==================== cache_control_burst
**cache_control_burst: placed cells, one colour a class**

Drawn at 12 px/um. Fill, decap, tap and diode cells in grey.
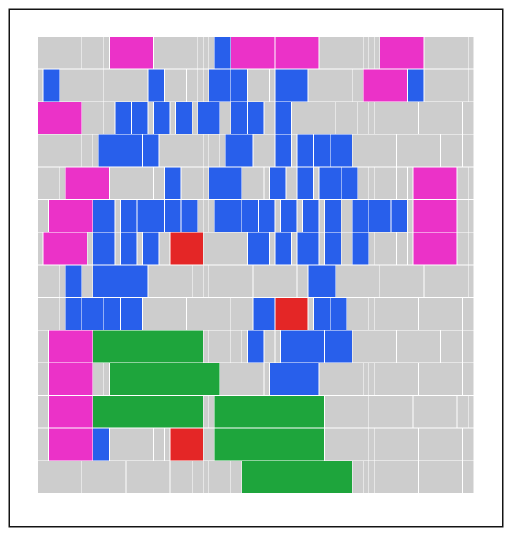

$ cat src/rtl/cache_control_burst.sv
// Direct-mapped write-through cache controller with 2**BEAT_W-word line refill.
// Optional CACHE_WRITE_ALLOCATE_EN: write misses fill the line first, then write as a hit.
module cache_control_burst #(
    parameter int BEAT_W = 2
) (
    input  logic              clock,
    input  logic              reset,
    input  logic              PStrobe,
    input  logic              PRw,
    output logic              PReady,
    output logic              SysStrobe,
    output logic              SysRW,
    input  logic              SysReady,
    input  logic              tag_match,
    input  logic              valid,
    output logic              write,
    output logic              write_tag,
    output logic              inval,
    output logic [BEAT_W-1:0] beat,
    output logic              select_CacheData,
    output logic              select_PData
);

    // state     | meaning
    // IDLE      | waiting for a processor strobe
    // READ      | tag compare for a read
    // READMISS  | invalidate line, issue line-fill request
    // READSYS   | collect fill beats, last beat writes tag
    // READDATA  | return cached word to processor
    // WRITE     | tag compare for a write
    // WRITEHIT  | update cached word, issue system write
    // WRITEMISS | issue system write, cache untouched
    // WRITESYS  | wait for system write completion
    // WRITEDATA | acknowledge processor write
    typedef enum logic [3:0] {
        IDLE, READ, READMISS, READSYS, READDATA,
        WRITE, WRITEHIT, WRITEMISS, WRITESYS, WRITEDATA
    } state_t;

    localparam logic [BEAT_W-1:0] LAST_BEAT = '1;

    state_t            state_q, state_d;
    logic [BEAT_W-1:0] beat_q, beat_d;
    logic              hit;

    assign hit  = tag_match & valid;
    assign beat = beat_q;

`ifdef CACHE_WRITE_ALLOCATE_EN
    logic pending_q, pending_d;

    always_ff @(posedge clock or posedge reset) begin
        if (reset) pending_q <= 1'b0;
        else       pending_q <= pending_d;
    end
`endif

    always_ff @(posedge clock or posedge reset) begin
        if (reset) begin
            state_q <= IDLE;
            beat_q  <= '0;
        end else begin
            state_q <= state_d;
            beat_q  <= beat_d;
        end
    end

    always_comb begin
        state_d          = state_q;
        beat_d           = beat_q;
`ifdef CACHE_WRITE_ALLOCATE_EN
        pending_d        = pending_q;
`endif
        PReady           = 1'b0;
        SysStrobe        = 1'b0;
        SysRW            = 1'b0;
        write            = 1'b0;
        write_tag        = 1'b0;
        inval            = 1'b0;
        select_CacheData = 1'b0;
        select_PData     = 1'b0;

        case (state_q)
            IDLE: begin
                if (PStrobe) state_d = PRw ? READ : WRITE;
            end
            READ: begin
                state_d = hit ? READDATA : READMISS;
            end
            READMISS: begin
                inval     = 1'b1;
                SysStrobe = 1'b1;
                SysRW     = 1'b1;
                beat_d    = '0;
                state_d   = READSYS;
            end
            READSYS: begin
                SysRW = 1'b1;
                if (SysReady) begin
                    write = 1'b1;
                    if (beat_q == LAST_BEAT) begin
                        write_tag = 1'b1;
                        beat_d    = '0;
`ifdef CACHE_WRITE_ALLOCATE_EN
                        state_d   = pending_q ? WRITEHIT : READDATA;
                        pending_d = 1'b0;
`else
                        state_d   = READDATA;
`endif
                    end else begin
                        beat_d = beat_q + BEAT_W'(1);
                    end
                end
            end
            READDATA: begin
                PReady           = 1'b1;
                select_CacheData = 1'b1;
                state_d          = IDLE;
            end
            WRITE: begin
                if (hit) begin
                    state_d = WRITEHIT;
                end else begin
`ifdef CACHE_WRITE_ALLOCATE_EN
                    pending_d = 1'b1;
                    state_d   = READMISS;
`else
                    state_d   = WRITEMISS;
`endif
                end
            end
            WRITEHIT: begin
                write        = 1'b1;
                select_PData = 1'b1;
                SysStrobe    = 1'b1;
                state_d      = WRITESYS;
            end
            WRITEMISS: begin
                SysStrobe = 1'b1;
                state_d   = WRITESYS;
            end
            WRITESYS: begin
                if (SysReady) state_d = WRITEDATA;
            end
            WRITEDATA: begin
                PReady  = 1'b1;
                state_d = IDLE;
            end
            default: state_d = IDLE;
        endcase
    end

endmodule

$ cat config.mk
export PLATFORM = sky130hd
export DESIGN_NAME = cache_control_burst
export DESIGN_NICKNAME = d
export VERILOG_FILES = /design/src/rtl/cache_control_burst.sv
export SDC_FILE = /design/constraint.sdc
export NUM_CORES = 1
export LEC_CHECK = 0
export ABC_AREA = 1
export ABC_CLOCK_PERIOD_IN_PS = 2500
export CAP_MARGIN = 40
export CORE_AREA = 2 2 39 41
export CTS_CLUSTER_DIAMETER = 120
export CTS_CLUSTER_SIZE = 12
export DETAILED_ROUTE_END_ITERATION = 16
export DIE_AREA = 0 0 41 43
export SYNTH_ARGS = -nofsm -noshare
export SYNTH_HDL_FRONTEND = slang
export SYNTH_SLANG_ARGS = --single-unit
export TNS_END_PERCENT = 100
$ cat constraint.sdc
create_clock -name clock -period 2.5 [get_ports clock]
set_input_delay 0.5 -clock clock [delete_from_list [all_inputs] [get_ports clock]]
set_output_delay 0.5 -clock clock [all_outputs]
set_load 0.02 [all_outputs]
==================== stream_fifo
$ cat src/rtl/stream_fifo_pkg.sv
// Shared types and helpers for the stream FIFO slice.
// Holds the per-cycle transfer encoding and pointer-width sizing.
package stream_fifo_pkg;

    // Bit 0 = push, bit 1 = pop; lets the occupancy update decode both at once.
    typedef enum logic [1:0] {
        OpNone = 2'b00,
        OpPush = 2'b01,
        OpPop  = 2'b10,
        OpBoth = 2'b11
    } fifo_op_e;

    function automatic int unsigned ptr_width(input int unsigned depth);
        return (depth > 1) ? $clog2(depth) : 1;
    endfunction

endpackage

$ cat src/rtl/stream_fifo_wrap_counter.sv
// Modulo-(MAX+1) counter used as a FIFO pointer.
// Wraps with an explicit compare, so depths need not be powers of two.
module wrap_counter #(
    parameter int unsigned MAX = 3,
    parameter int unsigned W   = (MAX > 0) ? $clog2(MAX + 1) : 1
) (
    input  logic         clk_i,
    input  logic         arst_ni,
    input  logic         clear_i,
    input  logic         en_i,
    output logic [W-1:0] cnt_o
);

    logic [W-1:0] r_cnt;
    logic [W-1:0] w_cnt_next;

    always_comb begin
        w_cnt_next = r_cnt;
        if (clear_i) begin
            w_cnt_next = '0;
        end else if (en_i) begin
            w_cnt_next = (r_cnt == W'(MAX)) ? '0 : r_cnt + W'(1);
        end
    end

    always_ff @(posedge clk_i or negedge arst_ni) begin
        if (!arst_ni) begin
            r_cnt <= '0;
        end else begin
            r_cnt <= w_cnt_next;
        end
    end

    assign cnt_o = r_cnt;

endmodule

$ cat src/rtl/stream_fifo.sv
// First-word-fall-through valid/ready FIFO of arbitrary depth with occupancy count,
// almost-full/almost-empty flags and a synchronous clear that wins over push/pop.
module stream_fifo
    import stream_fifo_pkg::*;
#(
    parameter int unsigned DATA_WIDTH   = 8,
    parameter int unsigned DEPTH        = 4,
    parameter int unsigned AF_THRESHOLD = 3,
    parameter int unsigned AE_THRESHOLD = 1
) (
    input  logic                          clk_i,
    input  logic                          arst_ni,
    input  logic                          clear_i,
    input  logic [DATA_WIDTH-1:0]         data_in_i,
    input  logic                          data_in_valid_i,
    output logic                          data_in_ready_o,
    output logic [DATA_WIDTH-1:0]         data_out_o,
    output logic                          data_out_valid_o,
    input  logic                          data_out_ready_i,
    output logic [$clog2(DEPTH+1)-1:0]    count_o,
    output logic                          almost_full_o,
    output logic                          almost_empty_o
);

    localparam int unsigned CNT_W = $clog2(DEPTH + 1);
    localparam int unsigned PTR_W = ptr_width(DEPTH);

    logic [DATA_WIDTH-1:0] r_mem [DEPTH];
    logic [CNT_W-1:0]      r_count;
    logic [PTR_W-1:0]      w_wr_ptr;
    logic [PTR_W-1:0]      w_rd_ptr;
    logic                  w_push;
    logic                  w_pop;
    fifo_op_e              w_op;

    // Ready depends only on registered count: a full FIFO refuses even when popping.
    assign data_in_ready_o  = (r_count != CNT_W'(DEPTH));
    assign data_out_valid_o = (r_count != '0);
    assign data_out_o       = r_mem[w_rd_ptr];
    assign count_o          = r_count;
    assign almost_full_o    = (r_count >= CNT_W'(AF_THRESHOLD));
    assign almost_empty_o   = (r_count <= CNT_W'(AE_THRESHOLD));

    assign w_push = data_in_valid_i & data_in_ready_o;
    assign w_pop  = data_out_valid_o & data_out_ready_i;
    assign w_op   = fifo_op_e'({w_pop, w_push});

    wrap_counter #(
        .MAX (DEPTH - 1),
        .W   (PTR_W)
    ) u_wr_ptr (
        .clk_i   (clk_i),
        .arst_ni (arst_ni),
        .clear_i (clear_i),
        .en_i    (w_push),
        .cnt_o   (w_wr_ptr)
    );

    wrap_counter #(
        .MAX (DEPTH - 1),
        .W   (PTR_W)
    ) u_rd_ptr (
        .clk_i   (clk_i),
        .arst_ni (arst_ni),
        .clear_i (clear_i),
        .en_i    (w_pop),
        .cnt_o   (w_rd_ptr)
    );

    // Storage is deliberately not reset; contents are don't-care while empty.
    always_ff @(posedge clk_i) begin
        if (w_push && !clear_i) begin
            r_mem[w_wr_ptr] <= data_in_i;
        end
    end

    always_ff @(posedge clk_i or negedge arst_ni) begin
        if (!arst_ni) begin
            r_count <= '0;
        end else if (clear_i) begin
            r_count <= '0;
        end else begin
            unique case (w_op)
                OpPush:  r_count <= r_count + CNT_W'(1);
                OpPop:   r_count <= r_count - CNT_W'(1);
                default: r_count <= r_count;
            endcase
        end
    end

`ifndef SYNTHESIS
    initial begin
        if (DEPTH < 2) begin
            $fatal(1, "%m: DEPTH must be >= 2 (got %0d)", DEPTH);
        end
        if (AF_THRESHOLD < 1 || AF_THRESHOLD > DEPTH) begin
            $display("\033[33mWarning: %m: AF_THRESHOLD %0d outside 1..%0d\033[0m",
                     AF_THRESHOLD, DEPTH);
        end
        if (AE_THRESHOLD > DEPTH - 1) begin
            $display("\033[33mWarning: %m: AE_THRESHOLD %0d outside 0..%0d\033[0m",
                     AE_THRESHOLD, DEPTH - 1);
        end
    end

    a_count_bound: assert property (@(posedge clk_i) disable iff (!arst_ni)
        r_count <= CNT_W'(DEPTH));
`endif

endmodule
$ cat config.mk
export PLATFORM = sky130hd
export DESIGN_NAME = stream_fifo
export DESIGN_NICKNAME = d
export VERILOG_FILES = /design/src/rtl/stream_fifo_pkg.sv /design/src/rtl/stream_fifo_wrap_counter.sv /design/src/rtl/stream_fifo.sv
export SDC_FILE = /design/constraint.sdc
export NUM_CORES = 1
export LEC_CHECK = 0
export ABC_AREA = 1
export CORE_MARGIN = 3
export CORE_UTILIZATION = 34
export DETAILED_ROUTE_END_ITERATION = 7
export MAX_ROUTING_LAYER = met4
export PLACE_DENSITY_LB_ADDON = 0.25
export SLEW_MARGIN = 20
export SYNTH_ARGS = -nofsm -noshare
export SYNTH_HDL_FRONTEND = slang
export SYNTH_SLANG_ARGS = --single-unit
$ cat constraint.sdc
create_clock -name clk_i -period 5.25 [get_ports clk_i]
set_input_delay 0.7875 -clock clk_i [delete_from_list [all_inputs] [get_ports clk_i]]
set_output_delay 0.7875 -clock clk_i [all_outputs]
set_load 0.02 [all_outputs]

## Gallery

Floorplan with the power grid.
panel A
Drawn at 8 px/um. Pins as bars on the die edge.
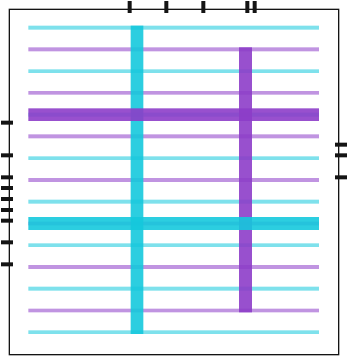
panel B
Drawn at 4 px/um. Pins as bars on the die edge.
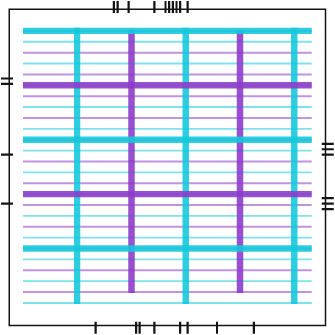
cache_control_burst: panel A
stream_fifo: panel B

Key to panel A:
net	colour
VSS	cyan
VDD	purple
met5 straps	2
rows	14

**stream_fifo: routed clock nets over the placement**

Drawn at 8 px/um.
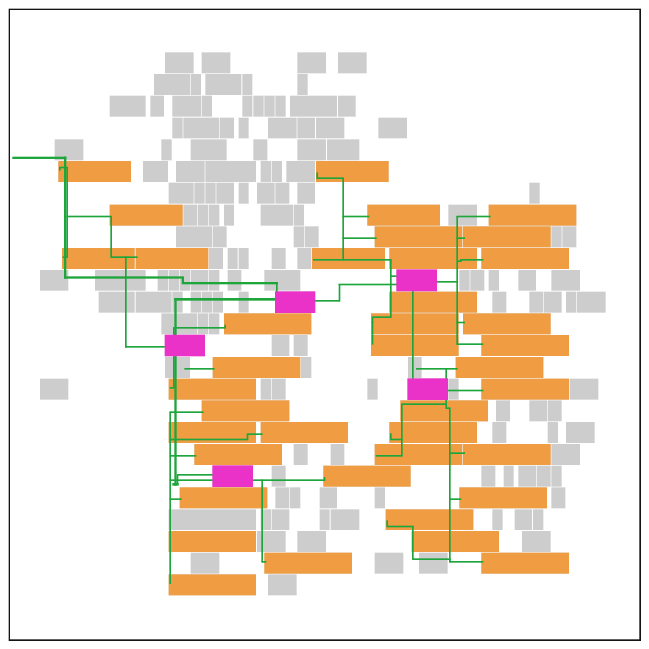
[cells driving clock nets] magenta | count: 5
[clock wires] green | length: 418 um
[flip-flops] orange | count: 39
routed clock nets	6

==> Implementation_results.wiki, stream_fifo <==
== Flow metrics ==
{| class="wikitable"
! Metric !! Value
|-
| Count of mapped cells out of synthesis || 153
|-
| Arithmetic-cell share of the synthesized area counting full adders, half adders and majority gates || 0.0697
|-
| Internal power summed over all cells || 691 uW
|-
| Endpoint of the worst hold-timing path || u_wr_ptr.cnt_o[1]
|-
| Routed Antenna Nets || 0
|-
| Num tapcells || 67
|-
| Critical path type || flip-flop to output port
|-
| Timing-limited maximum frequency || 337 MHz
|-
| Cell count of the worst hold path || 2
|-
| Group with the largest share of power || combinational cells
|-
| Post-synth area from yosys stat || 1800 um2
|-
| Number of ordinary and repair buffers in the finished layout || 27
|-
| Global-route wire length before repair || 5.66 mm
|-
| Reg2Reg Setup Slack || 3.00 ns
|-
| Core utilization before placement || 0.366
|-
| Slowest cell on the critical path || clkdlybuf4s50_1
|-
| Detailed-route vias per instance || 4.51
|-
| CTS H-tree lvls || 2
|-
| Clock buffer count from CTS || 5
|-
| Worst Path Arrival || 2.18 ns
|-
| Sequential cell area fraction in the yosys report || 0.633
|-
| Post-synthesis mux area share || 0
|-
| Status || finished, final reports clean
|-
| Met2 wire length || 1.71 mm
|}
## stream_fifo: cell usage in the layout, fill, tap and decap left out, types with 2 or more instances in the layout
cell,instances
a21oi_1,2
clkbuf_8,5
clkdlybuf4s50_1,27
dfrtp_1,7
edfxtp_1,32
ha_1,10
inv_1,13
inv_2,3
nand2_1,13
nand2_2,4
nand2_4,2
nand3_1,4
nor2_1,23
o21ai_0,16
o21ai_1,4
o21ai_2,2
o22ai_1,9
## stream_fifo: synthesized netlist by cell type, types with 2 or more instances
library cell	number	share of area
edfxtp_1	32	0.54
nor2_1	23	0.048
o21ai_0	16	0.045
inv_1	13	0.027
nand2_1	13	0.027
ha_1	10	0.070
o22ai_1	9	0.031
dfrtp_1	7	0.098
nand2_2	4	0.014
nand3_1	4	0.011
o21ai_1	4	0.011
buf_2	3	0.0084
inv_2	3	0.0063
a21oi_1	2	0.0056
nand2_4	2	0.013
o21ai_2	2	0.0098
## stream_fifo: per-stage QoR
step,hold WS [ns],util
2_1_floorplan,0.492,-
3_3_place_gp,0.624,0.435
3_5_place_dp,0.632,0.435
4_1_cts,0.642,0.458
5_1_grt,0.681,0.458
6_report,0.652,0.458
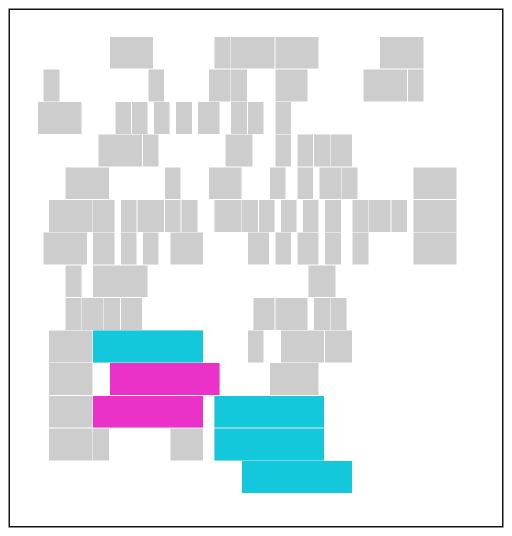
**Above:** cache_control_burst (where the registers sit).
Drawn at 12 px/um. Other cells in grey.
signal	colour	placed flops
`beat`	magenta	2
`state_q`	cyan	4

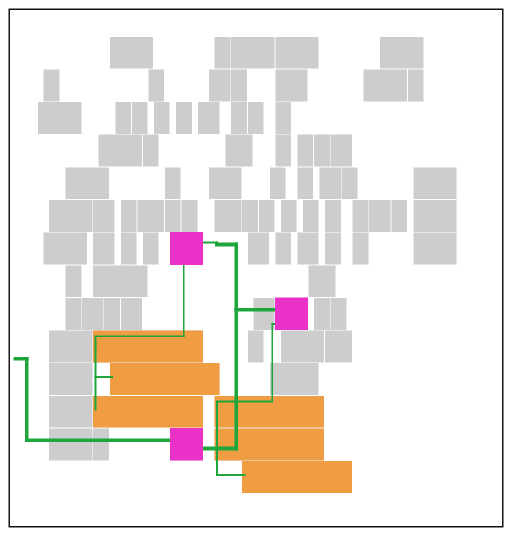
**Above:** cache_control_burst (routed clock nets over the placement).
Drawn at 12 px/um.
[flip-flops] orange | count: 6
[cells driving clock nets] magenta | count: 3
[clock wires] green | length: 94.3 um
flops lie	bottom middle
routed clock nets	4

About 'placed cells, one colour a class' of cache_control_burst:
class	colour	cells
other buffers and delay cells	magenta	16
flip-flops	green	6
cells driving clock nets	red	3
all other logic	blue	65

==> Implementation_results.wiki, cache_control_burst <==
== Flow metrics ==
{| class="wikitable"
! Metric !! Value
|-
| Num tapcells || 16
|-
| Status || finished, final reports clean
|-
| DP Cell Count || 103
|-
| Most used logic cell in the final layout || nand2_1
|-
| Largest clock skew in the final design || 0.000245 ns
|-
| Largest class || combinational gates
|-
| Delay contributed by the slowest stage of the critical path || 0.60 ns
|-
| Count of filler cells inserted in the layout || 160
|-
| Area of the die || 1760 um2
|-
| Top cell by count, worst path || clkdlybuf4s50_1
|-
| Overflow left after global routing || 0
|-
| Clock tree root driver cell || clkbuf_4
|-
| Met3 track demand over resource in global routing || 0.0471
|-
| Relative slew slack || 0.843
|-
| Placement row count || 14
|-
| Core utilization of the finished layout || 0.477
|-
| Final-report hold violation count || 0
|-
| Area taken by flip-flops and latches || 150 um2
|-
| Endpoint of the worst setup timing path || write
|-
| Reg2Reg Setup Slack || 1.29 ns
|-
| Clock transition at the register clock pins on the worst setup and hold paths after CTS || 0.04 ns
|-
| Timing-limited maximum frequency || 418 MHz
|-
| Synthesis Warnings || 0
|-
| Die Width || 41 um
|-
| CP Buf/Inv Count || 2
|-
| Sw Ratio || 0.509
|-
| Global-route wire length before repair || 1.97 mm
|}
-- cache_control_burst: metal layers --
metal,part of all wire,wire (um)
met5,0,0
met4,0.020,23
met3,0.074,85
met2,0.47,539
met1,0.44,506
-- cache_control_burst: state kept, by name, summed over array words and instances (netlist names) --
| name | flops |
|---|---|
| state_q | 4 |
| beat | 2 |
-- cache_control_burst: power by group through the flow --
stage          combinational (mW)  sequential [mW]  clock, mW
2_1_floorplan               0.347            0.217          0
3_3_place_gp                0.576            0.209          0
3_5_place_dp                0.572            0.208          0
4_1_cts                     0.575            0.209     0.0921
5_1_grt                     0.635            0.216      0.100
6_report                    0.573            0.208     0.0888
-- cache_control_burst: synth_stat cells (all sizes together) --
cell | instances | area [um2]
nand4 | 2 | 12.5
nand3 | 10 | 60.1
ha | 1 | 12.5
inv | 14 | 52.6
nand3b | 2 | 15.0
nand2 | 19 | 71.3
dfrtp | 6 | 150
o21ai | 4 | 20.0
nor2 | 13 | 63.8
-- cache_control_burst: cell families after synthesis --
group,count (synthesis)
flip-flops,6
buffers and inverters,14
AND/OR/NAND/NOR,46
AND-OR/OR-AND,4
adder cells (fa/ha/maj),1

==================== jam_load_ctrl
**jam_load_ctrl: placed cells, one colour a class**

Drawn at 6 px/um. Fill, decap, tap and diode cells in grey.
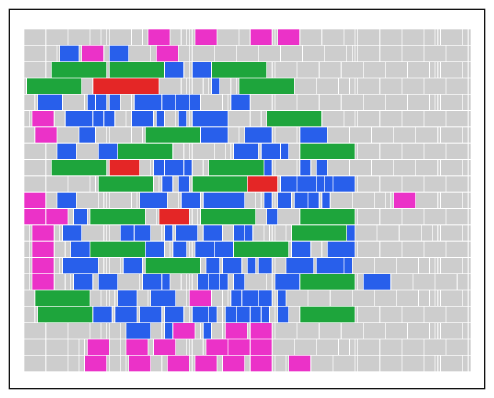

==> src/rtl/jam_pkg.sv <==
// Shared types and defaults for the sequencer parallel-load controller.
package jam_pkg;

  typedef enum logic [1:0] {
    ST_IDLE    = 2'd0,
    ST_SETUP   = 2'd1,
    ST_PULSE   = 2'd2,
    ST_RELEASE = 2'd3
  } state_e;

  // Sequencer code, bit order {D,C,B,A}
  typedef logic [3:0] code_t;

  localparam logic [15:0] DEF_LEGAL_MASK   = 16'h9FFF;
  localparam code_t       DEF_RECOVER_CODE = 4'b0011;

  function automatic logic is_legal(input code_t code, input logic [15:0] mask);
    return mask[code];
  endfunction

endpackage

==> src/rtl/jam_watchdog.sv <==
// Counts consecutive idle cycles spent on an illegal sequencer code and
// raises a one-cycle fire when the limit is reached.
module jam_watchdog #(
  parameter int unsigned WD_CYCLES = 4
) (
  input  logic clk,
  input  logic rst,
  input  logic in_idle,
  input  logic illegal,
  output logic fire
);

  logic [3:0] cnt_q, cnt_d;

  // Fire is combinational so the controller can act in the same idle cycle
  always_comb begin
    fire  = 1'b0;
    cnt_d = '0;
    if (in_idle && illegal) begin
      if (cnt_q == 4'(WD_CYCLES - 1)) begin
        fire = 1'b1;
      end else begin
        cnt_d = cnt_q + 4'd1;
      end
    end
  end

  always_ff @(posedge clk or posedge rst) begin
    if (rst) begin
      cnt_q <= '0;
    end else begin
      cnt_q <= cnt_d;
    end
  end

endmodule

==> src/rtl/jam_load_ctrl.sv <==
// Owns the sequencer JAM port: arbitrates two load requesters, validates
// codes, sequences setup/pulse/release and verifies the adopted state.
module jam_load_ctrl
  import jam_pkg::*;
#(
  parameter int unsigned PULSE_CYCLES = 2,
  parameter logic [15:0] LEGAL_MASK   = DEF_LEGAL_MASK,
  parameter code_t       RECOVER_CODE = DEF_RECOVER_CODE,
  parameter int unsigned WD_CYCLES    = 4
) (
  input  logic       Clk,
  input  logic       Reset,
  input  logic [1:0] Req_Load,
  input  logic [3:0] Req_Code0,
  input  logic [3:0] Req_Code1,
  output logic [1:0] Grant,
  output logic       Done,
  output logic       Fail,
  input  logic       Qa,
  input  logic       Qb,
  input  logic       Qc,
  input  logic       Qd,
  output logic       JAM_A,
  output logic       JAM_B,
  output logic       JAM_C,
  output logic       JAM_D,
  output logic       JAM_Enable,
  output logic       Busy,
  output logic [7:0] Recover_Count
);

  state_e     state_q, state_d;
  logic       rr_q, rr_d;
  code_t      target_q, target_d;
  logic [3:0] pcnt_q, pcnt_d;
  logic       match_q, match_d;
  logic [7:0] rcnt_q, rcnt_d;

  logic [1:0] grant;
  logic       done;
  logic       fail;
  logic       gnt_idx;
  code_t      req_code;
  code_t      q_code;
  logic       wd_fire;

  assign q_code = {Qd, Qc, Qb, Qa};

  jam_watchdog #(
    .WD_CYCLES(WD_CYCLES)
  ) u_watchdog (
    .clk    (Clk),
    .rst    (Reset),
    .in_idle(state_q == ST_IDLE),
    .illegal(!is_legal(q_code, LEGAL_MASK)),
    .fire   (wd_fire)
  );

  always_comb begin
    state_d  = state_q;
    rr_d     = rr_q;
    target_d = target_q;
    pcnt_d   = pcnt_q;
    match_d  = match_q;
    rcnt_d   = rcnt_q;
    grant    = '0;
    done     = 1'b0;
    fail     = 1'b0;
    gnt_idx  = 1'b0;
    req_code = '0;

    case (state_q)
      ST_IDLE: begin
        if (wd_fire) begin
          target_d = RECOVER_CODE;
          if (rcnt_q != 8'hFF) begin
            rcnt_d = rcnt_q + 8'd1;
          end
          state_d = ST_SETUP;
        end else if (|Req_Load) begin
          gnt_idx  = (Req_Load == 2'b11) ? rr_q : Req_Load[1];
          grant    = gnt_idx ? 2'b10 : 2'b01;
          rr_d     = ~gnt_idx;
          req_code = gnt_idx ? Req_Code1 : Req_Code0;
          // Illegal targets are rejected without touching the JAM data lines
          if (is_legal(req_code, LEGAL_MASK)) begin
            target_d = req_code;
            state_d  = ST_SETUP;
          end else begin
            fail = 1'b1;
          end
        end
      end
      ST_SETUP: begin
        pcnt_d  = '0;
        state_d = ST_PULSE;
      end
      ST_PULSE: begin
        if (pcnt_q == 4'(PULSE_CYCLES - 1)) begin
          match_d = (q_code == target_q);
          state_d = ST_RELEASE;
        end else begin
          pcnt_d = pcnt_q + 4'd1;
        end
      end
      ST_RELEASE: begin
        done    = match_q;
        fail    = !match_q;
        state_d = ST_IDLE;
      end
      default: state_d = ST_IDLE;
    endcase
  end

  always_ff @(posedge Clk or posedge Reset) begin
    if (Reset) begin
      state_q  <= ST_IDLE;
      rr_q     <= 1'b0;
      target_q <= '0;
      pcnt_q   <= '0;
      match_q  <= 1'b0;
      rcnt_q   <= '0;
    end else begin
      state_q  <= state_d;
      rr_q     <= rr_d;
      target_q <= target_d;
      pcnt_q   <= pcnt_d;
      match_q  <= match_d;
      rcnt_q   <= rcnt_d;
    end
  end

  // Grant/Fail decode straight from the request inputs, so hold them low in reset
  assign Grant         = Reset ? 2'b00 : grant;
  assign Fail          = Reset ? 1'b0 : fail;
  assign Done          = done;
  assign JAM_Enable    = (state_q == ST_PULSE);
  assign Busy          = (state_q != ST_IDLE);
  assign {JAM_D, JAM_C, JAM_B, JAM_A} = target_q;
  assign Recover_Count = rcnt_q;

endmodule

==> config.mk <==
export PLATFORM = sky130hd
export DESIGN_NAME = jam_load_ctrl
export DESIGN_NICKNAME = d
export VERILOG_FILES = /design/src/rtl/jam_pkg.sv /design/src/rtl/jam_watchdog.sv /design/src/rtl/jam_load_ctrl.sv
export SDC_FILE = /design/constraint.sdc
export NUM_CORES = 1
export LEC_CHECK = 0
export ABC_AREA = 0
export CAP_MARGIN = 20
export CORE_AREA = 2 2 77 61
export DETAILED_ROUTE_END_ITERATION = 8
export DIE_AREA = 0 0 79 63
export HOLD_SLACK_MARGIN = 0.15
export PLACE_DENSITY = 0.7
export SYNTH_ARGS = -nofsm -noshare
export SYNTH_HDL_FRONTEND = slang
export SYNTH_SLANG_ARGS = --single-unit
==> constraint.sdc <==
create_clock -name Clk -period 4.6 [get_ports Clk]
set_clock_uncertainty 0.15 [all_clocks]
set_input_delay 0.92 -clock Clk [delete_from_list [all_inputs] [get_ports Clk]]
set_output_delay 0.92 -clock Clk [all_outputs]
set_load 0.02 [all_outputs]
==================== spi_reg_peripheral
[src/rtl/spi_reg_peripheral.sv]
// Write-only SPI mode-0 target: receives 16-bit {wr, addr[6:0], data[7:0]} frames
// and holds the five configuration registers that feed pwm_peripheral.
module spi_reg_peripheral #(
  parameter int         SYNC_STAGES = 2,
  parameter logic [6:0] MAX_ADDR    = 7'h04
) (
  input  logic       clk,
  input  logic       rst_n,
  input  logic       sclk,
  input  logic       copi,
  input  logic       ncs,
  output logic [7:0] en_reg_out_7_0,
  output logic [7:0] en_reg_out_15_8,
  output logic [7:0] en_reg_pwm_7_0,
  output logic [7:0] en_reg_pwm_15_8,
  output logic [7:0] pwm_duty_cycle
);

  localparam logic [0:0] ST_IDLE = 1'b0;
  localparam logic [0:0] ST_RECV = 1'b1;
  localparam int         NUM_REGS = 5;

  logic [SYNC_STAGES-1:0] sclk_sync_q, sclk_sync_d;
  logic [SYNC_STAGES-1:0] copi_sync_q, copi_sync_d;
  logic [SYNC_STAGES-1:0] ncs_sync_q,  ncs_sync_d;
  logic                   sclk_prev_q, sclk_prev_d;
  logic                   ncs_prev_q,  ncs_prev_d;

  logic [0:0]  state_q, state_d;
  logic [4:0]  cnt_q,   cnt_d;
  logic [15:0] shift_q, shift_d;
  logic        ovf_q,   ovf_d;
  logic [7:0]  regs_q [NUM_REGS];
  logic [7:0]  regs_d [NUM_REGS];

  logic sclk_s, copi_s, ncs_s;
  logic sclk_rise, ncs_fall, ncs_rise;
  logic commit_ok;

  // All three chains share one depth so copi stays aligned with the sclk edge it belongs to.
  always_comb begin
    sclk_sync_d = {sclk_sync_q[SYNC_STAGES-2:0], sclk};
    copi_sync_d = {copi_sync_q[SYNC_STAGES-2:0], copi};
    ncs_sync_d  = {ncs_sync_q[SYNC_STAGES-2:0],  ncs};
  end

  assign sclk_s      = sclk_sync_q[SYNC_STAGES-1];
  assign copi_s      = copi_sync_q[SYNC_STAGES-1];
  assign ncs_s       = ncs_sync_q[SYNC_STAGES-1];
  assign sclk_prev_d = sclk_s;
  assign ncs_prev_d  = ncs_s;

  assign sclk_rise = sclk_s & ~sclk_prev_q;
  assign ncs_fall  = ~ncs_s & ncs_prev_q;
  assign ncs_rise  = ncs_s & ~ncs_prev_q;

  assign commit_ok = (cnt_q == 5'd16) && !ovf_q && shift_q[15] && (shift_q[14:8] <= MAX_ADDR);

  always_comb begin
    // NOTE: every always_comb output gets a default first, so no path can infer a latch.
    state_d = state_q;
    cnt_d   = cnt_q;
    shift_d = shift_q;
    ovf_d   = ovf_q;
    regs_d  = regs_q;
    case (state_q)
      ST_IDLE: begin
        if (ncs_fall) begin
          cnt_d   = '0;
          shift_d = '0;
          ovf_d   = 1'b0;
          state_d = ST_RECV;
        end
      end
      default: begin
        if (ncs_fall) begin
          cnt_d   = '0;
          shift_d = '0;
          ovf_d   = 1'b0;
        end else if (ncs_rise) begin
          // ncs_rise takes priority over a coincident sclk_rise, which is dropped.
          if (commit_ok) begin
            for (int i = 0; i < NUM_REGS; i++) begin
              if (shift_q[14:8] == 7'(i)) regs_d[i] = shift_q[7:0];
            end
          end
          state_d = ST_IDLE;
        end else if (sclk_rise) begin
          if (cnt_q < 5'd16) begin
            shift_d = {shift_q[14:0], copi_s};
            cnt_d   = cnt_q + 5'd1;
          end else begin
            ovf_d = 1'b1;
          end
        end
      end
    endcase
  end

  // NOTE: sequential state uses non-blocking assignments only, so every flop samples pre-edge values.
  always_ff @(posedge clk or negedge rst_n) begin
    if (!rst_n) begin
      sclk_sync_q <= '0;
      copi_sync_q <= '0;
      ncs_sync_q  <= '1;
      sclk_prev_q <= 1'b0;
      ncs_prev_q  <= 1'b1;
      state_q     <= ST_IDLE;
      cnt_q       <= '0;
      shift_q     <= '0;
      ovf_q       <= 1'b0;
      // NOTE: the register array is real configuration state, so each entry is reset explicitly.
      for (int i = 0; i < NUM_REGS; i++) regs_q[i] <= '0;
    end else begin
      sclk_sync_q <= sclk_sync_d;
      copi_sync_q <= copi_sync_d;
      ncs_sync_q  <= ncs_sync_d;
      sclk_prev_q <= sclk_prev_d;
      ncs_prev_q  <= ncs_prev_d;
      state_q     <= state_d;
      cnt_q       <= cnt_d;
      shift_q     <= shift_d;
      ovf_q       <= ovf_d;
      regs_q      <= regs_d;
    end
  end

  assign en_reg_out_7_0  = regs_q[0];
  assign en_reg_out_15_8 = regs_q[1];
  assign en_reg_pwm_7_0  = regs_q[2];
  assign en_reg_pwm_15_8 = regs_q[3];
  assign pwm_duty_cycle  = regs_q[4];

endmodule

[config.mk]
export PLATFORM = sky130hd
export DESIGN_NAME = spi_reg_peripheral
export DESIGN_NICKNAME = d
export VERILOG_FILES = /design/src/rtl/spi_reg_peripheral.sv
export SDC_FILE = /design/constraint.sdc
export NUM_CORES = 1
export LEC_CHECK = 0
export CAP_MARGIN = 0
export CELL_PAD_IN_SITES_DETAIL_PLACEMENT = 1
export CELL_PAD_IN_SITES_GLOBAL_PLACEMENT = 1
export CORE_MARGIN = 5
export CORE_UTILIZATION = 25
export CTS_CLUSTER_SIZE = 8
export DETAILED_ROUTE_END_ITERATION = 10
export HOLD_SLACK_MARGIN = 0.1
export PLACE_DENSITY_LB_ADDON = 0.2
export SLEW_MARGIN = 25
export SYNTH_ARGS = -nofsm -noshare
export SYNTH_HDL_FRONTEND = slang
export SYNTH_SLANG_ARGS = --single-unit
export TNS_END_PERCENT = 5
[constraint.sdc]
create_clock -name clk -period 5.3 [get_ports clk]
set_input_delay 1.59 -clock clk [delete_from_list [all_inputs] [get_ports clk]]
set_output_delay 1.59 -clock clk [all_outputs]
set_load 0.02 [all_outputs]
==================== mul_unit
[src/rtl/mul_unit.sv]
// mul_unit: iterative 32x32 shift-add multiplier with HI/LO registers and MFHI/MFLO/MTHI/MTLO/MUL support.
// Define MUL_ACC_EN to enable MADD/MADDU/MSUB/MSUBU and the 64-bit accumulate adder.
module mul_unit (
  input  logic        Clk,
  input  logic        nReset,
  input  logic        ALUOp,
  input  logic        MULOp,
  input  logic [5:0]  Func,
  input  logic [31:0] A,
  input  logic [31:0] B,
  output logic        Busy,
  output logic        Stall,
  output logic [31:0] Result,
  output logic        ResultValid,
  output logic [31:0] HI,
  output logic [31:0] LO
);
  typedef enum logic [1:0] {IDLE, MULT, FIN} state_t;
  typedef enum logic [1:0] {OP_MULT, OP_MUL, OP_MADD, OP_MSUB} op_t;
  state_t state, state_nxt;
  op_t op, op_nxt;
  logic alu, mulc, is_mfhi, is_mthi, is_mflo, is_mtlo, is_mult, is_multu, is_mul, acc_add, acc_sub;
  logic mcmd, valid, idle, accept, sgn_op, neg;
  logic [31:0] mag_a, mag_b, mplier;
  logic [63:0] mcand, prod, p_s, acc;
  logic [4:0] cnt;
  assign alu      = ALUOp & ~MULOp;
  assign mulc     = MULOp & ~ALUOp;
  assign is_mfhi  = alu & (Func == 6'h10);
  assign is_mthi  = alu & (Func == 6'h11);
  assign is_mflo  = alu & (Func == 6'h12);
  assign is_mtlo  = alu & (Func == 6'h13);
  assign is_mult  = alu & (Func == 6'h18);
  assign is_multu = alu & (Func == 6'h19);
  assign is_mul   = mulc & (Func == 6'h02);
`ifdef MUL_ACC_EN
  assign acc_add  = mulc & (Func == 6'h00 | Func == 6'h01);
  assign acc_sub  = mulc & (Func == 6'h04 | Func == 6'h05);
`else
  assign acc_add  = 1'b0;
  assign acc_sub  = 1'b0;
`endif
  assign mcmd   = is_mult | is_multu | is_mul | acc_add | acc_sub;
  assign valid  = mcmd | is_mfhi | is_mthi | is_mflo | is_mtlo;
  assign idle   = (state == IDLE);
  assign accept = idle & mcmd;
  assign Busy   = ~idle;
  assign Stall  = valid & ~idle;
  assign sgn_op = is_mult | is_mul | ((acc_add | acc_sub) & ~Func[0]);
  assign mag_a  = (sgn_op & A[31]) ? -A : A;
  assign mag_b  = (sgn_op & B[31]) ? -B : B;
  assign op_nxt = is_mul ? OP_MUL : acc_add ? OP_MADD : acc_sub ? OP_MSUB : OP_MULT;
  assign p_s    = neg ? -prod : prod;
`ifdef MUL_ACC_EN
  assign acc = (op == OP_MADD) ? {HI, LO} + p_s : (op == OP_MSUB) ? {HI, LO} - p_s : p_s;
`else
  assign acc = p_s;
`endif
  // Reset gates the read port so outputs clear the instant nReset falls.
  assign ResultValid = nReset & (((state == FIN) & (op == OP_MUL)) | (idle & (is_mfhi | is_mflo)));
  assign Result = !nReset ? 32'd0 :
                  ((state == FIN) & (op == OP_MUL)) ? p_s[31:0] :
                  (idle & is_mfhi) ? HI :
                  (idle & is_mflo) ? LO : 32'd0;
  always_comb begin
    state_nxt = IDLE;
    state_nxt = (state == IDLE) ? (accept ? MULT : IDLE) :
                (state == MULT) ? ((cnt == 5'd31) ? FIN : MULT) : IDLE;
  end
  always_ff @(posedge Clk or negedge nReset)
    if (!nReset) state <= IDLE;
    else state <= state_nxt;
  always_ff @(posedge Clk or negedge nReset)
    if (!nReset) begin
      mcand  <= '0;
      mplier <= '0;
      prod   <= '0;
      cnt    <= '0;
      neg    <= 1'b0;
      op     <= OP_MULT;
      HI     <= '0;
      LO     <= '0;
    end else begin
      if (accept) begin
        mcand  <= {32'd0, mag_a};
        mplier <= mag_b;
        prod   <= '0;
        cnt    <= '0;
        neg    <= sgn_op & (A[31] ^ B[31]);
        op     <= op_nxt;
      end else if (state == MULT) begin
        if (mplier[0]) prod <= prod + mcand;
        mcand  <= mcand << 1;
        mplier <= mplier >> 1;
        cnt    <= cnt + 5'd1;
      end
      if (idle & is_mthi) HI <= A;
      if (idle & is_mtlo) LO <= A;
      if ((state == FIN) & (op != OP_MUL)) {HI, LO} <= acc;
    end
endmodule

[config.mk]
export PLATFORM = sky130hd
export DESIGN_NAME = mul_unit
export DESIGN_NICKNAME = d
export VERILOG_FILES = /design/src/rtl/mul_unit.sv
export SDC_FILE = /design/constraint.sdc
export NUM_CORES = 1
export LEC_CHECK = 0
export ABC_AREA = 1
export CAP_MARGIN = 40
export CORE_AREA = 2 2 207 209
export CTS_CLUSTER_DIAMETER = 120
export DETAILED_ROUTE_END_ITERATION = 8
export DIE_AREA = 0 0 209 211
export PLACE_DENSITY = 0.81
export SYNTH_ARGS = -nofsm -noshare
export SYNTH_HDL_FRONTEND = slang
export SYNTH_SLANG_ARGS = --single-unit
[constraint.sdc]
create_clock -name Clk -period 4.8 [get_ports Clk]
set_input_delay 0.72 -clock Clk [delete_from_list [all_inputs] [get_ports Clk]]
set_output_delay 0.72 -clock Clk [all_outputs]
set_load 0.02 [all_outputs]

==> notes/layouts.md <==
Pictures saved along the way, in no particular order.

Track usage over the die.
(a)
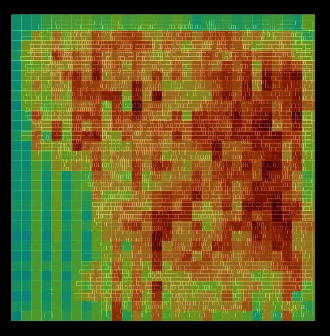
(b)
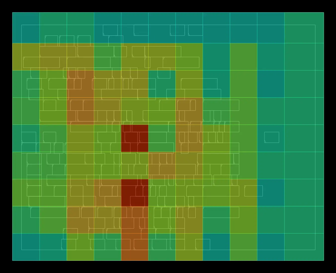
(c)
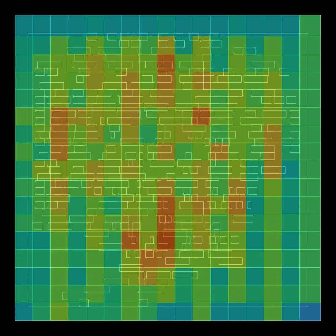
spi_reg_peripheral: (c)
jam_load_ctrl: (b)
mul_unit: (a)
The one with the least wire per cell is (b).
The one with the highest track usage is (a).

**mul_unit: where the registers sit**

Drawn at 2 px/um. Other sequential cells in the stronger grey, the rest of the logic in the fainter grey.
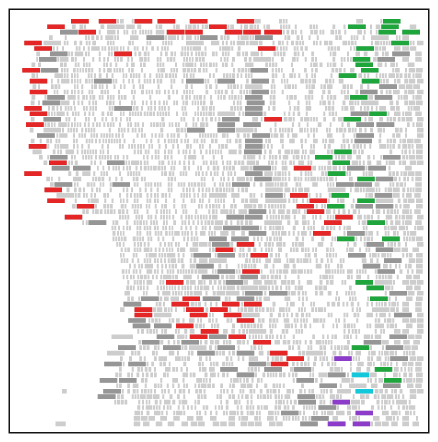
signal	colour	placed flops
`mcand`	red	64
`state`	cyan	2
`cnt`	purple	5
`HI`	green	32
not coloured	130
share of cell area taken by flip-flops and latches: 0.247
power consumed by sequential cells: 3.49 mW

==> Implementation_results.wiki, mul_unit <==
== Flow metrics ==
{| class="wikitable"
! Metric !! Value
|-
| Status || finished, final reports clean
|-
| Combined area of the multi-input logic cells || 12,100 um2
|-
| CTS Sinks || 233
|-
| Largest clock skew in the final design || 0.0399 ns
|-
| Count of buffers inserted at the top-level ports || 172
|-
| Kind of end point of the critical path || output port
|-
| Area of the die || 44,100 um2
|-
| Largest registers ranked by flip-flop count || mcand: 64 flops, prod: 64 flops
|-
| Clock transition at the register clock pins on the worst setup and hold paths after CTS || 0.06 ns
|-
| Most frequent cells in the layout || nand2_1 (1,238), inv_1 (594), nor2_1 (306), nand3_1 (240), dfrtp_1 (232)
|-
| Worst-case vdd ir drop || 0.000271 V
|-
| Cells in synth_stat.txt || 3,477
|-
| AND-OR/OR-AND share of the synthesized area || 0.131
|-
| Biggest area consumer among synthesized cells || dfrtp_1
|-
| Detailed-route vias per instance || 5.51
|-
| DRC violation count after routing || 0
|-
| Syn Std Cell Area || 20,700 um2
|-
| Syn avg cell area || 5.94 um2
|-
| Total Neg Setup Slack || 0 ns
|-
| Routability Congestion || 1.03
|-
| Routed Antenna Nets || 0
|-
| Count of filler cells inserted in the layout || 4,160
|-
| Delay-heaviest family, CP || buffers and inverters
|-
| Overflow left after global routing || 0
|-
| TritonCTS clock tree || yes
|-
| Reg2Reg Launch Point || state[0]
|}
## mul_unit: cell type report
| cell class | count | area share |
|---|---|---|
| multi-input cells | 2534 | 0.510 |
| flip-flops and latches | 233 | 0.247 |
| inverters | 610 | 0.0969 |
| repair buffers | 190 | 0.0788 |
| clock buffers | 37 | 0.0327 |
| well taps | 539 | 0.0286 |
| clock inverters | 13 | 0.00572 |
## mul_unit: synth_stat cells (6+ instances only)
cell type and count:
buf_1 6, nor3_1 38, nand2_2 6, xor2_1 66, buf_2 36, xnor2_1 14, inv_2 14, nand2_1 1238
inv_1 594, o21ai_0 210, nand4_1 40, clkbuf_1 46, nor2_1 307, o22ai_1 52, a31oi_1 19, a21oi_1 105
ha_1 68, nand3_1 240, dfrtp_1 233, nor2_2 7, nor4_1 7, o21bai_1 19, o211ai_1 39, buf_6 8
o21ai_1 15
## mul_unit: logic make-up (layout without fill, tap and decap cells)
group,count (synthesis),in the layout
and+or+nand+nor,1905,1905
AOI/OAI and AO/OA,480,480
xor gates and xnor gates,80,80
adders and majority gates,69,69
DFF,233,233
buffers and inverters,710,850
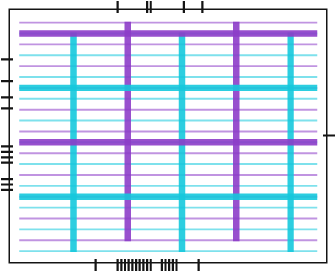
**Above:** jam_load_ctrl (floorplan with the power grid).
Drawn at 4 px/um. Pins as bars on the die edge.
net	colour
VDD	purple
VSS	cyan
met4 straps	5
rows	21
met5 straps	4
met1 rails	22
Die Span Y: 63 um
worst-case vdd ir drop: 0.000244 V

Notes on 'placed cells, one colour a class' of jam_load_ctrl above:
class	colour	cells
all other logic	blue	109
other buffers and delay cells	magenta	33
clock drivers and dummy loads	red	4
flip-flops	green	24
share of cell area taken by flip-flops and latches: 0.319
core area: 4260 um2
placement row count: 21
post-route design area: 1890 um2
core utilization of the finished layout: 0.443

==> Implementation_results.wiki, jam_load_ctrl <==
== Flow metrics ==
{| class="wikitable"
! Metric !! Value
|-
| Critical path type || input port to output port
|-
| Total Neg Setup Slack || 0 ns
|-
| Most instantiated flip-flop cell in the synthesis netlist || dfrtp_1
|-
| Top cell by count, worst path || clkdlybuf4s50_1
|-
| Worst slack, placed || 0.708 ns
|-
| XOR/XNOR Area Share || 0.110
|-
| Clock network fraction of design power || 0.214
|-
| Reg2Reg Setup Slack || 2.27 ns
|-
| Total leakage power || 0.824 nW
|-
| Number of antenna violations at the first check in global routing || 0
|-
| Number of multi-input combinational cells || 102
|-
| Number of hold buffers added after CTS || 0
|-
| Syn avg cell area || 10.6 um2
|-
| Layout inverter count without the clock tree || 7
|-
| Gr busiest metal || met1
|-
| Min setup slack post-route || 0.676 ns
|-
| Final-report hold violation count || 0
|-
| Status || finished, final reports clean
|-
| Worst reg2reg path endpoint || state_q[1]
|-
| Largest class || combinational gates
|-
| Non-filler instance count after layout || 227
|-
| Sequential cell area fraction in the yosys report || 0.422
|-
| DP Cell Count || 223
|-
| Delay-heaviest family, CP || buffers and inverters
|-
| Combined area of the multi-input logic cells || 786 um2
|-
| Power Dens Cells || 460 nW/um2
|-
| Comb area share || 0.417
|-
| Number of warnings in the stage logs || 30
|}
## jam_load_ctrl: flip-flops by register name, indices dropped and copies added, names as in the netlist
name,cells
pcnt_q,4
rr_q,1
match_q,1
target_q,4
Recover_Count,8
u_watchdog.cnt_q,4
state_q,2
## jam_load_ctrl: synthesized netlist by cell type, drive strengths merged, types with 2 or more instances
master / count
dfrtp: 24
nand2: 14
nor3: 9
xor2: 9
ha: 8
xnor2: 8
inv: 7
o21ai: 7
nand3: 6
mux2: 5
a22o: 3
mux2i: 3
nor3b: 3
a2bb2oi: 2
a31o: 2
a31oi: 2
and2: 2
and3: 2
nand2b: 2
nand4: 2
nor2: 2
nor4: 2
## jam_load_ctrl: kinds of logic (layout without fill, tap and decap cells)
family,Yosys count,after routing
xor gates and xnor gates,17,17
buffers and inverters,8,44
muxes,8,8
adders and majority gates,8,8
and+or+nand+nor,46,46
DFF,24,24
AOI/OAI and AO/OA,23,23
## jam_load_ctrl: worst reg2reg max path, stage by stage, from the launching register on
cell,delay [ns]
dfrtp_1,0.42
inv_1,0.10
ha_1,0.28
and3_1,0.29
nand3_2,0.25
a41oi_1,0.36
mux2_2,0.37
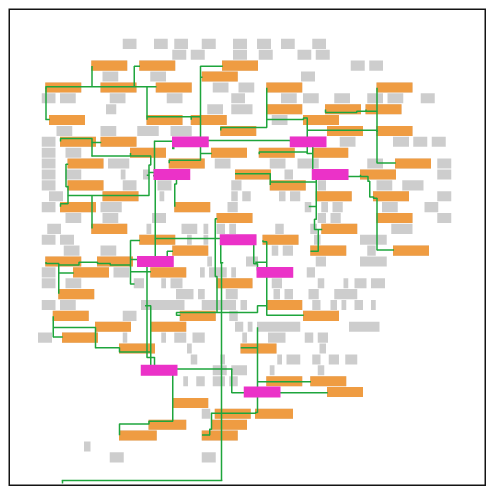
**Above:** spi_reg_peripheral (routed clock nets over the placement).
Drawn at 4 px/um.
[flip-flops] orange | count: 71
[clock wires] green | length: 998 um
[cells driving clock nets] magenta | count: 9
flops lie	all over the die
Clk. pwr: 629 uW
clock latency of the later-clocked register in the worst-skew pair: 0.33 ns
clock network fraction of design power: 0.490

==> Implementation_results.wiki, spi_reg_peripheral <==
== Flow metrics ==
{| class="wikitable"
! Metric !! Value
|-
| Status || finished, final reports clean
|-
| # nets final || 264
|-
| Final tally of setup violations || 0
|-
| Routed Antenna Nets || 0
|-
| And+or+nand+nor area frac || 0.101
|-
| CTS H-tree lvls || 3
|-
| Clock buffer count from CTS || 9
|-
| Post-synth area from yosys stat || 2950 um2
|-
| Die Width || 119 um
|-
| Number of warnings in the stage logs || 27
|-
| TritonCTS clock tree || yes
|-
| Global-route wire length before repair || 11.6 mm
|-
| Fin crit period || 2.91 ns
|-
| Sw Ratio || 0.224
|-
| Delay-heaviest family, CP || buffers and inverters
|-
| Cell area reported after detailed placement || 3530 um2
|-
| Worst hold slack after final layout || 0.347 ns
|-
| Die Span Y || 119 um
|-
| Number of cells upsized or downsized after cts || 0
|-
| Sequential cell area fraction in the yosys report || 0.603
|-
| Overflow left after global routing || 0
|-
| Number of violations of the max-capacitance limit || 0
|-
| Group with the largest share of power || clock
|-
| Largest register by flop count || shift_q
|-
| Relative contribution of sequential cells to total power || 0.459
|}
spi_reg_peripheral: final cells by class:
cell class | instances | area (um2) | area share
Multi-Input combinational cell | 127 | 1110 | 0.290
Timing Repair Buffer | 45 | 443 | 0.115
Tap cell | 143 | 179 | 0.0466
Clock buffer | 9 | 225 | 0.0587
Inverter | 3 | 11.3 | 0.00293
Clock inverter | 6 | 86.3 | 0.0225
Sequential cell | 71 | 1780 | 0.464
spi_reg_peripheral: cell usage after synthesis (all sizes together) (2+ instances only):
| library cell | count | share of area |
|---|---|---|
| a21oi | 11 | 0.019 |
| and3b | 2 | 0.0059 |
| buf | 2 | 0.0055 |
| clkbuf | 8 | 0.010 |
| dfrtp | 68 | 0.58 |
| dfstp | 3 | 0.027 |
| ha | 2 | 0.0085 |
| inv | 3 | 0.0038 |
| mux2 | 40 | 0.16 |
| mux2i | 5 | 0.017 |
| nand2 | 4 | 0.0051 |
| nand3 | 2 | 0.0034 |
| nand4 | 2 | 0.0093 |
| nor2 | 16 | 0.021 |
| nor2b | 2 | 0.0042 |
| nor3 | 4 | 0.012 |
| nor3b | 2 | 0.013 |
| o21bai | 11 | 0.028 |
| o22ai | 11 | 0.023 |
| xnor2 | 2 | 0.0059 |

==================== seg_display_driver
**seg_display_driver: placed cells, one colour a class**

Drawn at 6 px/um. Fill, decap, tap and diode cells in grey.
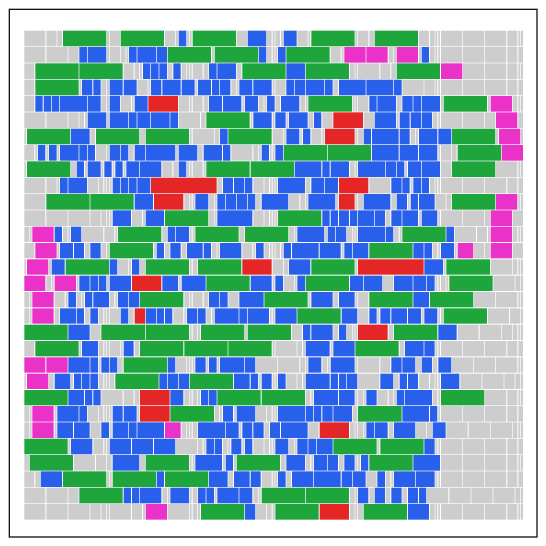

==> config.mk <==
export PLATFORM = sky130hd
export DESIGN_NAME = seg_display_driver
export DESIGN_NICKNAME = d
export VERILOG_FILES = /design/src/rtl/seg_pkg.sv /design/src/rtl/bin2bcd_seq.sv /design/src/rtl/seg_display_driver.sv
export SDC_FILE = /design/constraint.sdc
export NUM_CORES = 1
export LEC_CHECK = 0
export CAP_MARGIN = 25
export CORE_MARGIN = 2
export CORE_UTILIZATION = 60
export CTS_BUF_LIST = sky130_fd_sc_hd__clkbuf_4 sky130_fd_sc_hd__clkbuf_8
export CTS_CLUSTER_SIZE = 30
export DETAILED_ROUTE_END_ITERATION = 12
export HOLD_SLACK_MARGIN = 0.06
export PLACE_DENSITY_LB_ADDON = 0.25
export SLEW_MARGIN = 20
export SYNTH_ARGS = -nofsm -noshare
export SYNTH_HDL_FRONTEND = slang
export SYNTH_SLANG_ARGS = --single-unit
==> constraint.sdc <==
create_clock -name clk -period 7.27 [get_ports clk]
set_input_delay 0.727 -clock clk [delete_from_list [all_inputs] [get_ports clk]]
set_output_delay 0.727 -clock clk [all_outputs]
set_load 0.02 [all_outputs]
==> src/rtl/seg_pkg.sv <==
// Shared definitions for the seven-segment display driver.
//   - FSM state encoding for the load/convert/commit controller
//   - NUM_DIGITS and the blank glyph
//   - 16-entry hex glyph table, segments {g,f,e,d,c,b,a}, active high
package seg_pkg;

  localparam int NUM_DIGITS = 3;

  typedef enum logic [1:0] {
    ST_IDLE    = 2'd0,
    ST_CONVERT = 2'd1,
    ST_COMMIT  = 2'd2
  } seg_state_t;

  localparam logic [6:0] SEG_BLANK = 7'h00;

  // Entry [n] is the glyph for nibble n; listed from F down to 0.
  localparam logic [15:0][6:0] GLYPH_TBL = {
    7'h71, 7'h79, 7'h5E, 7'h39, 7'h7C, 7'h77, 7'h6F, 7'h7F,
    7'h07, 7'h7D, 7'h6D, 7'h66, 7'h4F, 7'h5B, 7'h06, 7'h3F
  };

  function automatic logic [6:0] seg_glyph(input logic [3:0] nib);
    return GLYPH_TBL[nib];
  endfunction

endpackage

==> src/rtl/bin2bcd_seq.sv <==
// Sequential 8-bit binary to 3-digit BCD converter (shift-add-3).
// A start pulse loads bin_in; the next 8 cycles each perform one
// add-3-then-shift step. done is high during the cycle whose closing edge
// performs the final step, so bcd holds the result from the following
// cycle until the next start.
// Ports:
//   clk, reset   : clock, synchronous active-high reset
//   start        : load bin_in and begin conversion
//   bin_in [7:0] : value to convert
//   done         : last step completes on the coming edge
//   bcd [2:0][3:0] : {hundreds, tens, ones}
module bin2bcd_seq (
  input  logic            clk,
  input  logic            reset,
  input  logic            start,
  input  logic [7:0]      bin_in,
  output logic            done,
  output logic [2:0][3:0] bcd
);

  logic [7:0]       sh;
  logic [2:0][3:0]  acc;
  logic [2:0][3:0]  adj;
  logic [19:0]      shifted;
  logic [2:0]       cnt;
  logic             active;

  // Correct every BCD nibble that would overflow past 9 when doubled.
  always_comb begin
    for (int i = 0; i < 3; i++)
      adj[i] = (acc[i] >= 4'd5) ? acc[i] + 4'd3 : acc[i];
    shifted = {adj, sh} << 1;
  end

  always_ff @(posedge clk) begin
    if (reset) begin
      sh     <= '0;
      acc    <= '0;
      cnt    <= '0;
      active <= 1'b0;
    end else if (start) begin
      sh     <= bin_in;
      acc    <= '0;
      cnt    <= '0;
      active <= 1'b1;
    end else if (active) begin
      acc <= shifted[19:8];
      sh  <= shifted[7:0];
      cnt <= cnt + 3'd1;
      if (cnt == 3'd7) active <= 1'b0;
    end
  end

  assign done = active && (cnt == 3'd7);
  assign bcd  = acc;

endmodule

==> src/rtl/seg_display_driver.sv <==
// Multiplexed 3-digit seven-segment driver for an 8-bit value.
// A free-running prescaler steps a digit index 0->1->2->0; the lit digit's
// glyph is registered onto seg_out/dp_out/digit_an. A load captures the
// value in hex (2 digits) or decimal (3 digits via bin2bcd_seq); the new
// digits are copied into the display register only at the scan wrap so a
// frame never mixes old and new digits.
// Ports:
//   clk, reset      : clock, synchronous active-high reset
//   data_in [7:0]   : value to display
//   load            : one-cycle display request (accepted only when idle)
//   dec_mode        : 1 = decimal, 0 = hex (sampled with load)
//   blank_lz        : blank leading zeros (sampled with load)
//   flag_in         : shown on digit 0 decimal point (sampled with load)
//   seg_out [6:0]   : segments {g,f,e,d,c,b,a}
//   dp_out          : decimal point
//   digit_an [2:0]  : one-hot digit enable, bit0 = least significant
//   busy            : conversion or commit pending
module seg_display_driver
  import seg_pkg::*;
#(
  parameter logic [23:0] REFRESH_DIV = 24'd10_000
) (
  input  logic       clk,
  input  logic       reset,
  input  logic [7:0] data_in,
  input  logic       load,
  input  logic       dec_mode,
  input  logic       blank_lz,
  input  logic       flag_in,
  output logic [6:0] seg_out,
  output logic       dp_out,
  output logic [2:0] digit_an,
  output logic       busy
);

  // ---------------- scan ----------------
  logic [23:0] presc;
  logic [1:0]  idx;
  logic        tc;
  logic        wrap;

  assign tc   = (presc == REFRESH_DIV - 24'd1);
  assign wrap = tc && (idx == 2'd2);

  always_ff @(posedge clk) begin
    if (reset) begin
      presc <= '0;
      idx   <= '0;
    end else if (tc) begin
      presc <= '0;
      idx   <= (idx == 2'd2) ? 2'd0 : idx + 2'd1;
    end else begin
      presc <= presc + 24'd1;
    end
  end

  // ---------------- controller ----------------
  seg_state_t state, state_nx;
  logic       accept;
  logic       conv_start;
  logic       conv_done;
  logic       commit;

  always_ff @(posedge clk) begin
    if (reset) state <= ST_IDLE;
    else       state <= state_nx;
  end

  always_comb begin
    state_nx   = state;
    accept     = 1'b0;
    conv_start = 1'b0;
    commit     = 1'b0;
    case (state)
      ST_IDLE: begin
        if (load) begin
          accept = 1'b1;
          if (dec_mode) begin
            conv_start = 1'b1;
            state_nx   = ST_CONVERT;
          end else begin
            state_nx   = ST_COMMIT;
          end
        end
      end
      ST_CONVERT: if (conv_done) state_nx = ST_COMMIT;
      ST_COMMIT: begin
        if (wrap) begin
          commit   = 1'b1;
          state_nx = ST_IDLE;
        end
      end
      default: state_nx = ST_IDLE;
    endcase
  end

  assign busy = (state != ST_IDLE);

  // ---------------- load capture ----------------
  logic       pend_dec;
  logic       pend_blz;
  logic       pend_flag;
  logic [7:0] pend_val;

  always_ff @(posedge clk) begin
    if (reset) begin
      pend_dec  <= 1'b0;
      pend_blz  <= 1'b0;
      pend_flag <= 1'b0;
      pend_val  <= '0;
    end else if (accept) begin
      pend_dec  <= dec_mode;
      pend_blz  <= blank_lz;
      pend_flag <= flag_in;
      pend_val  <= data_in;
    end
  end

  logic [2:0][3:0] bcd;

  bin2bcd_seq u_b2b (
    .clk    (clk),
    .reset  (reset),
    .start  (conv_start),
    .bin_in (data_in),
    .done   (conv_done),
    .bcd    (bcd)
  );

  // Digits/blanks to commit. The converter result stays stable from the
  // end of CONVERT until the next start, which cannot happen before commit.
  logic [NUM_DIGITS-1:0][3:0] new_dig;
  logic [NUM_DIGITS-1:0]      new_blank;

  always_comb begin
    new_dig   = '0;
    new_blank = '0;
    if (pend_dec) begin
      new_dig      = bcd;
      new_blank[2] = pend_blz && (bcd[2] == 4'd0);
      new_blank[1] = pend_blz && (bcd[2] == 4'd0) && (bcd[1] == 4'd0);
    end else begin
      new_dig      = {4'h0, pend_val[7:4], pend_val[3:0]};
      new_blank[2] = 1'b1;
      new_blank[1] = pend_blz && (pend_val[7:4] == 4'h0);
    end
    new_blank[0] = 1'b0;
  end

  // ---------------- display register ----------------
  logic [NUM_DIGITS-1:0][3:0] disp_dig;
  logic [NUM_DIGITS-1:0]      disp_blank;
  logic                       disp_flag;

  always_ff @(posedge clk) begin
    if (reset) begin
      disp_dig   <= '0;
      disp_blank <= '1;
      disp_flag  <= 1'b0;
    end else if (commit) begin
      disp_dig   <= new_dig;
      disp_blank <= new_blank;
      disp_flag  <= pend_flag;
    end
  end

  // ---------------- output register ----------------
  logic [3:0] cur_dig;
  logic       cur_blank;
  logic [2:0] an_nx;

  always_comb begin
    cur_dig   = disp_dig[0];
    cur_blank = disp_blank[0];
    an_nx     = 3'b001;
    case (idx)
      2'd1: begin
        cur_dig   = disp_dig[1];
        cur_blank = disp_blank[1];
        an_nx     = 3'b010;
      end
      2'd2: begin
        cur_dig   = disp_dig[2];
        cur_blank = disp_blank[2];
        an_nx     = 3'b100;
      end
      default: ;
    endcase
  end

  always_ff @(posedge clk) begin
    if (reset) begin
      seg_out  <= SEG_BLANK;
      dp_out   <= 1'b0;
      digit_an <= 3'b001;
    end else begin
      seg_out  <= cur_blank ? SEG_BLANK : seg_glyph(cur_dig);
      dp_out   <= (idx == 2'd0) && disp_flag;
      digit_an <= an_nx;
    end
  end

endmodule

==================== axi_wr_burst_master
$ cat src/rtl/axi_wr_burst_master.sv
// rtl/axi_wr_burst_master.sv - AXI4 write burst master with a buffered write-data FIFO
// One burst at a time: AW and W are issued together, then the B response is collected and reported.
module axi_wr_burst_master #(
   parameter int DATA_WIDTH = 32,
   parameter int ADDR_WIDTH = 32,
   parameter int ID_WIDTH   = 4,
   parameter int FIFO_DEPTH = 16,
   parameter int LW         = $clog2(FIFO_DEPTH) + 1
) (
   input  logic                    aclk,
   input  logic                    aresetn,
   input  logic                    cmd_valid,
   output logic                    cmd_ready,
   input  logic [ADDR_WIDTH-1:0]   cmd_addr,
   input  logic [ID_WIDTH-1:0]     cmd_id,
   input  logic [7:0]              cmd_len,
   input  logic [2:0]              cmd_size,
   input  logic [1:0]              cmd_burst,
   input  logic                    wr_data_valid,
   output logic                    wr_data_ready,
   input  logic [DATA_WIDTH-1:0]   wr_data,
   input  logic [DATA_WIDTH/8-1:0] wr_strb,
   output logic                    awvalid,
   input  logic                    awready,
   output logic [ID_WIDTH-1:0]     awid,
   output logic [ADDR_WIDTH-1:0]   awaddr,
   output logic [7:0]              awlen,
   output logic [2:0]              awsize,
   output logic [1:0]              awburst,
   output logic                    awlock,
   output logic [3:0]              awcache,
   output logic [2:0]              awprot,
   output logic [3:0]              awqos,
   output logic                    wvalid,
   input  logic                    wready,
   output logic [DATA_WIDTH-1:0]   wdata,
   output logic [DATA_WIDTH/8-1:0] wstrb,
   output logic                    wlast,
   input  logic                    bvalid,
   output logic                    bready,
   input  logic [ID_WIDTH-1:0]     bid,
   input  logic [1:0]              bresp,
   output logic                    done_valid,
   output logic [ID_WIDTH-1:0]     done_id,
   output logic [1:0]              done_resp,
   output logic                    done_id_err,
   output logic                    busy,
   output logic [LW-1:0]           fifo_level
);

   localparam int SW = DATA_WIDTH / 8;
   localparam int PW = $clog2(FIFO_DEPTH);
   localparam logic [2:0]    MAX_SIZE   = 3'($clog2(SW));
   localparam logic [LW-1:0] FULL_LEVEL = LW'(FIFO_DEPTH);

   typedef enum logic [1:0] {IDLE, BURST, RESP} state_t;

   state_t                state_q;
   logic                  cmd_ready_q;
   logic                  awvalid_q;
   logic                  aw_done_q;
   logic                  bready_q;
   logic                  done_valid_q;
   logic                  done_id_err_q;
   logic [ID_WIDTH-1:0]   done_id_q;
   logic [1:0]            done_resp_q;
   logic [ID_WIDTH-1:0]   awid_q;
   logic [ADDR_WIDTH-1:0] awaddr_q;
   logic [7:0]            awlen_q;
   logic [2:0]            awsize_q;
   logic [1:0]            awburst_q;
   logic [8:0]            beats_q;

   logic [DATA_WIDTH-1:0] data_mem_q [FIFO_DEPTH];
   logic [SW-1:0]         strb_mem_q [FIFO_DEPTH];
   logic [PW-1:0]         wr_ptr_q;
   logic [PW-1:0]         rd_ptr_q;
   logic [LW-1:0]         level_q;
   logic [LW-1:0]         level_d;

   logic fifo_empty;
   logic fifo_full;
   logic push;
   logic pop;
   logic w_left;
   logic last_beat;
   logic aw_hs;
   logic aw_ok;
   logic w_ok;

   assign fifo_empty = (level_q == '0);
   assign fifo_full  = (level_q == FULL_LEVEL);
   assign push       = wr_data_valid && !fifo_full;
   assign w_left     = (state_q == BURST) && (beats_q <= {1'b0, awlen_q});
   assign last_beat  = (beats_q == {1'b0, awlen_q});
   assign pop        = wvalid && wready;
   assign aw_hs      = awvalid_q && awready;
   assign aw_ok      = aw_done_q || aw_hs;
   assign w_ok       = !w_left || (pop && last_beat);

   // Head payload is gated by wvalid so W outputs read as zero whenever no beat is offered.
   assign wvalid        = w_left && !fifo_empty;
   assign wlast         = wvalid && last_beat;
   assign wdata         = wvalid ? data_mem_q[rd_ptr_q] : '0;
   assign wstrb         = wvalid ? strb_mem_q[rd_ptr_q] : '0;
   assign wr_data_ready = !fifo_full;
   assign fifo_level    = level_q;

   assign cmd_ready   = cmd_ready_q;
   assign awvalid     = awvalid_q;
   assign awid        = awid_q;
   assign awaddr      = awaddr_q;
   assign awlen       = awlen_q;
   assign awsize      = awsize_q;
   assign awburst     = awburst_q;
   assign awlock      = 1'b0;
   assign awcache     = 4'd0;
   assign awprot      = 3'd0;
   assign awqos       = 4'd0;
   assign bready      = bready_q;
   assign done_valid  = done_valid_q;
   assign done_id     = done_id_q;
   assign done_resp   = done_resp_q;
   assign done_id_err = done_id_err_q;
   assign busy        = (state_q != IDLE);

   always_comb begin
      level_d = level_q;
      case ({push, pop})
         2'b10:   level_d = level_q + 1'b1;
         2'b01:   level_d = level_q - 1'b1;
         default: level_d = level_q;
      endcase
   end

   always_ff @(posedge aclk) begin
      if (push) begin
         data_mem_q[wr_ptr_q] <= wr_data;
         strb_mem_q[wr_ptr_q] <= wr_strb;
      end
   end

   always_ff @(posedge aclk or negedge aresetn) begin
      if (!aresetn) begin
         wr_ptr_q <= '0;
         rd_ptr_q <= '0;
         level_q  <= '0;
      end else begin
         if (push) wr_ptr_q <= wr_ptr_q + 1'b1;
         if (pop)  rd_ptr_q <= rd_ptr_q + 1'b1;
         level_q <= level_d;
      end
   end

   always_ff @(posedge aclk or negedge aresetn) begin
      if (!aresetn) begin
         state_q       <= IDLE;
         cmd_ready_q   <= 1'b0;
         awvalid_q     <= 1'b0;
         aw_done_q     <= 1'b0;
         bready_q      <= 1'b0;
         done_valid_q  <= 1'b0;
         done_id_err_q <= 1'b0;
         done_id_q     <= '0;
         done_resp_q   <= 2'b00;
         awid_q        <= '0;
         awaddr_q      <= '0;
         awlen_q       <= 8'd0;
         awsize_q      <= 3'd0;
         awburst_q     <= 2'b00;
         beats_q       <= 9'd0;
      end else begin
         done_valid_q <= 1'b0;
         if (pop) beats_q <= beats_q + 9'd1;
         case (state_q)
            IDLE: begin
               cmd_ready_q <= 1'b1;
               if (cmd_valid && cmd_ready_q) begin
                  if (cmd_size > MAX_SIZE) begin
                     // Oversized beat cannot be carried on this bus: report SLVERR without touching AXI.
                     done_valid_q  <= 1'b1;
                     done_resp_q   <= 2'b10;
                     done_id_q     <= cmd_id;
                     done_id_err_q <= 1'b0;
                  end else begin
                     awid_q      <= cmd_id;
                     awaddr_q    <= cmd_addr;
                     awlen_q     <= cmd_len;
                     awsize_q    <= cmd_size;
                     awburst_q   <= cmd_burst;
                     beats_q     <= 9'd0;
                     aw_done_q   <= 1'b0;
                     awvalid_q   <= 1'b1;
                     cmd_ready_q <= 1'b0;
                     state_q     <= BURST;
                  end
               end
            end
            BURST: begin
               if (aw_hs) begin
                  awvalid_q <= 1'b0;
                  aw_done_q <= 1'b1;
               end
               if (aw_ok && w_ok) begin
                  bready_q <= 1'b1;
                  state_q  <= RESP;
               end
            end
            RESP: begin
               if (bvalid && bready_q) begin
                  bready_q      <= 1'b0;
                  done_valid_q  <= 1'b1;
                  done_resp_q   <= bresp;
                  done_id_q     <= bid;
                  done_id_err_q <= (bid != awid_q);
                  cmd_ready_q   <= 1'b1;
                  state_q       <= IDLE;
               end
            end
            default: state_q <= IDLE;
         endcase
      end
   end

endmodule

$ cat config.mk
export PLATFORM = sky130hd
export DESIGN_NAME = axi_wr_burst_master
export DESIGN_NICKNAME = d
export VERILOG_FILES = /design/src/rtl/axi_wr_burst_master.sv
export SDC_FILE = /design/constraint.sdc
export NUM_CORES = 1
export LEC_CHECK = 0
export CAP_MARGIN = 20
export CORE_UTILIZATION = 30
export DETAILED_ROUTE_END_ITERATION = 10
export PLACE_DENSITY = 0.52
export SYNTH_ARGS = -nofsm -noshare
export SYNTH_HDL_FRONTEND = slang
export SYNTH_SLANG_ARGS = --single-unit
$ cat constraint.sdc
create_clock -name aclk -period 5.8 [get_ports aclk]
set_input_delay 1.16 -clock aclk [delete_from_list [all_inputs] [get_ports aclk]]
set_output_delay 1.16 -clock aclk [all_outputs]
set_load 0.05 [all_outputs]

==> layout pictures side by side <==
Where the registers sit.
Plate I
Drawn at 1.5 px/um. Other sequential cells in the stronger grey, the rest of the logic in the fainter grey.
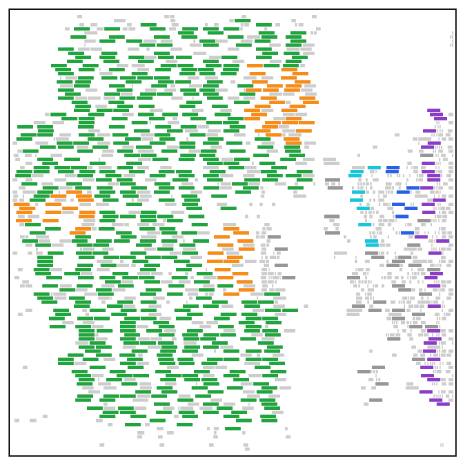
Plate II
Drawn at 6 px/um. Other sequential cells in the stronger grey, the rest of the logic in the fainter grey.
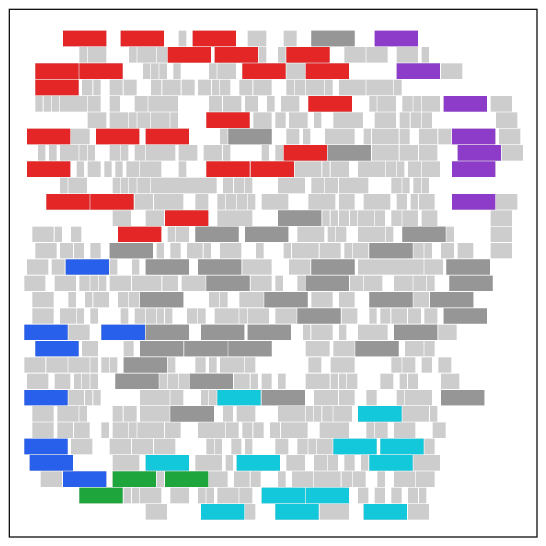
The one with the largest die is Plate I.
seg_display_driver is Plate II.
axi_wr_burst_master is Plate I.

**axi_wr_burst_master: placed cells, one colour a class**

Drawn at 1.5 px/um. Fill, decap, tap and diode cells in grey.
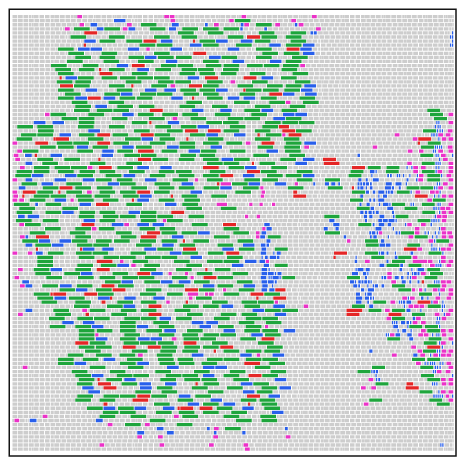
class	colour	cells
flip-flops	green	661
clock drivers and dummy loads	red	127
other buffers and delay cells	magenta	241
all other logic	blue	562

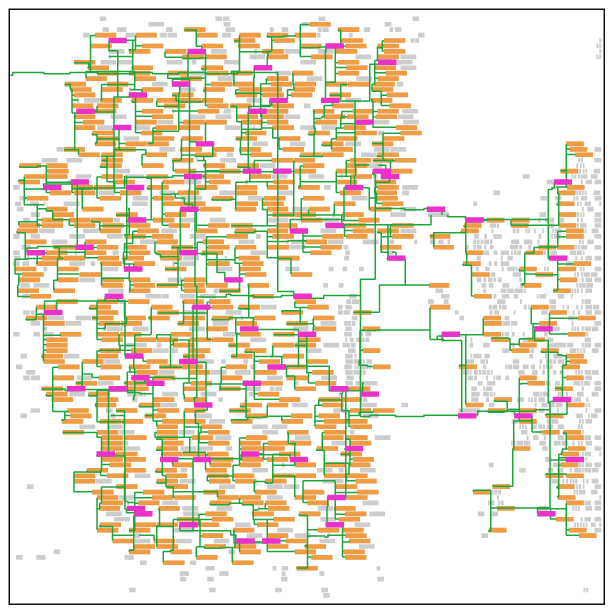
**Above:** axi_wr_burst_master (routed clock nets over the placement).
Drawn at 2 px/um.
[clock wires] green | length: 8,140 um
[cells driving clock nets] magenta | count: 74
[flip-flops] orange | count: 661
routed clock nets	75
flops lie	all over the die
clock network fraction of design power: 0.287
Clk. pwr: 4.56 mW
clock latency of the later-clocked register in the worst-skew pair: 0.62 ns

==> Implementation_results.wiki, axi_wr_burst_master <==
== Flow metrics ==
{| class="wikitable"
! Metric !! Value
|-
| Violation tally from detailed-route iteration zero || 939
|-
| Most used logic cell in the final layout || edfxtp_1
|-
| Global-route usage over all layers || 0.143
|-
| Final-report hold violation count || 0
|-
| Total leakage power || 10.8 nW
|-
| Met2 wire length || 30.7 mm
|-
| Final tally of setup violations || 0
|-
| Setup repair after global routing missed its margin || false
|-
| Sw power || 5.17 mW
|-
| Status || finished, final reports clean
|-
| Largest class || flip-flops and latches
|-
| Global Route met1 Usage || 0.190
|-
| Post-synth EDFFs || 576
|-
| Power consumed by combinational cells || 5.22 mW
|-
| Relative slew slack || 0.314
|}
-- axi_wr_burst_master: synth_stat cells (3+ instances only) --
cell      count  area (um2)
ha_1         18         225
inv_1        20        75.1
a21oi_1      19        95.1
nor2_1       25        93.8
xor2_1       11        96.3
nor2b_4      20         275
or4_1         7        52.6
nand3_1       9        45.0
and3_1        3        18.8
mux2i_1       5        50.1
o21ai_0      15        75.1
buf_1         8        30.0
dfrtp_1      85        2130
clkbuf_1     37         139
edfxtp_1    576       17300
buf_4        12        90.1
xnor2_1       5        43.8
o31ai_1       6        45.0
nor3_1        5        25.0
nand2b_1      3        18.8
nand4_1       3        18.8
buf_2        19        95.1
nand2_1     145         544
mux4_2      180        4050
nor2b_1      18         113
-- axi_wr_burst_master: final timing paths --
path                             from             to  slack, ns  cells past startpoint
min reg2reg                 awaddr[8]      awaddr[8]       0.47                      2
max                        beats_q[7]       wstrb[1]       0.34                      8
max reg2reg                beats_q[7]  fifo_level[4]       2.25                     14
max in group asynchronous     aresetn    rd_ptr_q[3]       4.21                      2
min                         awaddr[8]      awaddr[8]       0.47                      2
min in group asynchronous     aresetn     awaddr[30]       0.59                      1
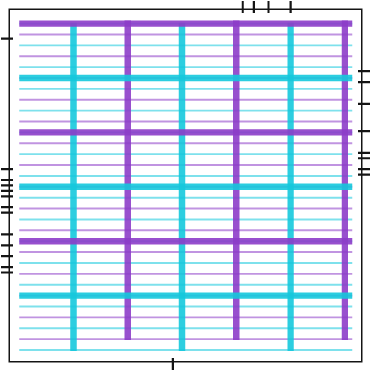
**Above:** seg_display_driver (floorplan with the power grid).
Drawn at 4 px/um. Pins as bars on the die edge.
net	colour
VSS	cyan
VDD	purple
signal pins	26
met4 straps	6
met5 straps	6
met1 rails	31
rows	30
core area: 6790 um2
Die Span Y: 87.7 um
worst-case vdd ir drop: 0.000149 V

About 'placed cells, one colour a class' of seg_display_driver:
class	colour	cells
flip-flops	green	90
all other logic	blue	360
other buffers and delay cells	magenta	27
clock drivers and dummy loads	red	16
post-route design area: 4710 um2
core utilization of the finished layout: 0.694

==> Implementation_results.wiki, seg_display_driver <==
== Flow metrics ==
{| class="wikitable"
! Metric !! Value
|-
| Share of cell area taken by flip-flops and latches || 0.382
|-
| Worst reg2reg path endpoint || seg_out[0]
|-
| Status || finished, final reports clean
|-
| Top cell type by instance count after synthesis || dfxtp_1
|-
| Number of antenna violations at the first check in global routing || 0
|-
| Count of inserted antenna diode cells || 0
|-
| Synth cell types || 44
|-
| Synth Register Bits || 90
|-
| Sequential cell area fraction in the yosys report || 0.428
|-
| Buffer count from post-CTS setup fixing || 0
|-
| Via count of the first global-routing pass || 2,983
|-
| Number of warnings in the stage logs || 42
|-
| Violation tally from detailed-route iteration zero || 143
|-
| Number of iterations in the first detailed-routing pass || 4
|-
| Cell area reported after detailed placement || 4480 um2
|-
| Routability Congestion || 0.814
|-
| Synthesis Warnings || 0
|-
| Power consumed by combinational cells || 59.2 uW
|-
| Proportion of power drawn by combinational gates || 0.061
|-
| Reg2Reg Launch Point || idx[0]
|-
| Relative contribution of sequential cells to total power || 0.533
|-
| Clk. pwr || 393 uW
|-
| Largest clock skew in the final design || 0.00840 ns
|-
| Total Neg Setup Slack || 0 ns
|-
| Area added between synthesis and finish || 12.1%
|-
| Die Width || 87.7 um
|}
## seg_display_driver: metrics by stage
step                cells  setup WS, ns
CTS                   589          4.45
finish                589          4.46
global placement      573          4.54
detailed placement    573          4.43
floorplan             471          4.75
global route          589          4.26
## seg_display_driver: worst max path at each step
stage / cells past startpoint / slack [ns] / to / from
3_3_place_gp: 5 / 4.54 / u_b2b.cnt[1] / load
5_1_grt: 8 / 4.26 / seg_out[0] / idx[0]
3_5_place_dp: 5 / 4.43 / u_b2b.bcd[4] / load
2_1_floorplan: 9 / 4.75 / seg_out[0] / idx[0]
4_1_cts: 8 / 4.45 / seg_out[0] / idx[0]
6_report: 8 / 4.46 / seg_out[0] / idx[0]
## seg_display_driver: worst reg2reg max path: stages, from the launching register on
cell and delay, ns:
dfxtp_1 0.40, inv_1 0.12, ha_1 0.46, o21ai_0 0.73
inv_1 0.20, ha_1 0.28, or3_1 0.38, o221ai_1 0.07
nor2b_1 0.13
## seg_display_driver: layer usage
metal  GRT usage  routed length (um)  up-vias  share of wire
met5           0                   0        -              0
met4      0.0951                 133        0          0.017
met3      0.0358                 216       11          0.028
met2       0.345                3550       56           0.46
met1       0.296                3850     1461           0.50
li1            -                   -     1649              -

==================== spi_reg_bank
**spi_reg_bank: track usage over the die**

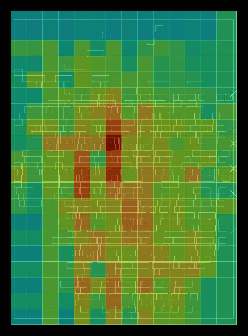

<file path="src/rtl/spi_reg_pkg.sv">
// Shared types and frame-geometry helpers for the SPI register bank.
package spi_reg_pkg;

  // Frame decoder states.
  typedef enum logic [1:0] {
    IDLE   = 2'd0,
    SHIFT  = 2'd1,
    COMMIT = 2'd2
  } state_e;

  // Total frame length: R/W flag, address field, data field.
  function automatic int unsigned frame_w(input int unsigned addr_w, input int unsigned data_w);
    return 1 + addr_w + data_w;
  endfunction

  // Bit position of the R/W flag within the shift register (frame MSB).
  function automatic int unsigned rw_bit(input int unsigned addr_w, input int unsigned data_w);
    return addr_w + data_w;
  endfunction

endpackage

</file>
<file path="src/rtl/spi_sync_edge.sv">
// Two-flop synchroniser plus delay flop; registered level and edge pulses.
module spi_sync_edge #(
  parameter logic RST_VAL = 1'b0
) (
  input  logic clk,
  input  logic rst,
  input  logic din,
  output logic level,
  output logic rise,
  output logic fall
);

  logic s1;
  logic s2;

  // Synchronise din; level is the delay stage, edges compare it with s2.
  always_ff @(posedge clk) begin
    if (rst) begin
      s1    <= RST_VAL;
      s2    <= RST_VAL;
      level <= RST_VAL;
      rise  <= 1'b0;
      fall  <= 1'b0;
    end else begin
      s1    <= din;
      s2    <= s1;
      level <= s2;
      rise  <= s2 & ~level;
      fall  <= ~s2 & level;
    end
  end

endmodule

</file>
<file path="src/rtl/spi_reg_bank.sv">
// SPI mode-0 write-frame decoder into NUM_REGS control registers.
// Optional read-back on cipo is enabled by defining SPI_READBACK_EN.
module spi_reg_bank
  import spi_reg_pkg::*;
#(
  parameter int unsigned       NUM_REGS = 5,
  parameter int unsigned       ADDR_W   = 7,
  parameter int unsigned       DATA_W   = 8,
  parameter logic [DATA_W-1:0] RST_VAL  = '0
) (
  input  logic                       clk,
  input  logic                       rst,
  input  logic                       sclk,
  input  logic                       cs_n,
  input  logic                       copi,
`ifdef SPI_READBACK_EN
  output logic                       cipo,
`endif
  output logic [NUM_REGS*DATA_W-1:0] regs_flat,
  output logic                       wr_strobe,
  output logic [ADDR_W-1:0]          wr_addr,
  output logic                       frame_err
);

  localparam int unsigned FRAME_W = frame_w(ADDR_W, DATA_W);
  localparam int unsigned RW_BIT  = rw_bit(ADDR_W, DATA_W);
  localparam int unsigned CNT_W   = $clog2(FRAME_W + 1);

  logic sclk_lvl, sclk_rise, sclk_fall;
  logic cs_lvl, cs_rise, cs_fall;
  logic copi_lvl, copi_rise, copi_fall;

  spi_sync_edge #(.RST_VAL(1'b0)) u_sync_sclk (
    .clk(clk), .rst(rst), .din(sclk), .level(sclk_lvl), .rise(sclk_rise), .fall(sclk_fall));
  spi_sync_edge #(.RST_VAL(1'b1)) u_sync_cs (
    .clk(clk), .rst(rst), .din(cs_n), .level(cs_lvl), .rise(cs_rise), .fall(cs_fall));
  spi_sync_edge #(.RST_VAL(1'b0)) u_sync_copi (
    .clk(clk), .rst(rst), .din(copi), .level(copi_lvl), .rise(copi_rise), .fall(copi_fall));

  wire unused_sync = ^{sclk_lvl, sclk_fall, cs_lvl, copi_rise, copi_fall};

  state_e             state, state_nxt;
  logic [FRAME_W-1:0] shreg;
  logic [FRAME_W-1:0] shreg_nxt;
  logic [CNT_W-1:0]   bit_cnt;
  logic               overrun;
  logic               start_c, shift_c, do_write_c, do_err_c;

  logic              frm_rw;
  logic [ADDR_W-1:0] frm_addr;
  logic [DATA_W-1:0] frm_data;
  logic              addr_ok;

  assign shreg_nxt = {shreg[FRAME_W-2:0], copi_lvl};
  assign frm_rw    = shreg[RW_BIT];
  assign frm_addr  = shreg[RW_BIT-1 -: ADDR_W];
  assign frm_data  = shreg[DATA_W-1:0];
  assign addr_ok   = 32'(frm_addr) < 32'(NUM_REGS);

  // State register.
  always_ff @(posedge clk) begin
    if (rst) state <= IDLE;
    else     state <= state_nxt;
  end

  // Next state and frame commit decisions.
  always_comb begin
    state_nxt  = state;
    start_c    = 1'b0;
    shift_c    = 1'b0;
    do_write_c = 1'b0;
    do_err_c   = 1'b0;
    case (state)
      IDLE: begin
        if (cs_fall) begin
          state_nxt = SHIFT;
          start_c   = 1'b1;
        end
      end
      SHIFT: begin
        shift_c = sclk_rise;
        if (cs_rise) state_nxt = COMMIT;
      end
      COMMIT: begin
        state_nxt = IDLE;
        if (bit_cnt != CNT_W'(FRAME_W) || overrun) do_err_c   = 1'b1;
        else if (frm_rw && !addr_ok)               do_err_c   = 1'b1;
        else if (frm_rw)                           do_write_c = 1'b1;
      end
      default: state_nxt = IDLE;
    endcase
  end

  // Shift register and saturating bit counter; overrun marks a long frame.
  always_ff @(posedge clk) begin
    if (rst) begin
      shreg   <= '0;
      bit_cnt <= '0;
      overrun <= 1'b0;
    end else if (start_c) begin
      shreg   <= '0;
      bit_cnt <= '0;
      overrun <= 1'b0;
    end else if (shift_c) begin
      shreg <= shreg_nxt;
      if (bit_cnt != CNT_W'(FRAME_W)) bit_cnt <= bit_cnt + CNT_W'(1);
      else                            overrun <= 1'b1;
    end
  end

  // Register file update and single-cycle status pulses.
  always_ff @(posedge clk) begin
    if (rst) begin
      regs_flat <= {NUM_REGS{RST_VAL}};
      wr_strobe <= 1'b0;
      wr_addr   <= '0;
      frame_err <= 1'b0;
    end else begin
      wr_strobe <= do_write_c;
      frame_err <= do_err_c;
      if (do_write_c) begin
        wr_addr <= frm_addr;
        for (int unsigned i = 0; i < NUM_REGS; i++) begin
          if (frm_addr == ADDR_W'(i)) regs_flat[i*DATA_W +: DATA_W] <= frm_data;
        end
      end
    end
  end

`ifdef SPI_READBACK_EN
  logic [DATA_W-1:0] shadow;
  logic [DATA_W-1:0] rd_word;
  logic              rd_frame;
  logic              hdr_done_c;
  logic              data_phase_c;

  assign hdr_done_c   = shift_c && (bit_cnt == CNT_W'(ADDR_W));
  assign data_phase_c = rd_frame && (bit_cnt >= CNT_W'(1 + ADDR_W)) && (bit_cnt < CNT_W'(FRAME_W));

  // Select the addressed register as the header completes; 0 if out of range.
  always_comb begin
    rd_word = '0;
    for (int unsigned i = 0; i < NUM_REGS; i++) begin
      if (shreg_nxt[ADDR_W-1:0] == ADDR_W'(i)) rd_word = regs_flat[i*DATA_W +: DATA_W];
    end
  end

  // Load the shadow on a read header, then shift it out MSB first on sclk falls.
  always_ff @(posedge clk) begin
    if (rst) begin
      shadow   <= '0;
      rd_frame <= 1'b0;
      cipo     <= 1'b0;
    end else if (start_c) begin
      shadow   <= '0;
      rd_frame <= 1'b0;
      cipo     <= 1'b0;
    end else begin
      if (hdr_done_c && !shreg_nxt[ADDR_W]) begin
        shadow   <= rd_word;
        rd_frame <= 1'b1;
      end
      if (state != SHIFT || cs_lvl) begin
        cipo <= 1'b0;
      end else if (sclk_fall) begin
        if (data_phase_c) {cipo, shadow} <= {shadow, 1'b0};
        else              cipo <= 1'b0;
      end
    end
  end
`endif

endmodule

</file>
<file path="config.mk">
export PLATFORM = sky130hd
export DESIGN_NAME = spi_reg_bank
export DESIGN_NICKNAME = d
export VERILOG_FILES = /design/src/rtl/spi_reg_pkg.sv /design/src/rtl/spi_sync_edge.sv /design/src/rtl/spi_reg_bank.sv
export SDC_FILE = /design/constraint.sdc
export NUM_CORES = 1
export LEC_CHECK = 0
export CAP_MARGIN = 25
export CORE_ASPECT_RATIO = 1.4
export CORE_UTILIZATION = 26
export CTS_BUF_LIST = sky130_fd_sc_hd__clkbuf_16
export CTS_CLUSTER_SIZE = 8
export DETAILED_ROUTE_END_ITERATION = 12
export MAX_ROUTING_LAYER = met4
export PLACE_DENSITY = 0.53
export SETUP_SLACK_MARGIN = 0.02
export SYNTH_ARGS = -nofsm -noshare
export SYNTH_HDL_FRONTEND = slang
export SYNTH_SLANG_ARGS = --single-unit
</file>
<file path="constraint.sdc">
create_clock -name clk -period 1.48 [get_ports clk]
set_input_delay 0.148 -clock clk [delete_from_list [all_inputs] [get_ports clk]]
set_output_delay 0.148 -clock clk [all_outputs]
set_load 0.03 [all_outputs]
</file>
==================== pit_timer_flat
===== src/rtl/pit_timer_if.sv =====
// CPU register port of the interval timer: write/read strobes, address, data,
// plus the interrupt request and its acknowledge.
interface pit_timer_if #(
  parameter int WIDTH = 32
);
  logic             WR_EN;
  logic             RD_EN;
  logic [1:0]       ADDR;
  logic [WIDTH-1:0] WR_DATA;
  logic [WIDTH-1:0] RD_DATA;
  logic             IRQ;
  logic             IRQ_ACK;

  modport master (
    output WR_EN, RD_EN, ADDR, WR_DATA, IRQ_ACK,
    input  RD_DATA, IRQ
  );

  modport slave (
    input  WR_EN, RD_EN, ADDR, WR_DATA, IRQ_ACK,
    output RD_DATA, IRQ
  );
endinterface


===== src/rtl/pit_timer.sv =====
// Programmable interval timer: counts down from LOAD, flags expiry as a pending
// interrupt, optionally reloads, and exposes CTRL/LOAD/COUNT/STATUS to the CPU.
module pit_timer #(
  parameter int WIDTH = 32
) (
  input  logic       CLOCK,
  input  logic       RST,
  pit_timer_if.slave bus
);
  localparam logic [1:0] ADDR_CTRL   = 2'd0;
  localparam logic [1:0] ADDR_LOAD   = 2'd1;
  localparam logic [1:0] ADDR_COUNT  = 2'd2;
  localparam logic [1:0] ADDR_STATUS = 2'd3;

  logic             enable_reg, enable_next;
  logic             irq_en_reg, irq_en_next;
  logic             auto_reload_reg, auto_reload_next;
  logic             pending_reg, pending_next;
  logic [WIDTH-1:0] load_reg, load_next;
  logic [WIDTH-1:0] count_reg, count_next;
  logic [WIDTH-1:0] rd_data_reg, rd_data_next;

  logic wr_ctrl, wr_load, wr_status;
  logic expiry, clear_req;

  assign wr_ctrl   = bus.WR_EN && (bus.ADDR == ADDR_CTRL);
  assign wr_load   = bus.WR_EN && (bus.ADDR == ADDR_LOAD);
  assign wr_status = bus.WR_EN && (bus.ADDR == ADDR_STATUS);

  // COUNT==0 is the idle state, so a zero LOAD never produces an expiry.
  assign expiry    = enable_reg && (count_reg == WIDTH'(1));
  assign clear_req = bus.IRQ_ACK || (wr_status && bus.WR_DATA[0]);

  always_ff @(posedge CLOCK) begin
    if (RST) begin
      enable_reg      <= 1'b0;
      irq_en_reg      <= 1'b0;
      auto_reload_reg <= 1'b0;
      pending_reg     <= 1'b0;
      load_reg        <= '0;
      count_reg       <= '0;
      rd_data_reg     <= '0;
    end else begin
      enable_reg      <= enable_next;
      irq_en_reg      <= irq_en_next;
      auto_reload_reg <= auto_reload_next;
      pending_reg     <= pending_next;
      load_reg        <= load_next;
      count_reg       <= count_next;
      rd_data_reg     <= rd_data_next;
    end
  end

  always_comb begin
    enable_next      = enable_reg;
    irq_en_next      = irq_en_reg;
    auto_reload_next = auto_reload_reg;
    pending_next     = pending_reg;
    load_next        = load_reg;
    count_next       = count_reg;
    rd_data_next     = rd_data_reg;

    if (enable_reg) begin
      if (count_reg > WIDTH'(1)) begin
        count_next = count_reg - WIDTH'(1);
      end else if (expiry) begin
        if (auto_reload_reg) begin
          count_next = load_reg;
        end else begin
          count_next  = '0;
          enable_next = 1'b0;
        end
      end
    end

    // Expiry is applied after the clear so a same-cycle set wins.
    if (clear_req) pending_next = 1'b0;
    if (expiry)    pending_next = 1'b1;

    // CPU writes come last so they override the counter's own updates.
    if (wr_ctrl) begin
      enable_next      = bus.WR_DATA[0];
      irq_en_next      = bus.WR_DATA[1];
      auto_reload_next = bus.WR_DATA[2];
    end
    if (wr_load) begin
      load_next  = bus.WR_DATA;
      count_next = bus.WR_DATA;
    end

    if (bus.RD_EN) begin
      case (bus.ADDR)
        ADDR_CTRL:   rd_data_next = {{(WIDTH-3){1'b0}}, auto_reload_reg, irq_en_reg, enable_reg};
        ADDR_LOAD:   rd_data_next = load_reg;
        ADDR_COUNT:  rd_data_next = count_reg;
        default:     rd_data_next = {{(WIDTH-1){1'b0}}, pending_reg};
      endcase
    end
  end

  assign bus.RD_DATA = rd_data_reg;
  assign bus.IRQ     = pending_reg & irq_en_reg;
endmodule


===== src/flat_wrapper.sv =====
// flat-port wrapper written by rule: the top's interface ports become plain ports
module pit_timer_flat 
#(
  parameter int WIDTH = 32
)
  (CLOCK, RST, bus_WR_EN, bus_RD_EN, bus_ADDR, bus_WR_DATA, bus_IRQ_ACK, bus_RD_DATA, bus_IRQ);
  pit_timer_if #(.WIDTH(WIDTH)) bus_i ();
  input  logic CLOCK;
  input  logic RST;
  input wire logic [$bits(bus_i.WR_EN)-1:0] bus_WR_EN;
  input wire logic [$bits(bus_i.RD_EN)-1:0] bus_RD_EN;
  input wire logic [$bits(bus_i.ADDR)-1:0] bus_ADDR;
  input wire logic [$bits(bus_i.WR_DATA)-1:0] bus_WR_DATA;
  input wire logic [$bits(bus_i.IRQ_ACK)-1:0] bus_IRQ_ACK;
  output wire logic [$bits(bus_i.RD_DATA)-1:0] bus_RD_DATA;
  output wire logic [$bits(bus_i.IRQ)-1:0] bus_IRQ;
  assign bus_i.WR_EN = bus_WR_EN;
  assign bus_i.RD_EN = bus_RD_EN;
  assign bus_i.ADDR = bus_ADDR;
  assign bus_i.WR_DATA = bus_WR_DATA;
  assign bus_i.IRQ_ACK = bus_IRQ_ACK;
  assign bus_RD_DATA = bus_i.RD_DATA;
  assign bus_IRQ = bus_i.IRQ;
  pit_timer #(.WIDTH(WIDTH)) u_core (.CLOCK(CLOCK), .RST(RST), .bus(bus_i));
endmodule

===== config.mk =====
export PLATFORM = sky130hd
export DESIGN_NAME = pit_timer_flat
export DESIGN_NICKNAME = d
export VERILOG_FILES = /design/src/rtl/pit_timer_if.sv /design/src/rtl/pit_timer.sv /design/src/flat_wrapper.sv
export SDC_FILE = /design/constraint.sdc
export NUM_CORES = 1
export LEC_CHECK = 0
export CAP_MARGIN = 20
export CORE_ASPECT_RATIO = 1.4
export CORE_MARGIN = 5
export CORE_UTILIZATION = 59
export CTS_CLUSTER_SIZE = 25
export DETAILED_ROUTE_END_ITERATION = 7
export GPL_TIMING_DRIVEN = 0
export PLACE_DENSITY = 0.91
export SETUP_SLACK_MARGIN = 0.15
export SYNTH_ARGS = -nofsm -noshare
export SYNTH_HDL_FRONTEND = slang
export SYNTH_SLANG_ARGS = --single-unit

===== constraint.sdc =====
create_clock -name CLOCK -period 7.49 [get_ports CLOCK]
set_input_delay 1.498 -clock CLOCK [delete_from_list [all_inputs] [get_ports CLOCK]]
set_output_delay 1.498 -clock CLOCK [all_outputs]
set_load 0.02 [all_outputs]

==================== gbpt_ghr
$ cat config.mk
export PLATFORM = sky130hd
export DESIGN_NAME = gbpt_ghr
export DESIGN_NICKNAME = d
export VERILOG_FILES = /design/src/rtl/gbpt_ghr.sv
export SDC_FILE = /design/constraint.sdc
export NUM_CORES = 1
export LEC_CHECK = 0
export ABC_AREA = 1
export CAP_MARGIN = 20
export CORE_MARGIN = 10
export CORE_UTILIZATION = 46
export DETAILED_ROUTE_END_ITERATION = 10
export PLACE_DENSITY = 0.76
export REMOVE_ABC_BUFFERS = 1
export SETUP_SLACK_MARGIN = 0.05
export SLEW_MARGIN = 20
export SYNTH_ARGS = -nofsm -noshare
export SYNTH_HDL_FRONTEND = slang
export SYNTH_SLANG_ARGS = --single-unit
$ cat constraint.sdc
create_clock -name CLK -period 7.7 [get_ports CLK]
set_input_delay 1.54 -clock CLK [delete_from_list [all_inputs] [get_ports CLK]]
set_output_delay 1.54 -clock CLK [all_outputs]
set_load 0.01 [all_outputs]
$ cat src/rtl/gbpt_ghr.sv
// Speculative global-history register with a circular FIFO of per-branch
// checkpoints, restored on restart and drained in order to the GBPT update path.
module gbpt_ghr #(
  parameter int GH_LENGTH        = 12,
  parameter int CKPT_ENTRIES     = 8,
  parameter int LOG_CKPT_ENTRIES = 3
) (
  input  logic                        CLK,
  input  logic                        nRST,
  input  logic                        alloc_valid,
  input  logic                        alloc_taken,
  output logic                        alloc_ready,
  output logic [LOG_CKPT_ENTRIES-1:0] alloc_index,
  output logic [GH_LENGTH-1:0]        GH_RESP,
  input  logic                        restart_valid,
  input  logic [LOG_CKPT_ENTRIES-1:0] restart_index,
  input  logic                        restart_taken,
  input  logic                        free_valid,
  output logic [GH_LENGTH-1:0]        free_GH,
  output logic [LOG_CKPT_ENTRIES-1:0] free_index,
  output logic [LOG_CKPT_ENTRIES:0]   ckpt_count
);

  localparam int PW = LOG_CKPT_ENTRIES + 1;

  // Pointers carry one extra wrap bit so full and empty can be told apart.
  logic [PW-1:0]                 head, tail, count;
  logic [GH_LENGTH-1:0]          gh;
  logic [GH_LENGTH-1:0]          ckpt [CKPT_ENTRIES];
  logic [LOG_CKPT_ENTRIES-1:0]   head_idx, tail_idx, restart_offset;
  logic [PW-1:0]                 restart_tail;
  logic                          empty, full;
  logic                          restart_hit, alloc_fire, free_fire;

  assign head_idx = head[LOG_CKPT_ENTRIES-1:0];
  assign tail_idx = tail[LOG_CKPT_ENTRIES-1:0];
  assign count    = tail - head;
  assign empty    = (head == tail);
  assign full     = (head_idx == tail_idx) && (head[PW-1] != tail[PW-1]);

  // Distance of the restart target from the head; it is live only if that
  // distance is below the live count, which handles the circular range.
  assign restart_offset = restart_index - head_idx;
  assign restart_hit    = restart_valid && ({1'b0, restart_offset} < count);
  assign restart_tail   = head + {1'b0, restart_offset} + PW'(1);

  // Raw restart_valid blocks allocation even when the restart misses.
  assign alloc_fire = alloc_valid && !full && !restart_valid;
  assign free_fire  = free_valid && !empty;

  assign alloc_ready = !full;
  assign alloc_index = tail_idx;
  assign GH_RESP     = gh;
  assign free_GH     = ckpt[head_idx];
  assign free_index  = head_idx;
  assign ckpt_count  = count;

  always_ff @(posedge CLK) begin
    if (!nRST) begin
      gh   <= '0;
      head <= '0;
      tail <= '0;
      // NOTE: the checkpoint array is flops and is cleared on reset so free_GH
      // reads a defined value before any branch is allocated.
      for (int i = 0; i < CKPT_ENTRIES; i++) ckpt[i] <= '0;
    end else begin
      if (free_fire) head <= head + PW'(1);
      if (restart_hit) begin
        gh   <= {ckpt[restart_index][GH_LENGTH-2:0], restart_taken};
        tail <= restart_tail;
      end else if (alloc_fire) begin
        ckpt[tail_idx] <= gh;
        tail           <= tail + PW'(1);
        gh             <= {gh[GH_LENGTH-2:0], alloc_taken};
      end
    end
  end

endmodule

==================== stage_if_fetch_queue
--- src/rtl/stage_if_fetch_queue.sv ---
// Instruction-fetch stage with a prefetching PC generator, a synchronous IMEM
// request/response pipe and a decoupling FIFO of {pc, npc, instr} entries.
// Requests are credit-limited so every response always has a free FIFO slot.
// A redirect flushes the FIFO and the in-flight request, then refetches from
// the target.
//
// Handshake: an entry leaves the FIFO on a rising edge where out_valid_o and
// out_ready_i are both high; while out_valid_o && !out_ready_i the head
// outputs (pc_o, npc_o, instruction_o) hold their values.
module stage_if_fetch_queue #(
    parameter int          IMEM_AW  = 11,
    parameter int          FQ_DEPTH = 4,
    parameter logic [31:0] RESET_PC = 32'h0
) (
    input  logic                        clk_i,
    input  logic                        rst_i,
    input  logic                        redirect_i,
    input  logic [31:0]                 redirect_pc_i,
    input  logic                        out_ready_i,
    output logic                        out_valid_o,
    output logic [31:0]                 pc_o,
    output logic [31:0]                 npc_o,
    output logic [31:0]                 instruction_o,
    output logic                        imem_en_o,
    output logic [IMEM_AW-1:0]          imem_addr_o,
    input  logic [31:0]                 imem_data_i,
    output logic [$clog2(FQ_DEPTH):0]   fq_count_o
);

    localparam int PW = $clog2(FQ_DEPTH);
    localparam int CW = PW + 1;
    localparam logic [CW:0] DEPTH_C = (CW+1)'(FQ_DEPTH);

    logic [31:0]   fetch_pc_q, fetch_pc_d;
    logic          infl_valid_q;
    logic [31:0]   infl_pc_q;
    logic [31:0]   pc_mem_q    [FQ_DEPTH];
    logic [31:0]   npc_mem_q   [FQ_DEPTH];
    logic [31:0]   instr_mem_q [FQ_DEPTH];
    logic [PW-1:0] rd_ptr_q, rd_ptr_d;
    logic [PW-1:0] wr_ptr_q, wr_ptr_d;
    logic [CW-1:0] count_q, count_d;

    logic          issue;
    logic          push;
    logic          pop;
    logic [CW:0]   credits_used;
    logic          unused_pc_lsbs;

    // The two low bits of a redirect target are always discarded.
    assign unused_pc_lsbs = ^redirect_pc_i[1:0];

    // A credit is held by every queued entry and by the request in flight;
    // no request goes out during reset or in a redirect cycle.
    assign credits_used = {1'b0, count_q} + {{CW{1'b0}}, infl_valid_q};
    assign issue        = !rst_i && !redirect_i && (credits_used < DEPTH_C);
    assign push         = infl_valid_q && !redirect_i;
    assign pop          = (count_q != '0) && out_ready_i;

    assign imem_en_o     = issue;
    assign imem_addr_o   = fetch_pc_q[IMEM_AW+1:2];
    assign out_valid_o   = (count_q != '0);
    assign pc_o          = pc_mem_q[rd_ptr_q];
    assign npc_o         = npc_mem_q[rd_ptr_q];
    assign instruction_o = instr_mem_q[rd_ptr_q];
    assign fq_count_o    = count_q;

    // Next PC, pointers and occupancy; a redirect overrides everything else.
    always_comb begin
        fetch_pc_d = fetch_pc_q;
        rd_ptr_d   = rd_ptr_q;
        wr_ptr_d   = wr_ptr_q;
        count_d    = count_q;
        if (redirect_i) begin
            fetch_pc_d = {redirect_pc_i[31:2], 2'b00};
            rd_ptr_d   = '0;
            wr_ptr_d   = '0;
            count_d    = '0;
        end else begin
            if (issue) fetch_pc_d = fetch_pc_q + 32'd4;
            if (push)  wr_ptr_d   = wr_ptr_q + PW'(1);
            if (pop)   rd_ptr_d   = rd_ptr_q + PW'(1);
            case ({push, pop})
                2'b10:   count_d = count_q + CW'(1);
                2'b01:   count_d = count_q - CW'(1);
                default: count_d = count_q;
            endcase
        end
    end

    // PC generator, FIFO pointers and count registers.
    always_ff @(posedge clk_i or posedge rst_i) begin
        if (rst_i) begin
            fetch_pc_q <= RESET_PC;
            rd_ptr_q   <= '0;
            wr_ptr_q   <= '0;
            count_q    <= '0;
        end else begin
            fetch_pc_q <= fetch_pc_d;
            rd_ptr_q   <= rd_ptr_d;
            wr_ptr_q   <= wr_ptr_d;
            count_q    <= count_d;
        end
    end

    // Remember which PC the outstanding IMEM request belongs to.
    always_ff @(posedge clk_i or posedge rst_i) begin
        if (rst_i) begin
            infl_valid_q <= 1'b0;
            infl_pc_q    <= '0;
        end else begin
            infl_valid_q <= issue;
            if (issue) infl_pc_q <= fetch_pc_q;
        end
    end

    // FIFO storage: the IMEM response is written at the tail with its PCs.
    always_ff @(posedge clk_i or posedge rst_i) begin
        if (rst_i) begin
            for (int i = 0; i < FQ_DEPTH; i++) begin
                pc_mem_q[i]    <= '0;
                npc_mem_q[i]   <= '0;
                instr_mem_q[i] <= '0;
            end
        end else if (push) begin
            pc_mem_q[wr_ptr_q]    <= infl_pc_q;
            npc_mem_q[wr_ptr_q]   <= infl_pc_q + 32'd4;
            instr_mem_q[wr_ptr_q] <= imem_data_i;
        end
    end

endmodule

--- config.mk ---
export PLATFORM = sky130hd
export DESIGN_NAME = stage_if_fetch_queue
export DESIGN_NICKNAME = d
export VERILOG_FILES = /design/src/rtl/stage_if_fetch_queue.sv
export SDC_FILE = /design/constraint.sdc
export NUM_CORES = 1
export LEC_CHECK = 0
export ABC_AREA = 1
export CAP_MARGIN = 20
export CORE_ASPECT_RATIO = 1.2
export CORE_MARGIN = 4
export CORE_UTILIZATION = 39
export DETAILED_ROUTE_END_ITERATION = 8
export PLACE_DENSITY = 0.7
export SLEW_MARGIN = 15
export SYNTH_ARGS = -nofsm -noshare
export SYNTH_HDL_FRONTEND = slang
export SYNTH_SLANG_ARGS = --single-unit
--- constraint.sdc ---
create_clock -name clk_i -period 22.5 [get_ports clk_i]
set_input_delay 4.5 -clock clk_i [delete_from_list [all_inputs] [get_ports clk_i]]
set_output_delay 4.5 -clock clk_i [all_outputs]
set_load 0.1 [all_outputs]

==> gallery <==
Placed cells, one colour a class.
picture 1
Drawn at 2 px/um. Fill, decap, tap and diode cells in grey.
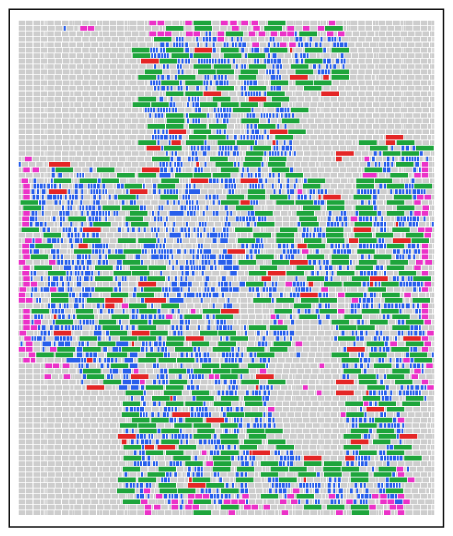
picture 2
Drawn at 3 px/um. Fill, decap, tap and diode cells in grey.
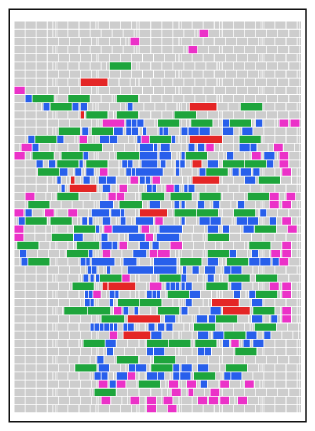
picture 3
Drawn at 3 px/um. Fill, decap, tap and diode cells in grey.
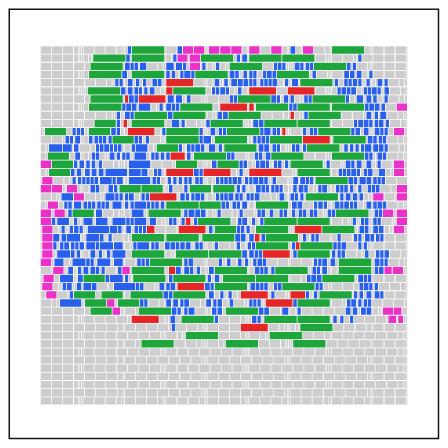
picture 4
Drawn at 4 px/um. Fill, decap, tap and diode cells in grey.
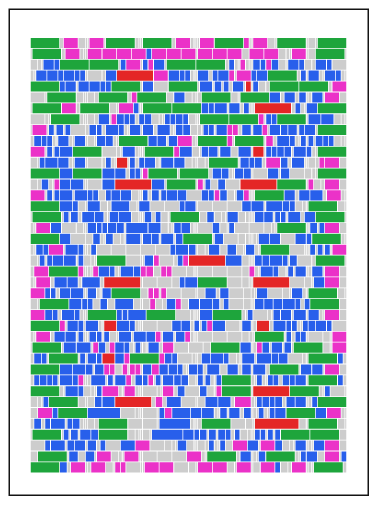
- picture 3 = gbpt_ghr
- picture 4 = pit_timer_flat
- picture 1 = stage_if_fetch_queue
- picture 2 = spi_reg_bank
- fewest cells: picture 2
- largest die: picture 1

Key to picture 2:
class	colour	cells
flip-flops	green	85
clock drivers and dummy loads	red	15
all other logic	blue	219
other buffers and delay cells	magenta	80

**spi_reg_bank: floorplan with the power grid**

Drawn at 3 px/um. Pins as bars on the die edge.
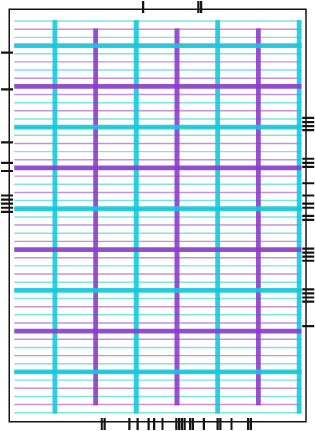
net	colour
VDD	purple
VSS	cyan
signal pins	54
met5 straps	9
rows	48
met4 straps	7
met1 rails	49
Die Width: 98.4 um

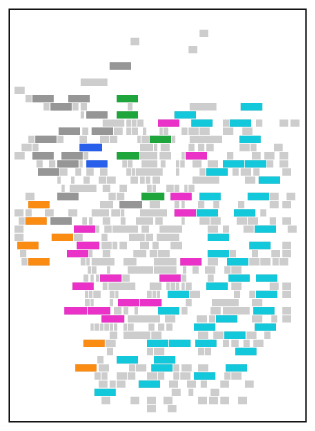
**Above:** spi_reg_bank (where the registers sit).
Drawn at 3 px/um. Other sequential cells in the stronger grey, the rest of the logic in the fainter grey.
signal	colour	placed flops
`state`	blue	2
`wr_addr`	orange	7
`bit_cnt`	green	5
`regs_flat`	cyan	40
`shreg`	magenta	16
not coloured	15

## Picture notes: 'track usage over the die' of spi_reg_bank
Global Route met1 Usage: 0.140
routed length per instance: 13.8 um
gr busiest metal: met2

==> Implementation_results.wiki, spi_reg_bank <==
== Flow metrics ==
{| class="wikitable"
! Metric !! Value
|-
| Status || finished with violations
|-
| Violated checks || design-rule violations, negative setup slack
|-
| Area of the die || 13,500 um2
|-
| Relative slew slack || 0.719
|-
| DRC violation count after routing || 6
|-
| Count of flip-flops and latches || 85
|-
| Min setup slack post-route || -0.000168 ns
|-
| Worst Path Arrival || 1.74 ns
|-
| Synth Register Bits || 85
|-
| Count of buffers inserted at the top-level ports || 53
|-
| Most instantiated flip-flop cell in the synthesis netlist || dfxtp_1
|-
| Largest fanout on the critical path || 7
|-
| And+or+nand+nor area frac || 0.269
|-
| Biggest area consumer among synthesized cells || dfxtp_1
|-
| Final tally of setup violations || 1
|-
| Number of iterations in the first detailed-routing pass || 10
|-
| Mapped Nets || 330
|}
==> spi_reg_bank: synth_stat cells (4+ instances only) <==
library cell	count
and2_1	4
nor2b_1	7
nand4_4	4
mux2i_1	42
buf_6	4
a21oi_1	22
buf_2	8
clkbuf_1	8
dfxtp_1	85
nand2b_1	54
nand2_1	35
inv_1	4
==> spi_reg_bank: stage by stage <==
step                      cells   TNS (ns)  setup WS, ns
after floorplan             323          0        0.0221
after global placement      530      -1.30       -0.0805
after detailed placement    530      -2.22        -0.111
after CTS                   548   -0.00900      -0.00852
after global routing        549      -1.27       -0.0679
final                       549  -0.000168     -0.000168
==> spi_reg_bank: worst max-delay path: cells and delay by family, from the launching register on <==
kind	cells	cell delay, ns
AND/OR/NAND/NOR	2	0.54
flip-flops	1	0.32
buffers and inverters	2	0.20
multiplexers	1	0.20
adder cells (fa/ha/maj)	1	0.14
==> spi_reg_bank: state kept, by name, summed over array words and instances, names as in the netlist, 2 cells and up <==
signal,flops
shreg,16
regs_flat,40
wr_addr,7
bit_cnt,5
state,2
==> spi_reg_bank: what timing repair did <==
action,in CTS,in global routing
resized,65,7
setup buffers,2,1
pin swaps,6,3
hold buffers,0,0
endpoints found under the setup margin,94,47
gates cloned,1,0
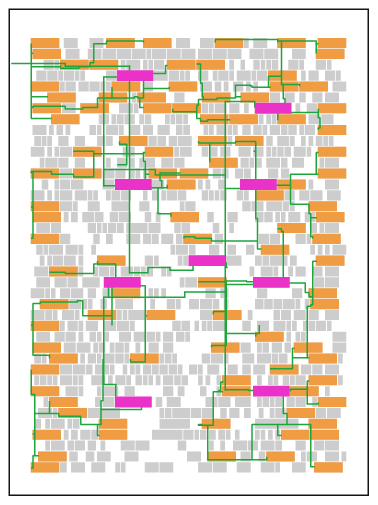
**Above:** pit_timer_flat (routed clock nets over the placement).
Drawn at 4 px/um.
[flip-flops] orange | count: 100
[clock wires] green | length: 1,220 um
[cells driving clock nets] magenta | count: 9
routed clock nets	10
flops lie	all over the die

==> Implementation_results.wiki, pit_timer_flat <==
== Flow metrics ==
{| class="wikitable"
! Metric !! Value
|-
| Status || finished, final reports clean
|-
| Global-route usage over all layers || 0.357
|-
| # nets final || 776
|-
| Post-synth EDFFs || 0
|-
| Global Route met1 Usage || 0.423
|-
| Number of violations of the max-capacitance limit || 0
|-
| Number of antenna violations at the first check in global routing || 0
|-
| Combined area of the multi-input logic cells || 2940 um2
|-
| Top-area cell type share of the netlist area || 0.385
|-
| Max Transition Viols Final || 0
|-
| Kind of end point of the critical path || flip-flop
|-
| Number of iterations in the first detailed-routing pass || 5
|-
| Routed Antenna Nets || 0
|-
| Non-filler instance count after layout || 845
|-
| Timing-limited maximum frequency || 240 MHz
|-
| Top Ports || 72
|-
| DR WL met3 || 1.68 mm
|}
==> pit_timer_flat: worst max-delay path, stage by stage <==
cell and delay, ns:
clkbuf_1 0.29, nor2b_1 0.18, clkbuf_1 0.29, and2_1 0.18, clkbuf_1 0.38, nor2_1 0.20, a21oi_1 0.27, buf_4 0.26
clkbuf_1 0.56, nor2_1 0.09, a211oi_1 0.25
==> pit_timer_flat: kinds of logic (layout without fill, tap and decap cells) <==
kind of cell    after synthesis  after routing  share of synthesized area
buf+inv                      64            149                     0.0517
mux                           6              6                     0.0139
compound gates              190            190                      0.253
xor+xnor                     23             23                     0.0387
flops                       100            100                      0.385
fa+ha+maj                     2              2                    0.00481
simple gates                270            270                      0.253
==> pit_timer_flat: cell type report <==
type	count	area share
clock buffer	10	0.0362
inverter	2	0.00119
buffer	62	0.0413
tap	105	0.0208
sequential	100	0.316
multi-input combinational	491	0.464
timing repair buffer	69	0.109
clock inverter	6	0.0113
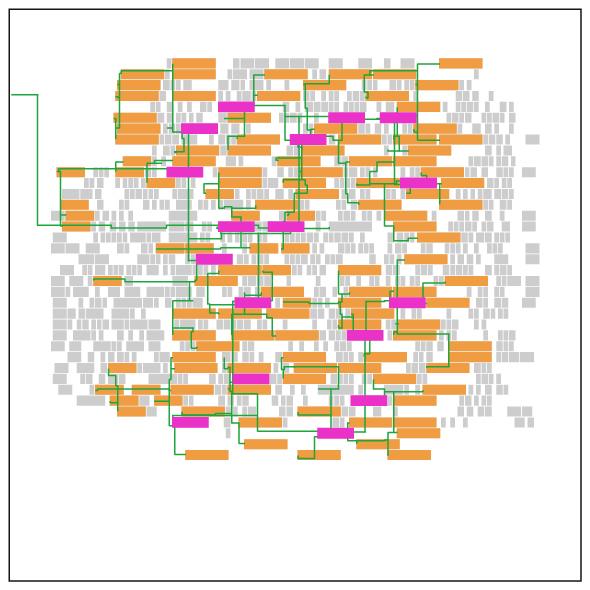
**Above:** gbpt_ghr (routed clock nets over the placement).
Drawn at 4 px/um.
[clock wires] green | length: 1,490 um
[flip-flops] orange | count: 119
[cells driving clock nets] magenta | count: 17
routed clock nets	18

==> Implementation_results.wiki, gbpt_ghr <==
== Flow metrics ==
{| class="wikitable"
! Metric !! Value
|-
| Signal buf overhead || 0.0611
|-
| Global-route wire length before repair || 30.0 mm
|-
| Share of cell area taken by flip-flops and latches || 0.425
|-
| Synth Register Bits || 119
|-
| Clock buffers || 24
|-
| Status || finished, final reports clean
|-
| Routed length per instance || 17.8 um
|-
| Final tally of setup violations || 0
|-
| M1 WL || 7.83 mm
|-
| Die Width || 143 um
|-
| Required @ worst endpoint || 6.16 ns
|-
| Core area || 14,600 um2
|-
| Worst hold start || GH_RESP[0]
|-
| Number of violations of the max-capacitance limit || 0
|-
| Maximum number of pins on one net before global-route repair || 53
|-
| Violation tally from detailed-route iteration zero || 756
|-
| Clock transition at the register clock pins on the worst setup and hold paths after CTS || 0.05 ns
|-
| Area added between synthesis and finish || 13.9%
|-
| TritonCTS clock tree || yes
|-
| Number of cells upsized or downsized after cts || 0
|-
| Routed Antenna Nets || 0
|}
[gbpt_ghr: through the flow]
stage	utilization	cell area, um2	hold WS, ns
after floorplan	-	6590	0.489
after global placement	0.499	7300	0.525
after detailed placement	0.499	7300	0.505
after CTS	0.537	7870	0.521
after global routing	0.537	7870	0.553
final	0.537	7870	0.527
[gbpt_ghr: worst max-delay path, stage by stage, from the launching register on]
cell	delay [ns]
dfxtp_1	0.30
buf_4	0.45
inv_2	0.47
o21ai_0	0.30
a21oi_1	0.17
a31oi_1	0.31
clkdlybuf4s50_1	0.59
[gbpt_ghr: kinds of logic (layout without fill, tap and decap cells)]
kind of cell | Yosys count | in the layout | share of synthesized area
adders and majority gates | 14 | 14 | 0.0286
buffers and inverters | 170 | 200 | 0.110
xor gates and xnor gates | 8 | 8 | 0.0101
AOI/OAI and AO/OA | 141 | 141 | 0.106
and+or+nand+nor | 419 | 419 | 0.262
DFF | 119 | 119 | 0.484
[gbpt_ghr: flip-flops by register name (all words and copies together) (netlist names), named ones only]
name and flops:
head 4, ckpt 96, GH_RESP 12, tail 4
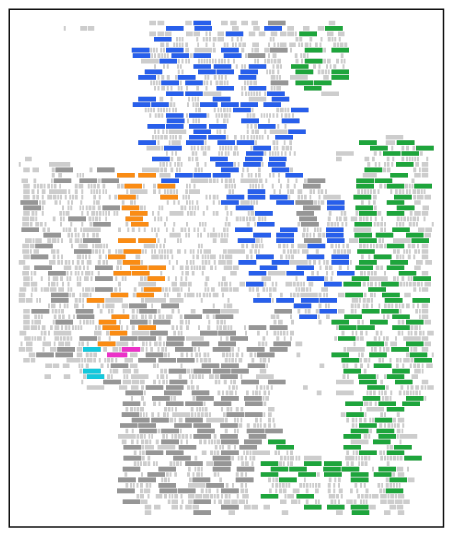
**Above:** stage_if_fetch_queue (where the registers sit).
Drawn at 2 px/um. Other sequential cells in the stronger grey, the rest of the logic in the fainter grey.
signal	colour	placed flops
`fq_count_o`	cyan	3
`npc_mem_q`	blue	120
`infl_pc_q`	orange	30
`rd_ptr_q`	magenta	2
`instr_mem_q`	green	128

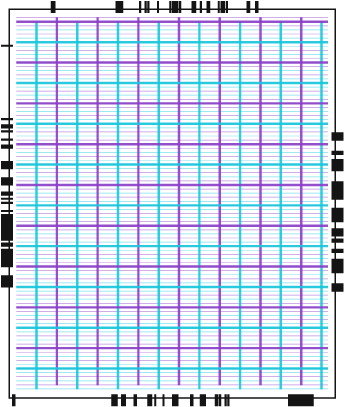
**Above:** stage_if_fetch_queue (floorplan with the power grid).
Drawn at 1.5 px/um. Pins as bars on the die edge.
net	colour
VSS	cyan
VDD	purple
met1 rails	92
rows	91
met5 straps	18

==> Implementation_results.wiki, stage_if_fetch_queue <==
== Flow metrics ==
{| class="wikitable"
! Metric !! Value
|-
| Synthesis Warnings || 0
|-
| Via count of the first global-routing pass || 17,300
|-
| Post-synth area from yosys stat || 20,300 um2
|-
| Worst slack, placed || 9.84 ns
|-
| Post-route design area || 23,800 um2
|-
| Synth cell types || 37
|-
| Largest clock skew in the final design || 0.0187 ns
|-
| Fraction of final layout cells sized beyond drive strength 1 || 0.0561
|-
| Status || finished, final reports clean
|-
| Top cell type by instance count after synthesis || nand2_1
|-
| Fraction of registers with async set/reset || 1.00
|-
| CP Buf/Inv Count || 4
|-
| Min setup slack post-route || 9.83 ns
|-
| Max Transition Viols Final || 0
|-
| Total Neg Setup Slack || 0 ns
|-
| Post-synth EDFFs || 0
|}
==> stage_if_fetch_queue: layout make-up <==
cell class              instances  area [um2]
clock buffers                  66        1350
clock inverters                13         146
fillers                      4980       27600
inverters                     126         483
multi-input cells            1770        8190
flip-flops and latches        436       10900
well taps                     697         872
repair buffers                191        1880
==> stage_if_fetch_queue: worst paths after layout <==
path	start	end	slack, ns	cells after the start
max	rst_i	imem_en_o	9.83	5
min	npc_mem_q[81]	npc_mem_q[81]	0.47	2
max reg2reg	wr_ptr_q[0]	npc_mem_q[40]	19.70	6
min reg2reg	npc_mem_q[81]	npc_mem_q[81]	0.47	2
max in group asynchronous	rst_i	instr_mem_q[65]	16.04	4
min in group asynchronous	rst_i	instr_mem_q[89]	4.40	2
==> stage_if_fetch_queue: state kept, by name, summed over array words and instances (netlist names) <==
signal        flops
npc_mem_q       120
infl_valid_q      1
instr_mem_q     128
pc_mem_q        120
rd_ptr_q          2
fetch_pc_q       30
fq_count_o        3
wr_ptr_q          2
infl_pc_q        30


==> notes/layouts.md <==
Pictures saved along the way, in no particular order.

Where the registers sit.
image #1
Drawn at 6 px/um. Other sequential cells in the stronger grey, the rest of the logic in the fainter grey.
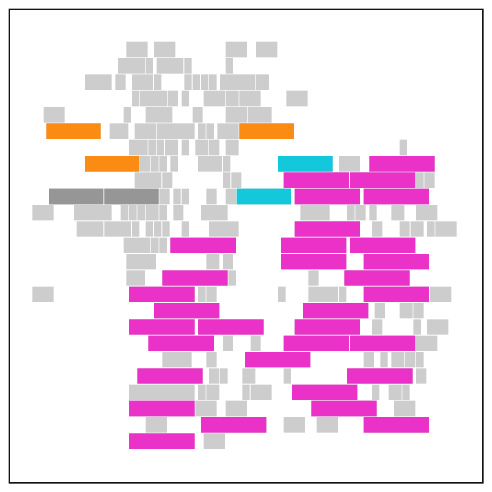
image #2
Drawn at 4 px/um. Other sequential cells in the stronger grey, the rest of the logic in the fainter grey.
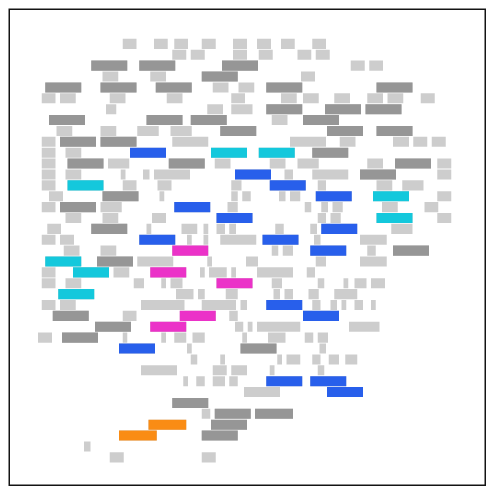
image #3
Drawn at 6 px/um. Other sequential cells in the stronger grey, the rest of the logic in the fainter grey.
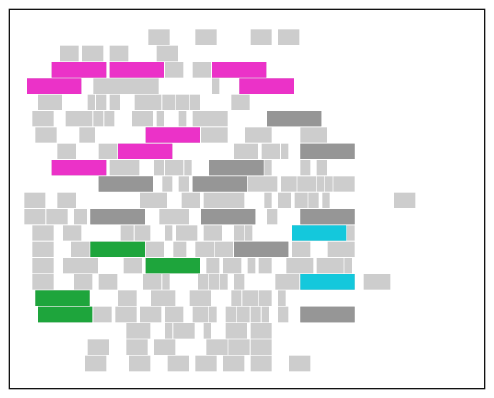
image #4
Drawn at 3 px/um. Other sequential cells in the stronger grey, the rest of the logic in the fainter grey.
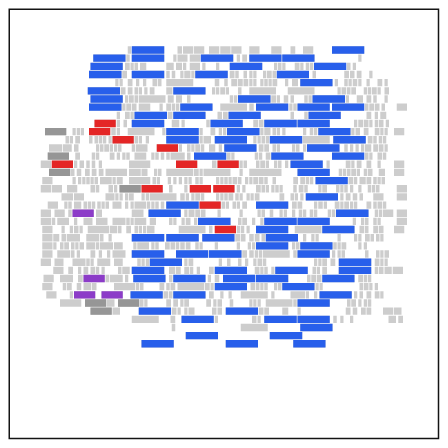
| picture | from |
|---|---|
| image #2 | spi_reg_peripheral |
| image #4 | gbpt_ghr |
| image #1 | stream_fifo |
| image #3 | jam_load_ctrl |
The one with the smallest die is image #3.
The one with the most sequential cells is image #4.

Key to image #1:
signal	colour	placed flops
`count_o`	orange	3
`u_rd_ptr.cnt_o`	cyan	2
`r_mem`	magenta	32


==> gallery <==
Placed cells, one colour a class.
shot_01.png
Drawn at 4 px/um. Fill, decap, tap and diode cells in grey.
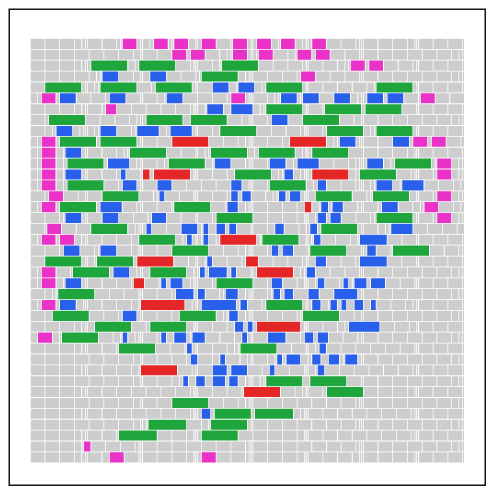
shot_02.png
Drawn at 6 px/um. Fill, decap, tap and diode cells in grey.
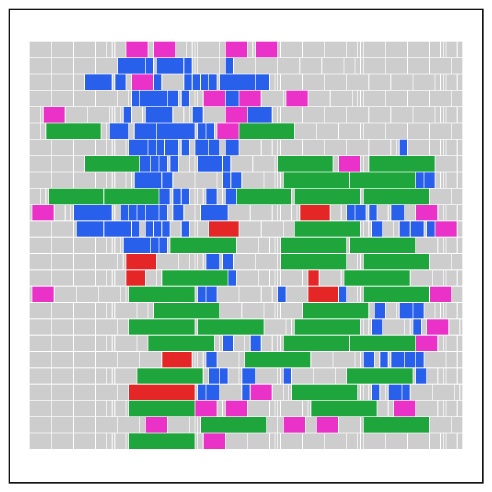
shot_03.png
Drawn at 2 px/um. Fill, decap, tap and diode cells in grey.
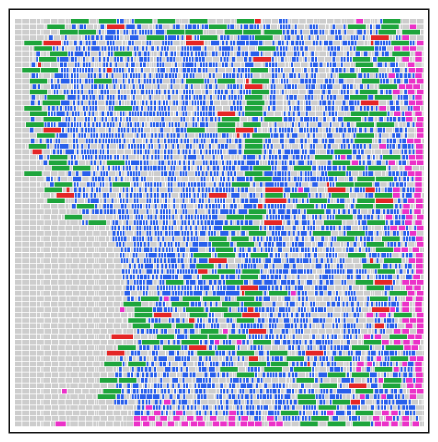
Of these, most cells: shot_03.png
| from | picture |
|---|---|
| spi_reg_peripheral | shot_01.png |
| mul_unit | shot_03.png |
| stream_fifo | shot_02.png |

Key to shot_01.png:
class	colour	cells
all other logic	blue	130
other buffers and delay cells	magenta	45
flip-flops	green	71
clock drivers and dummy loads	red	15

Power is estimated from default activity; no workload was simulated.
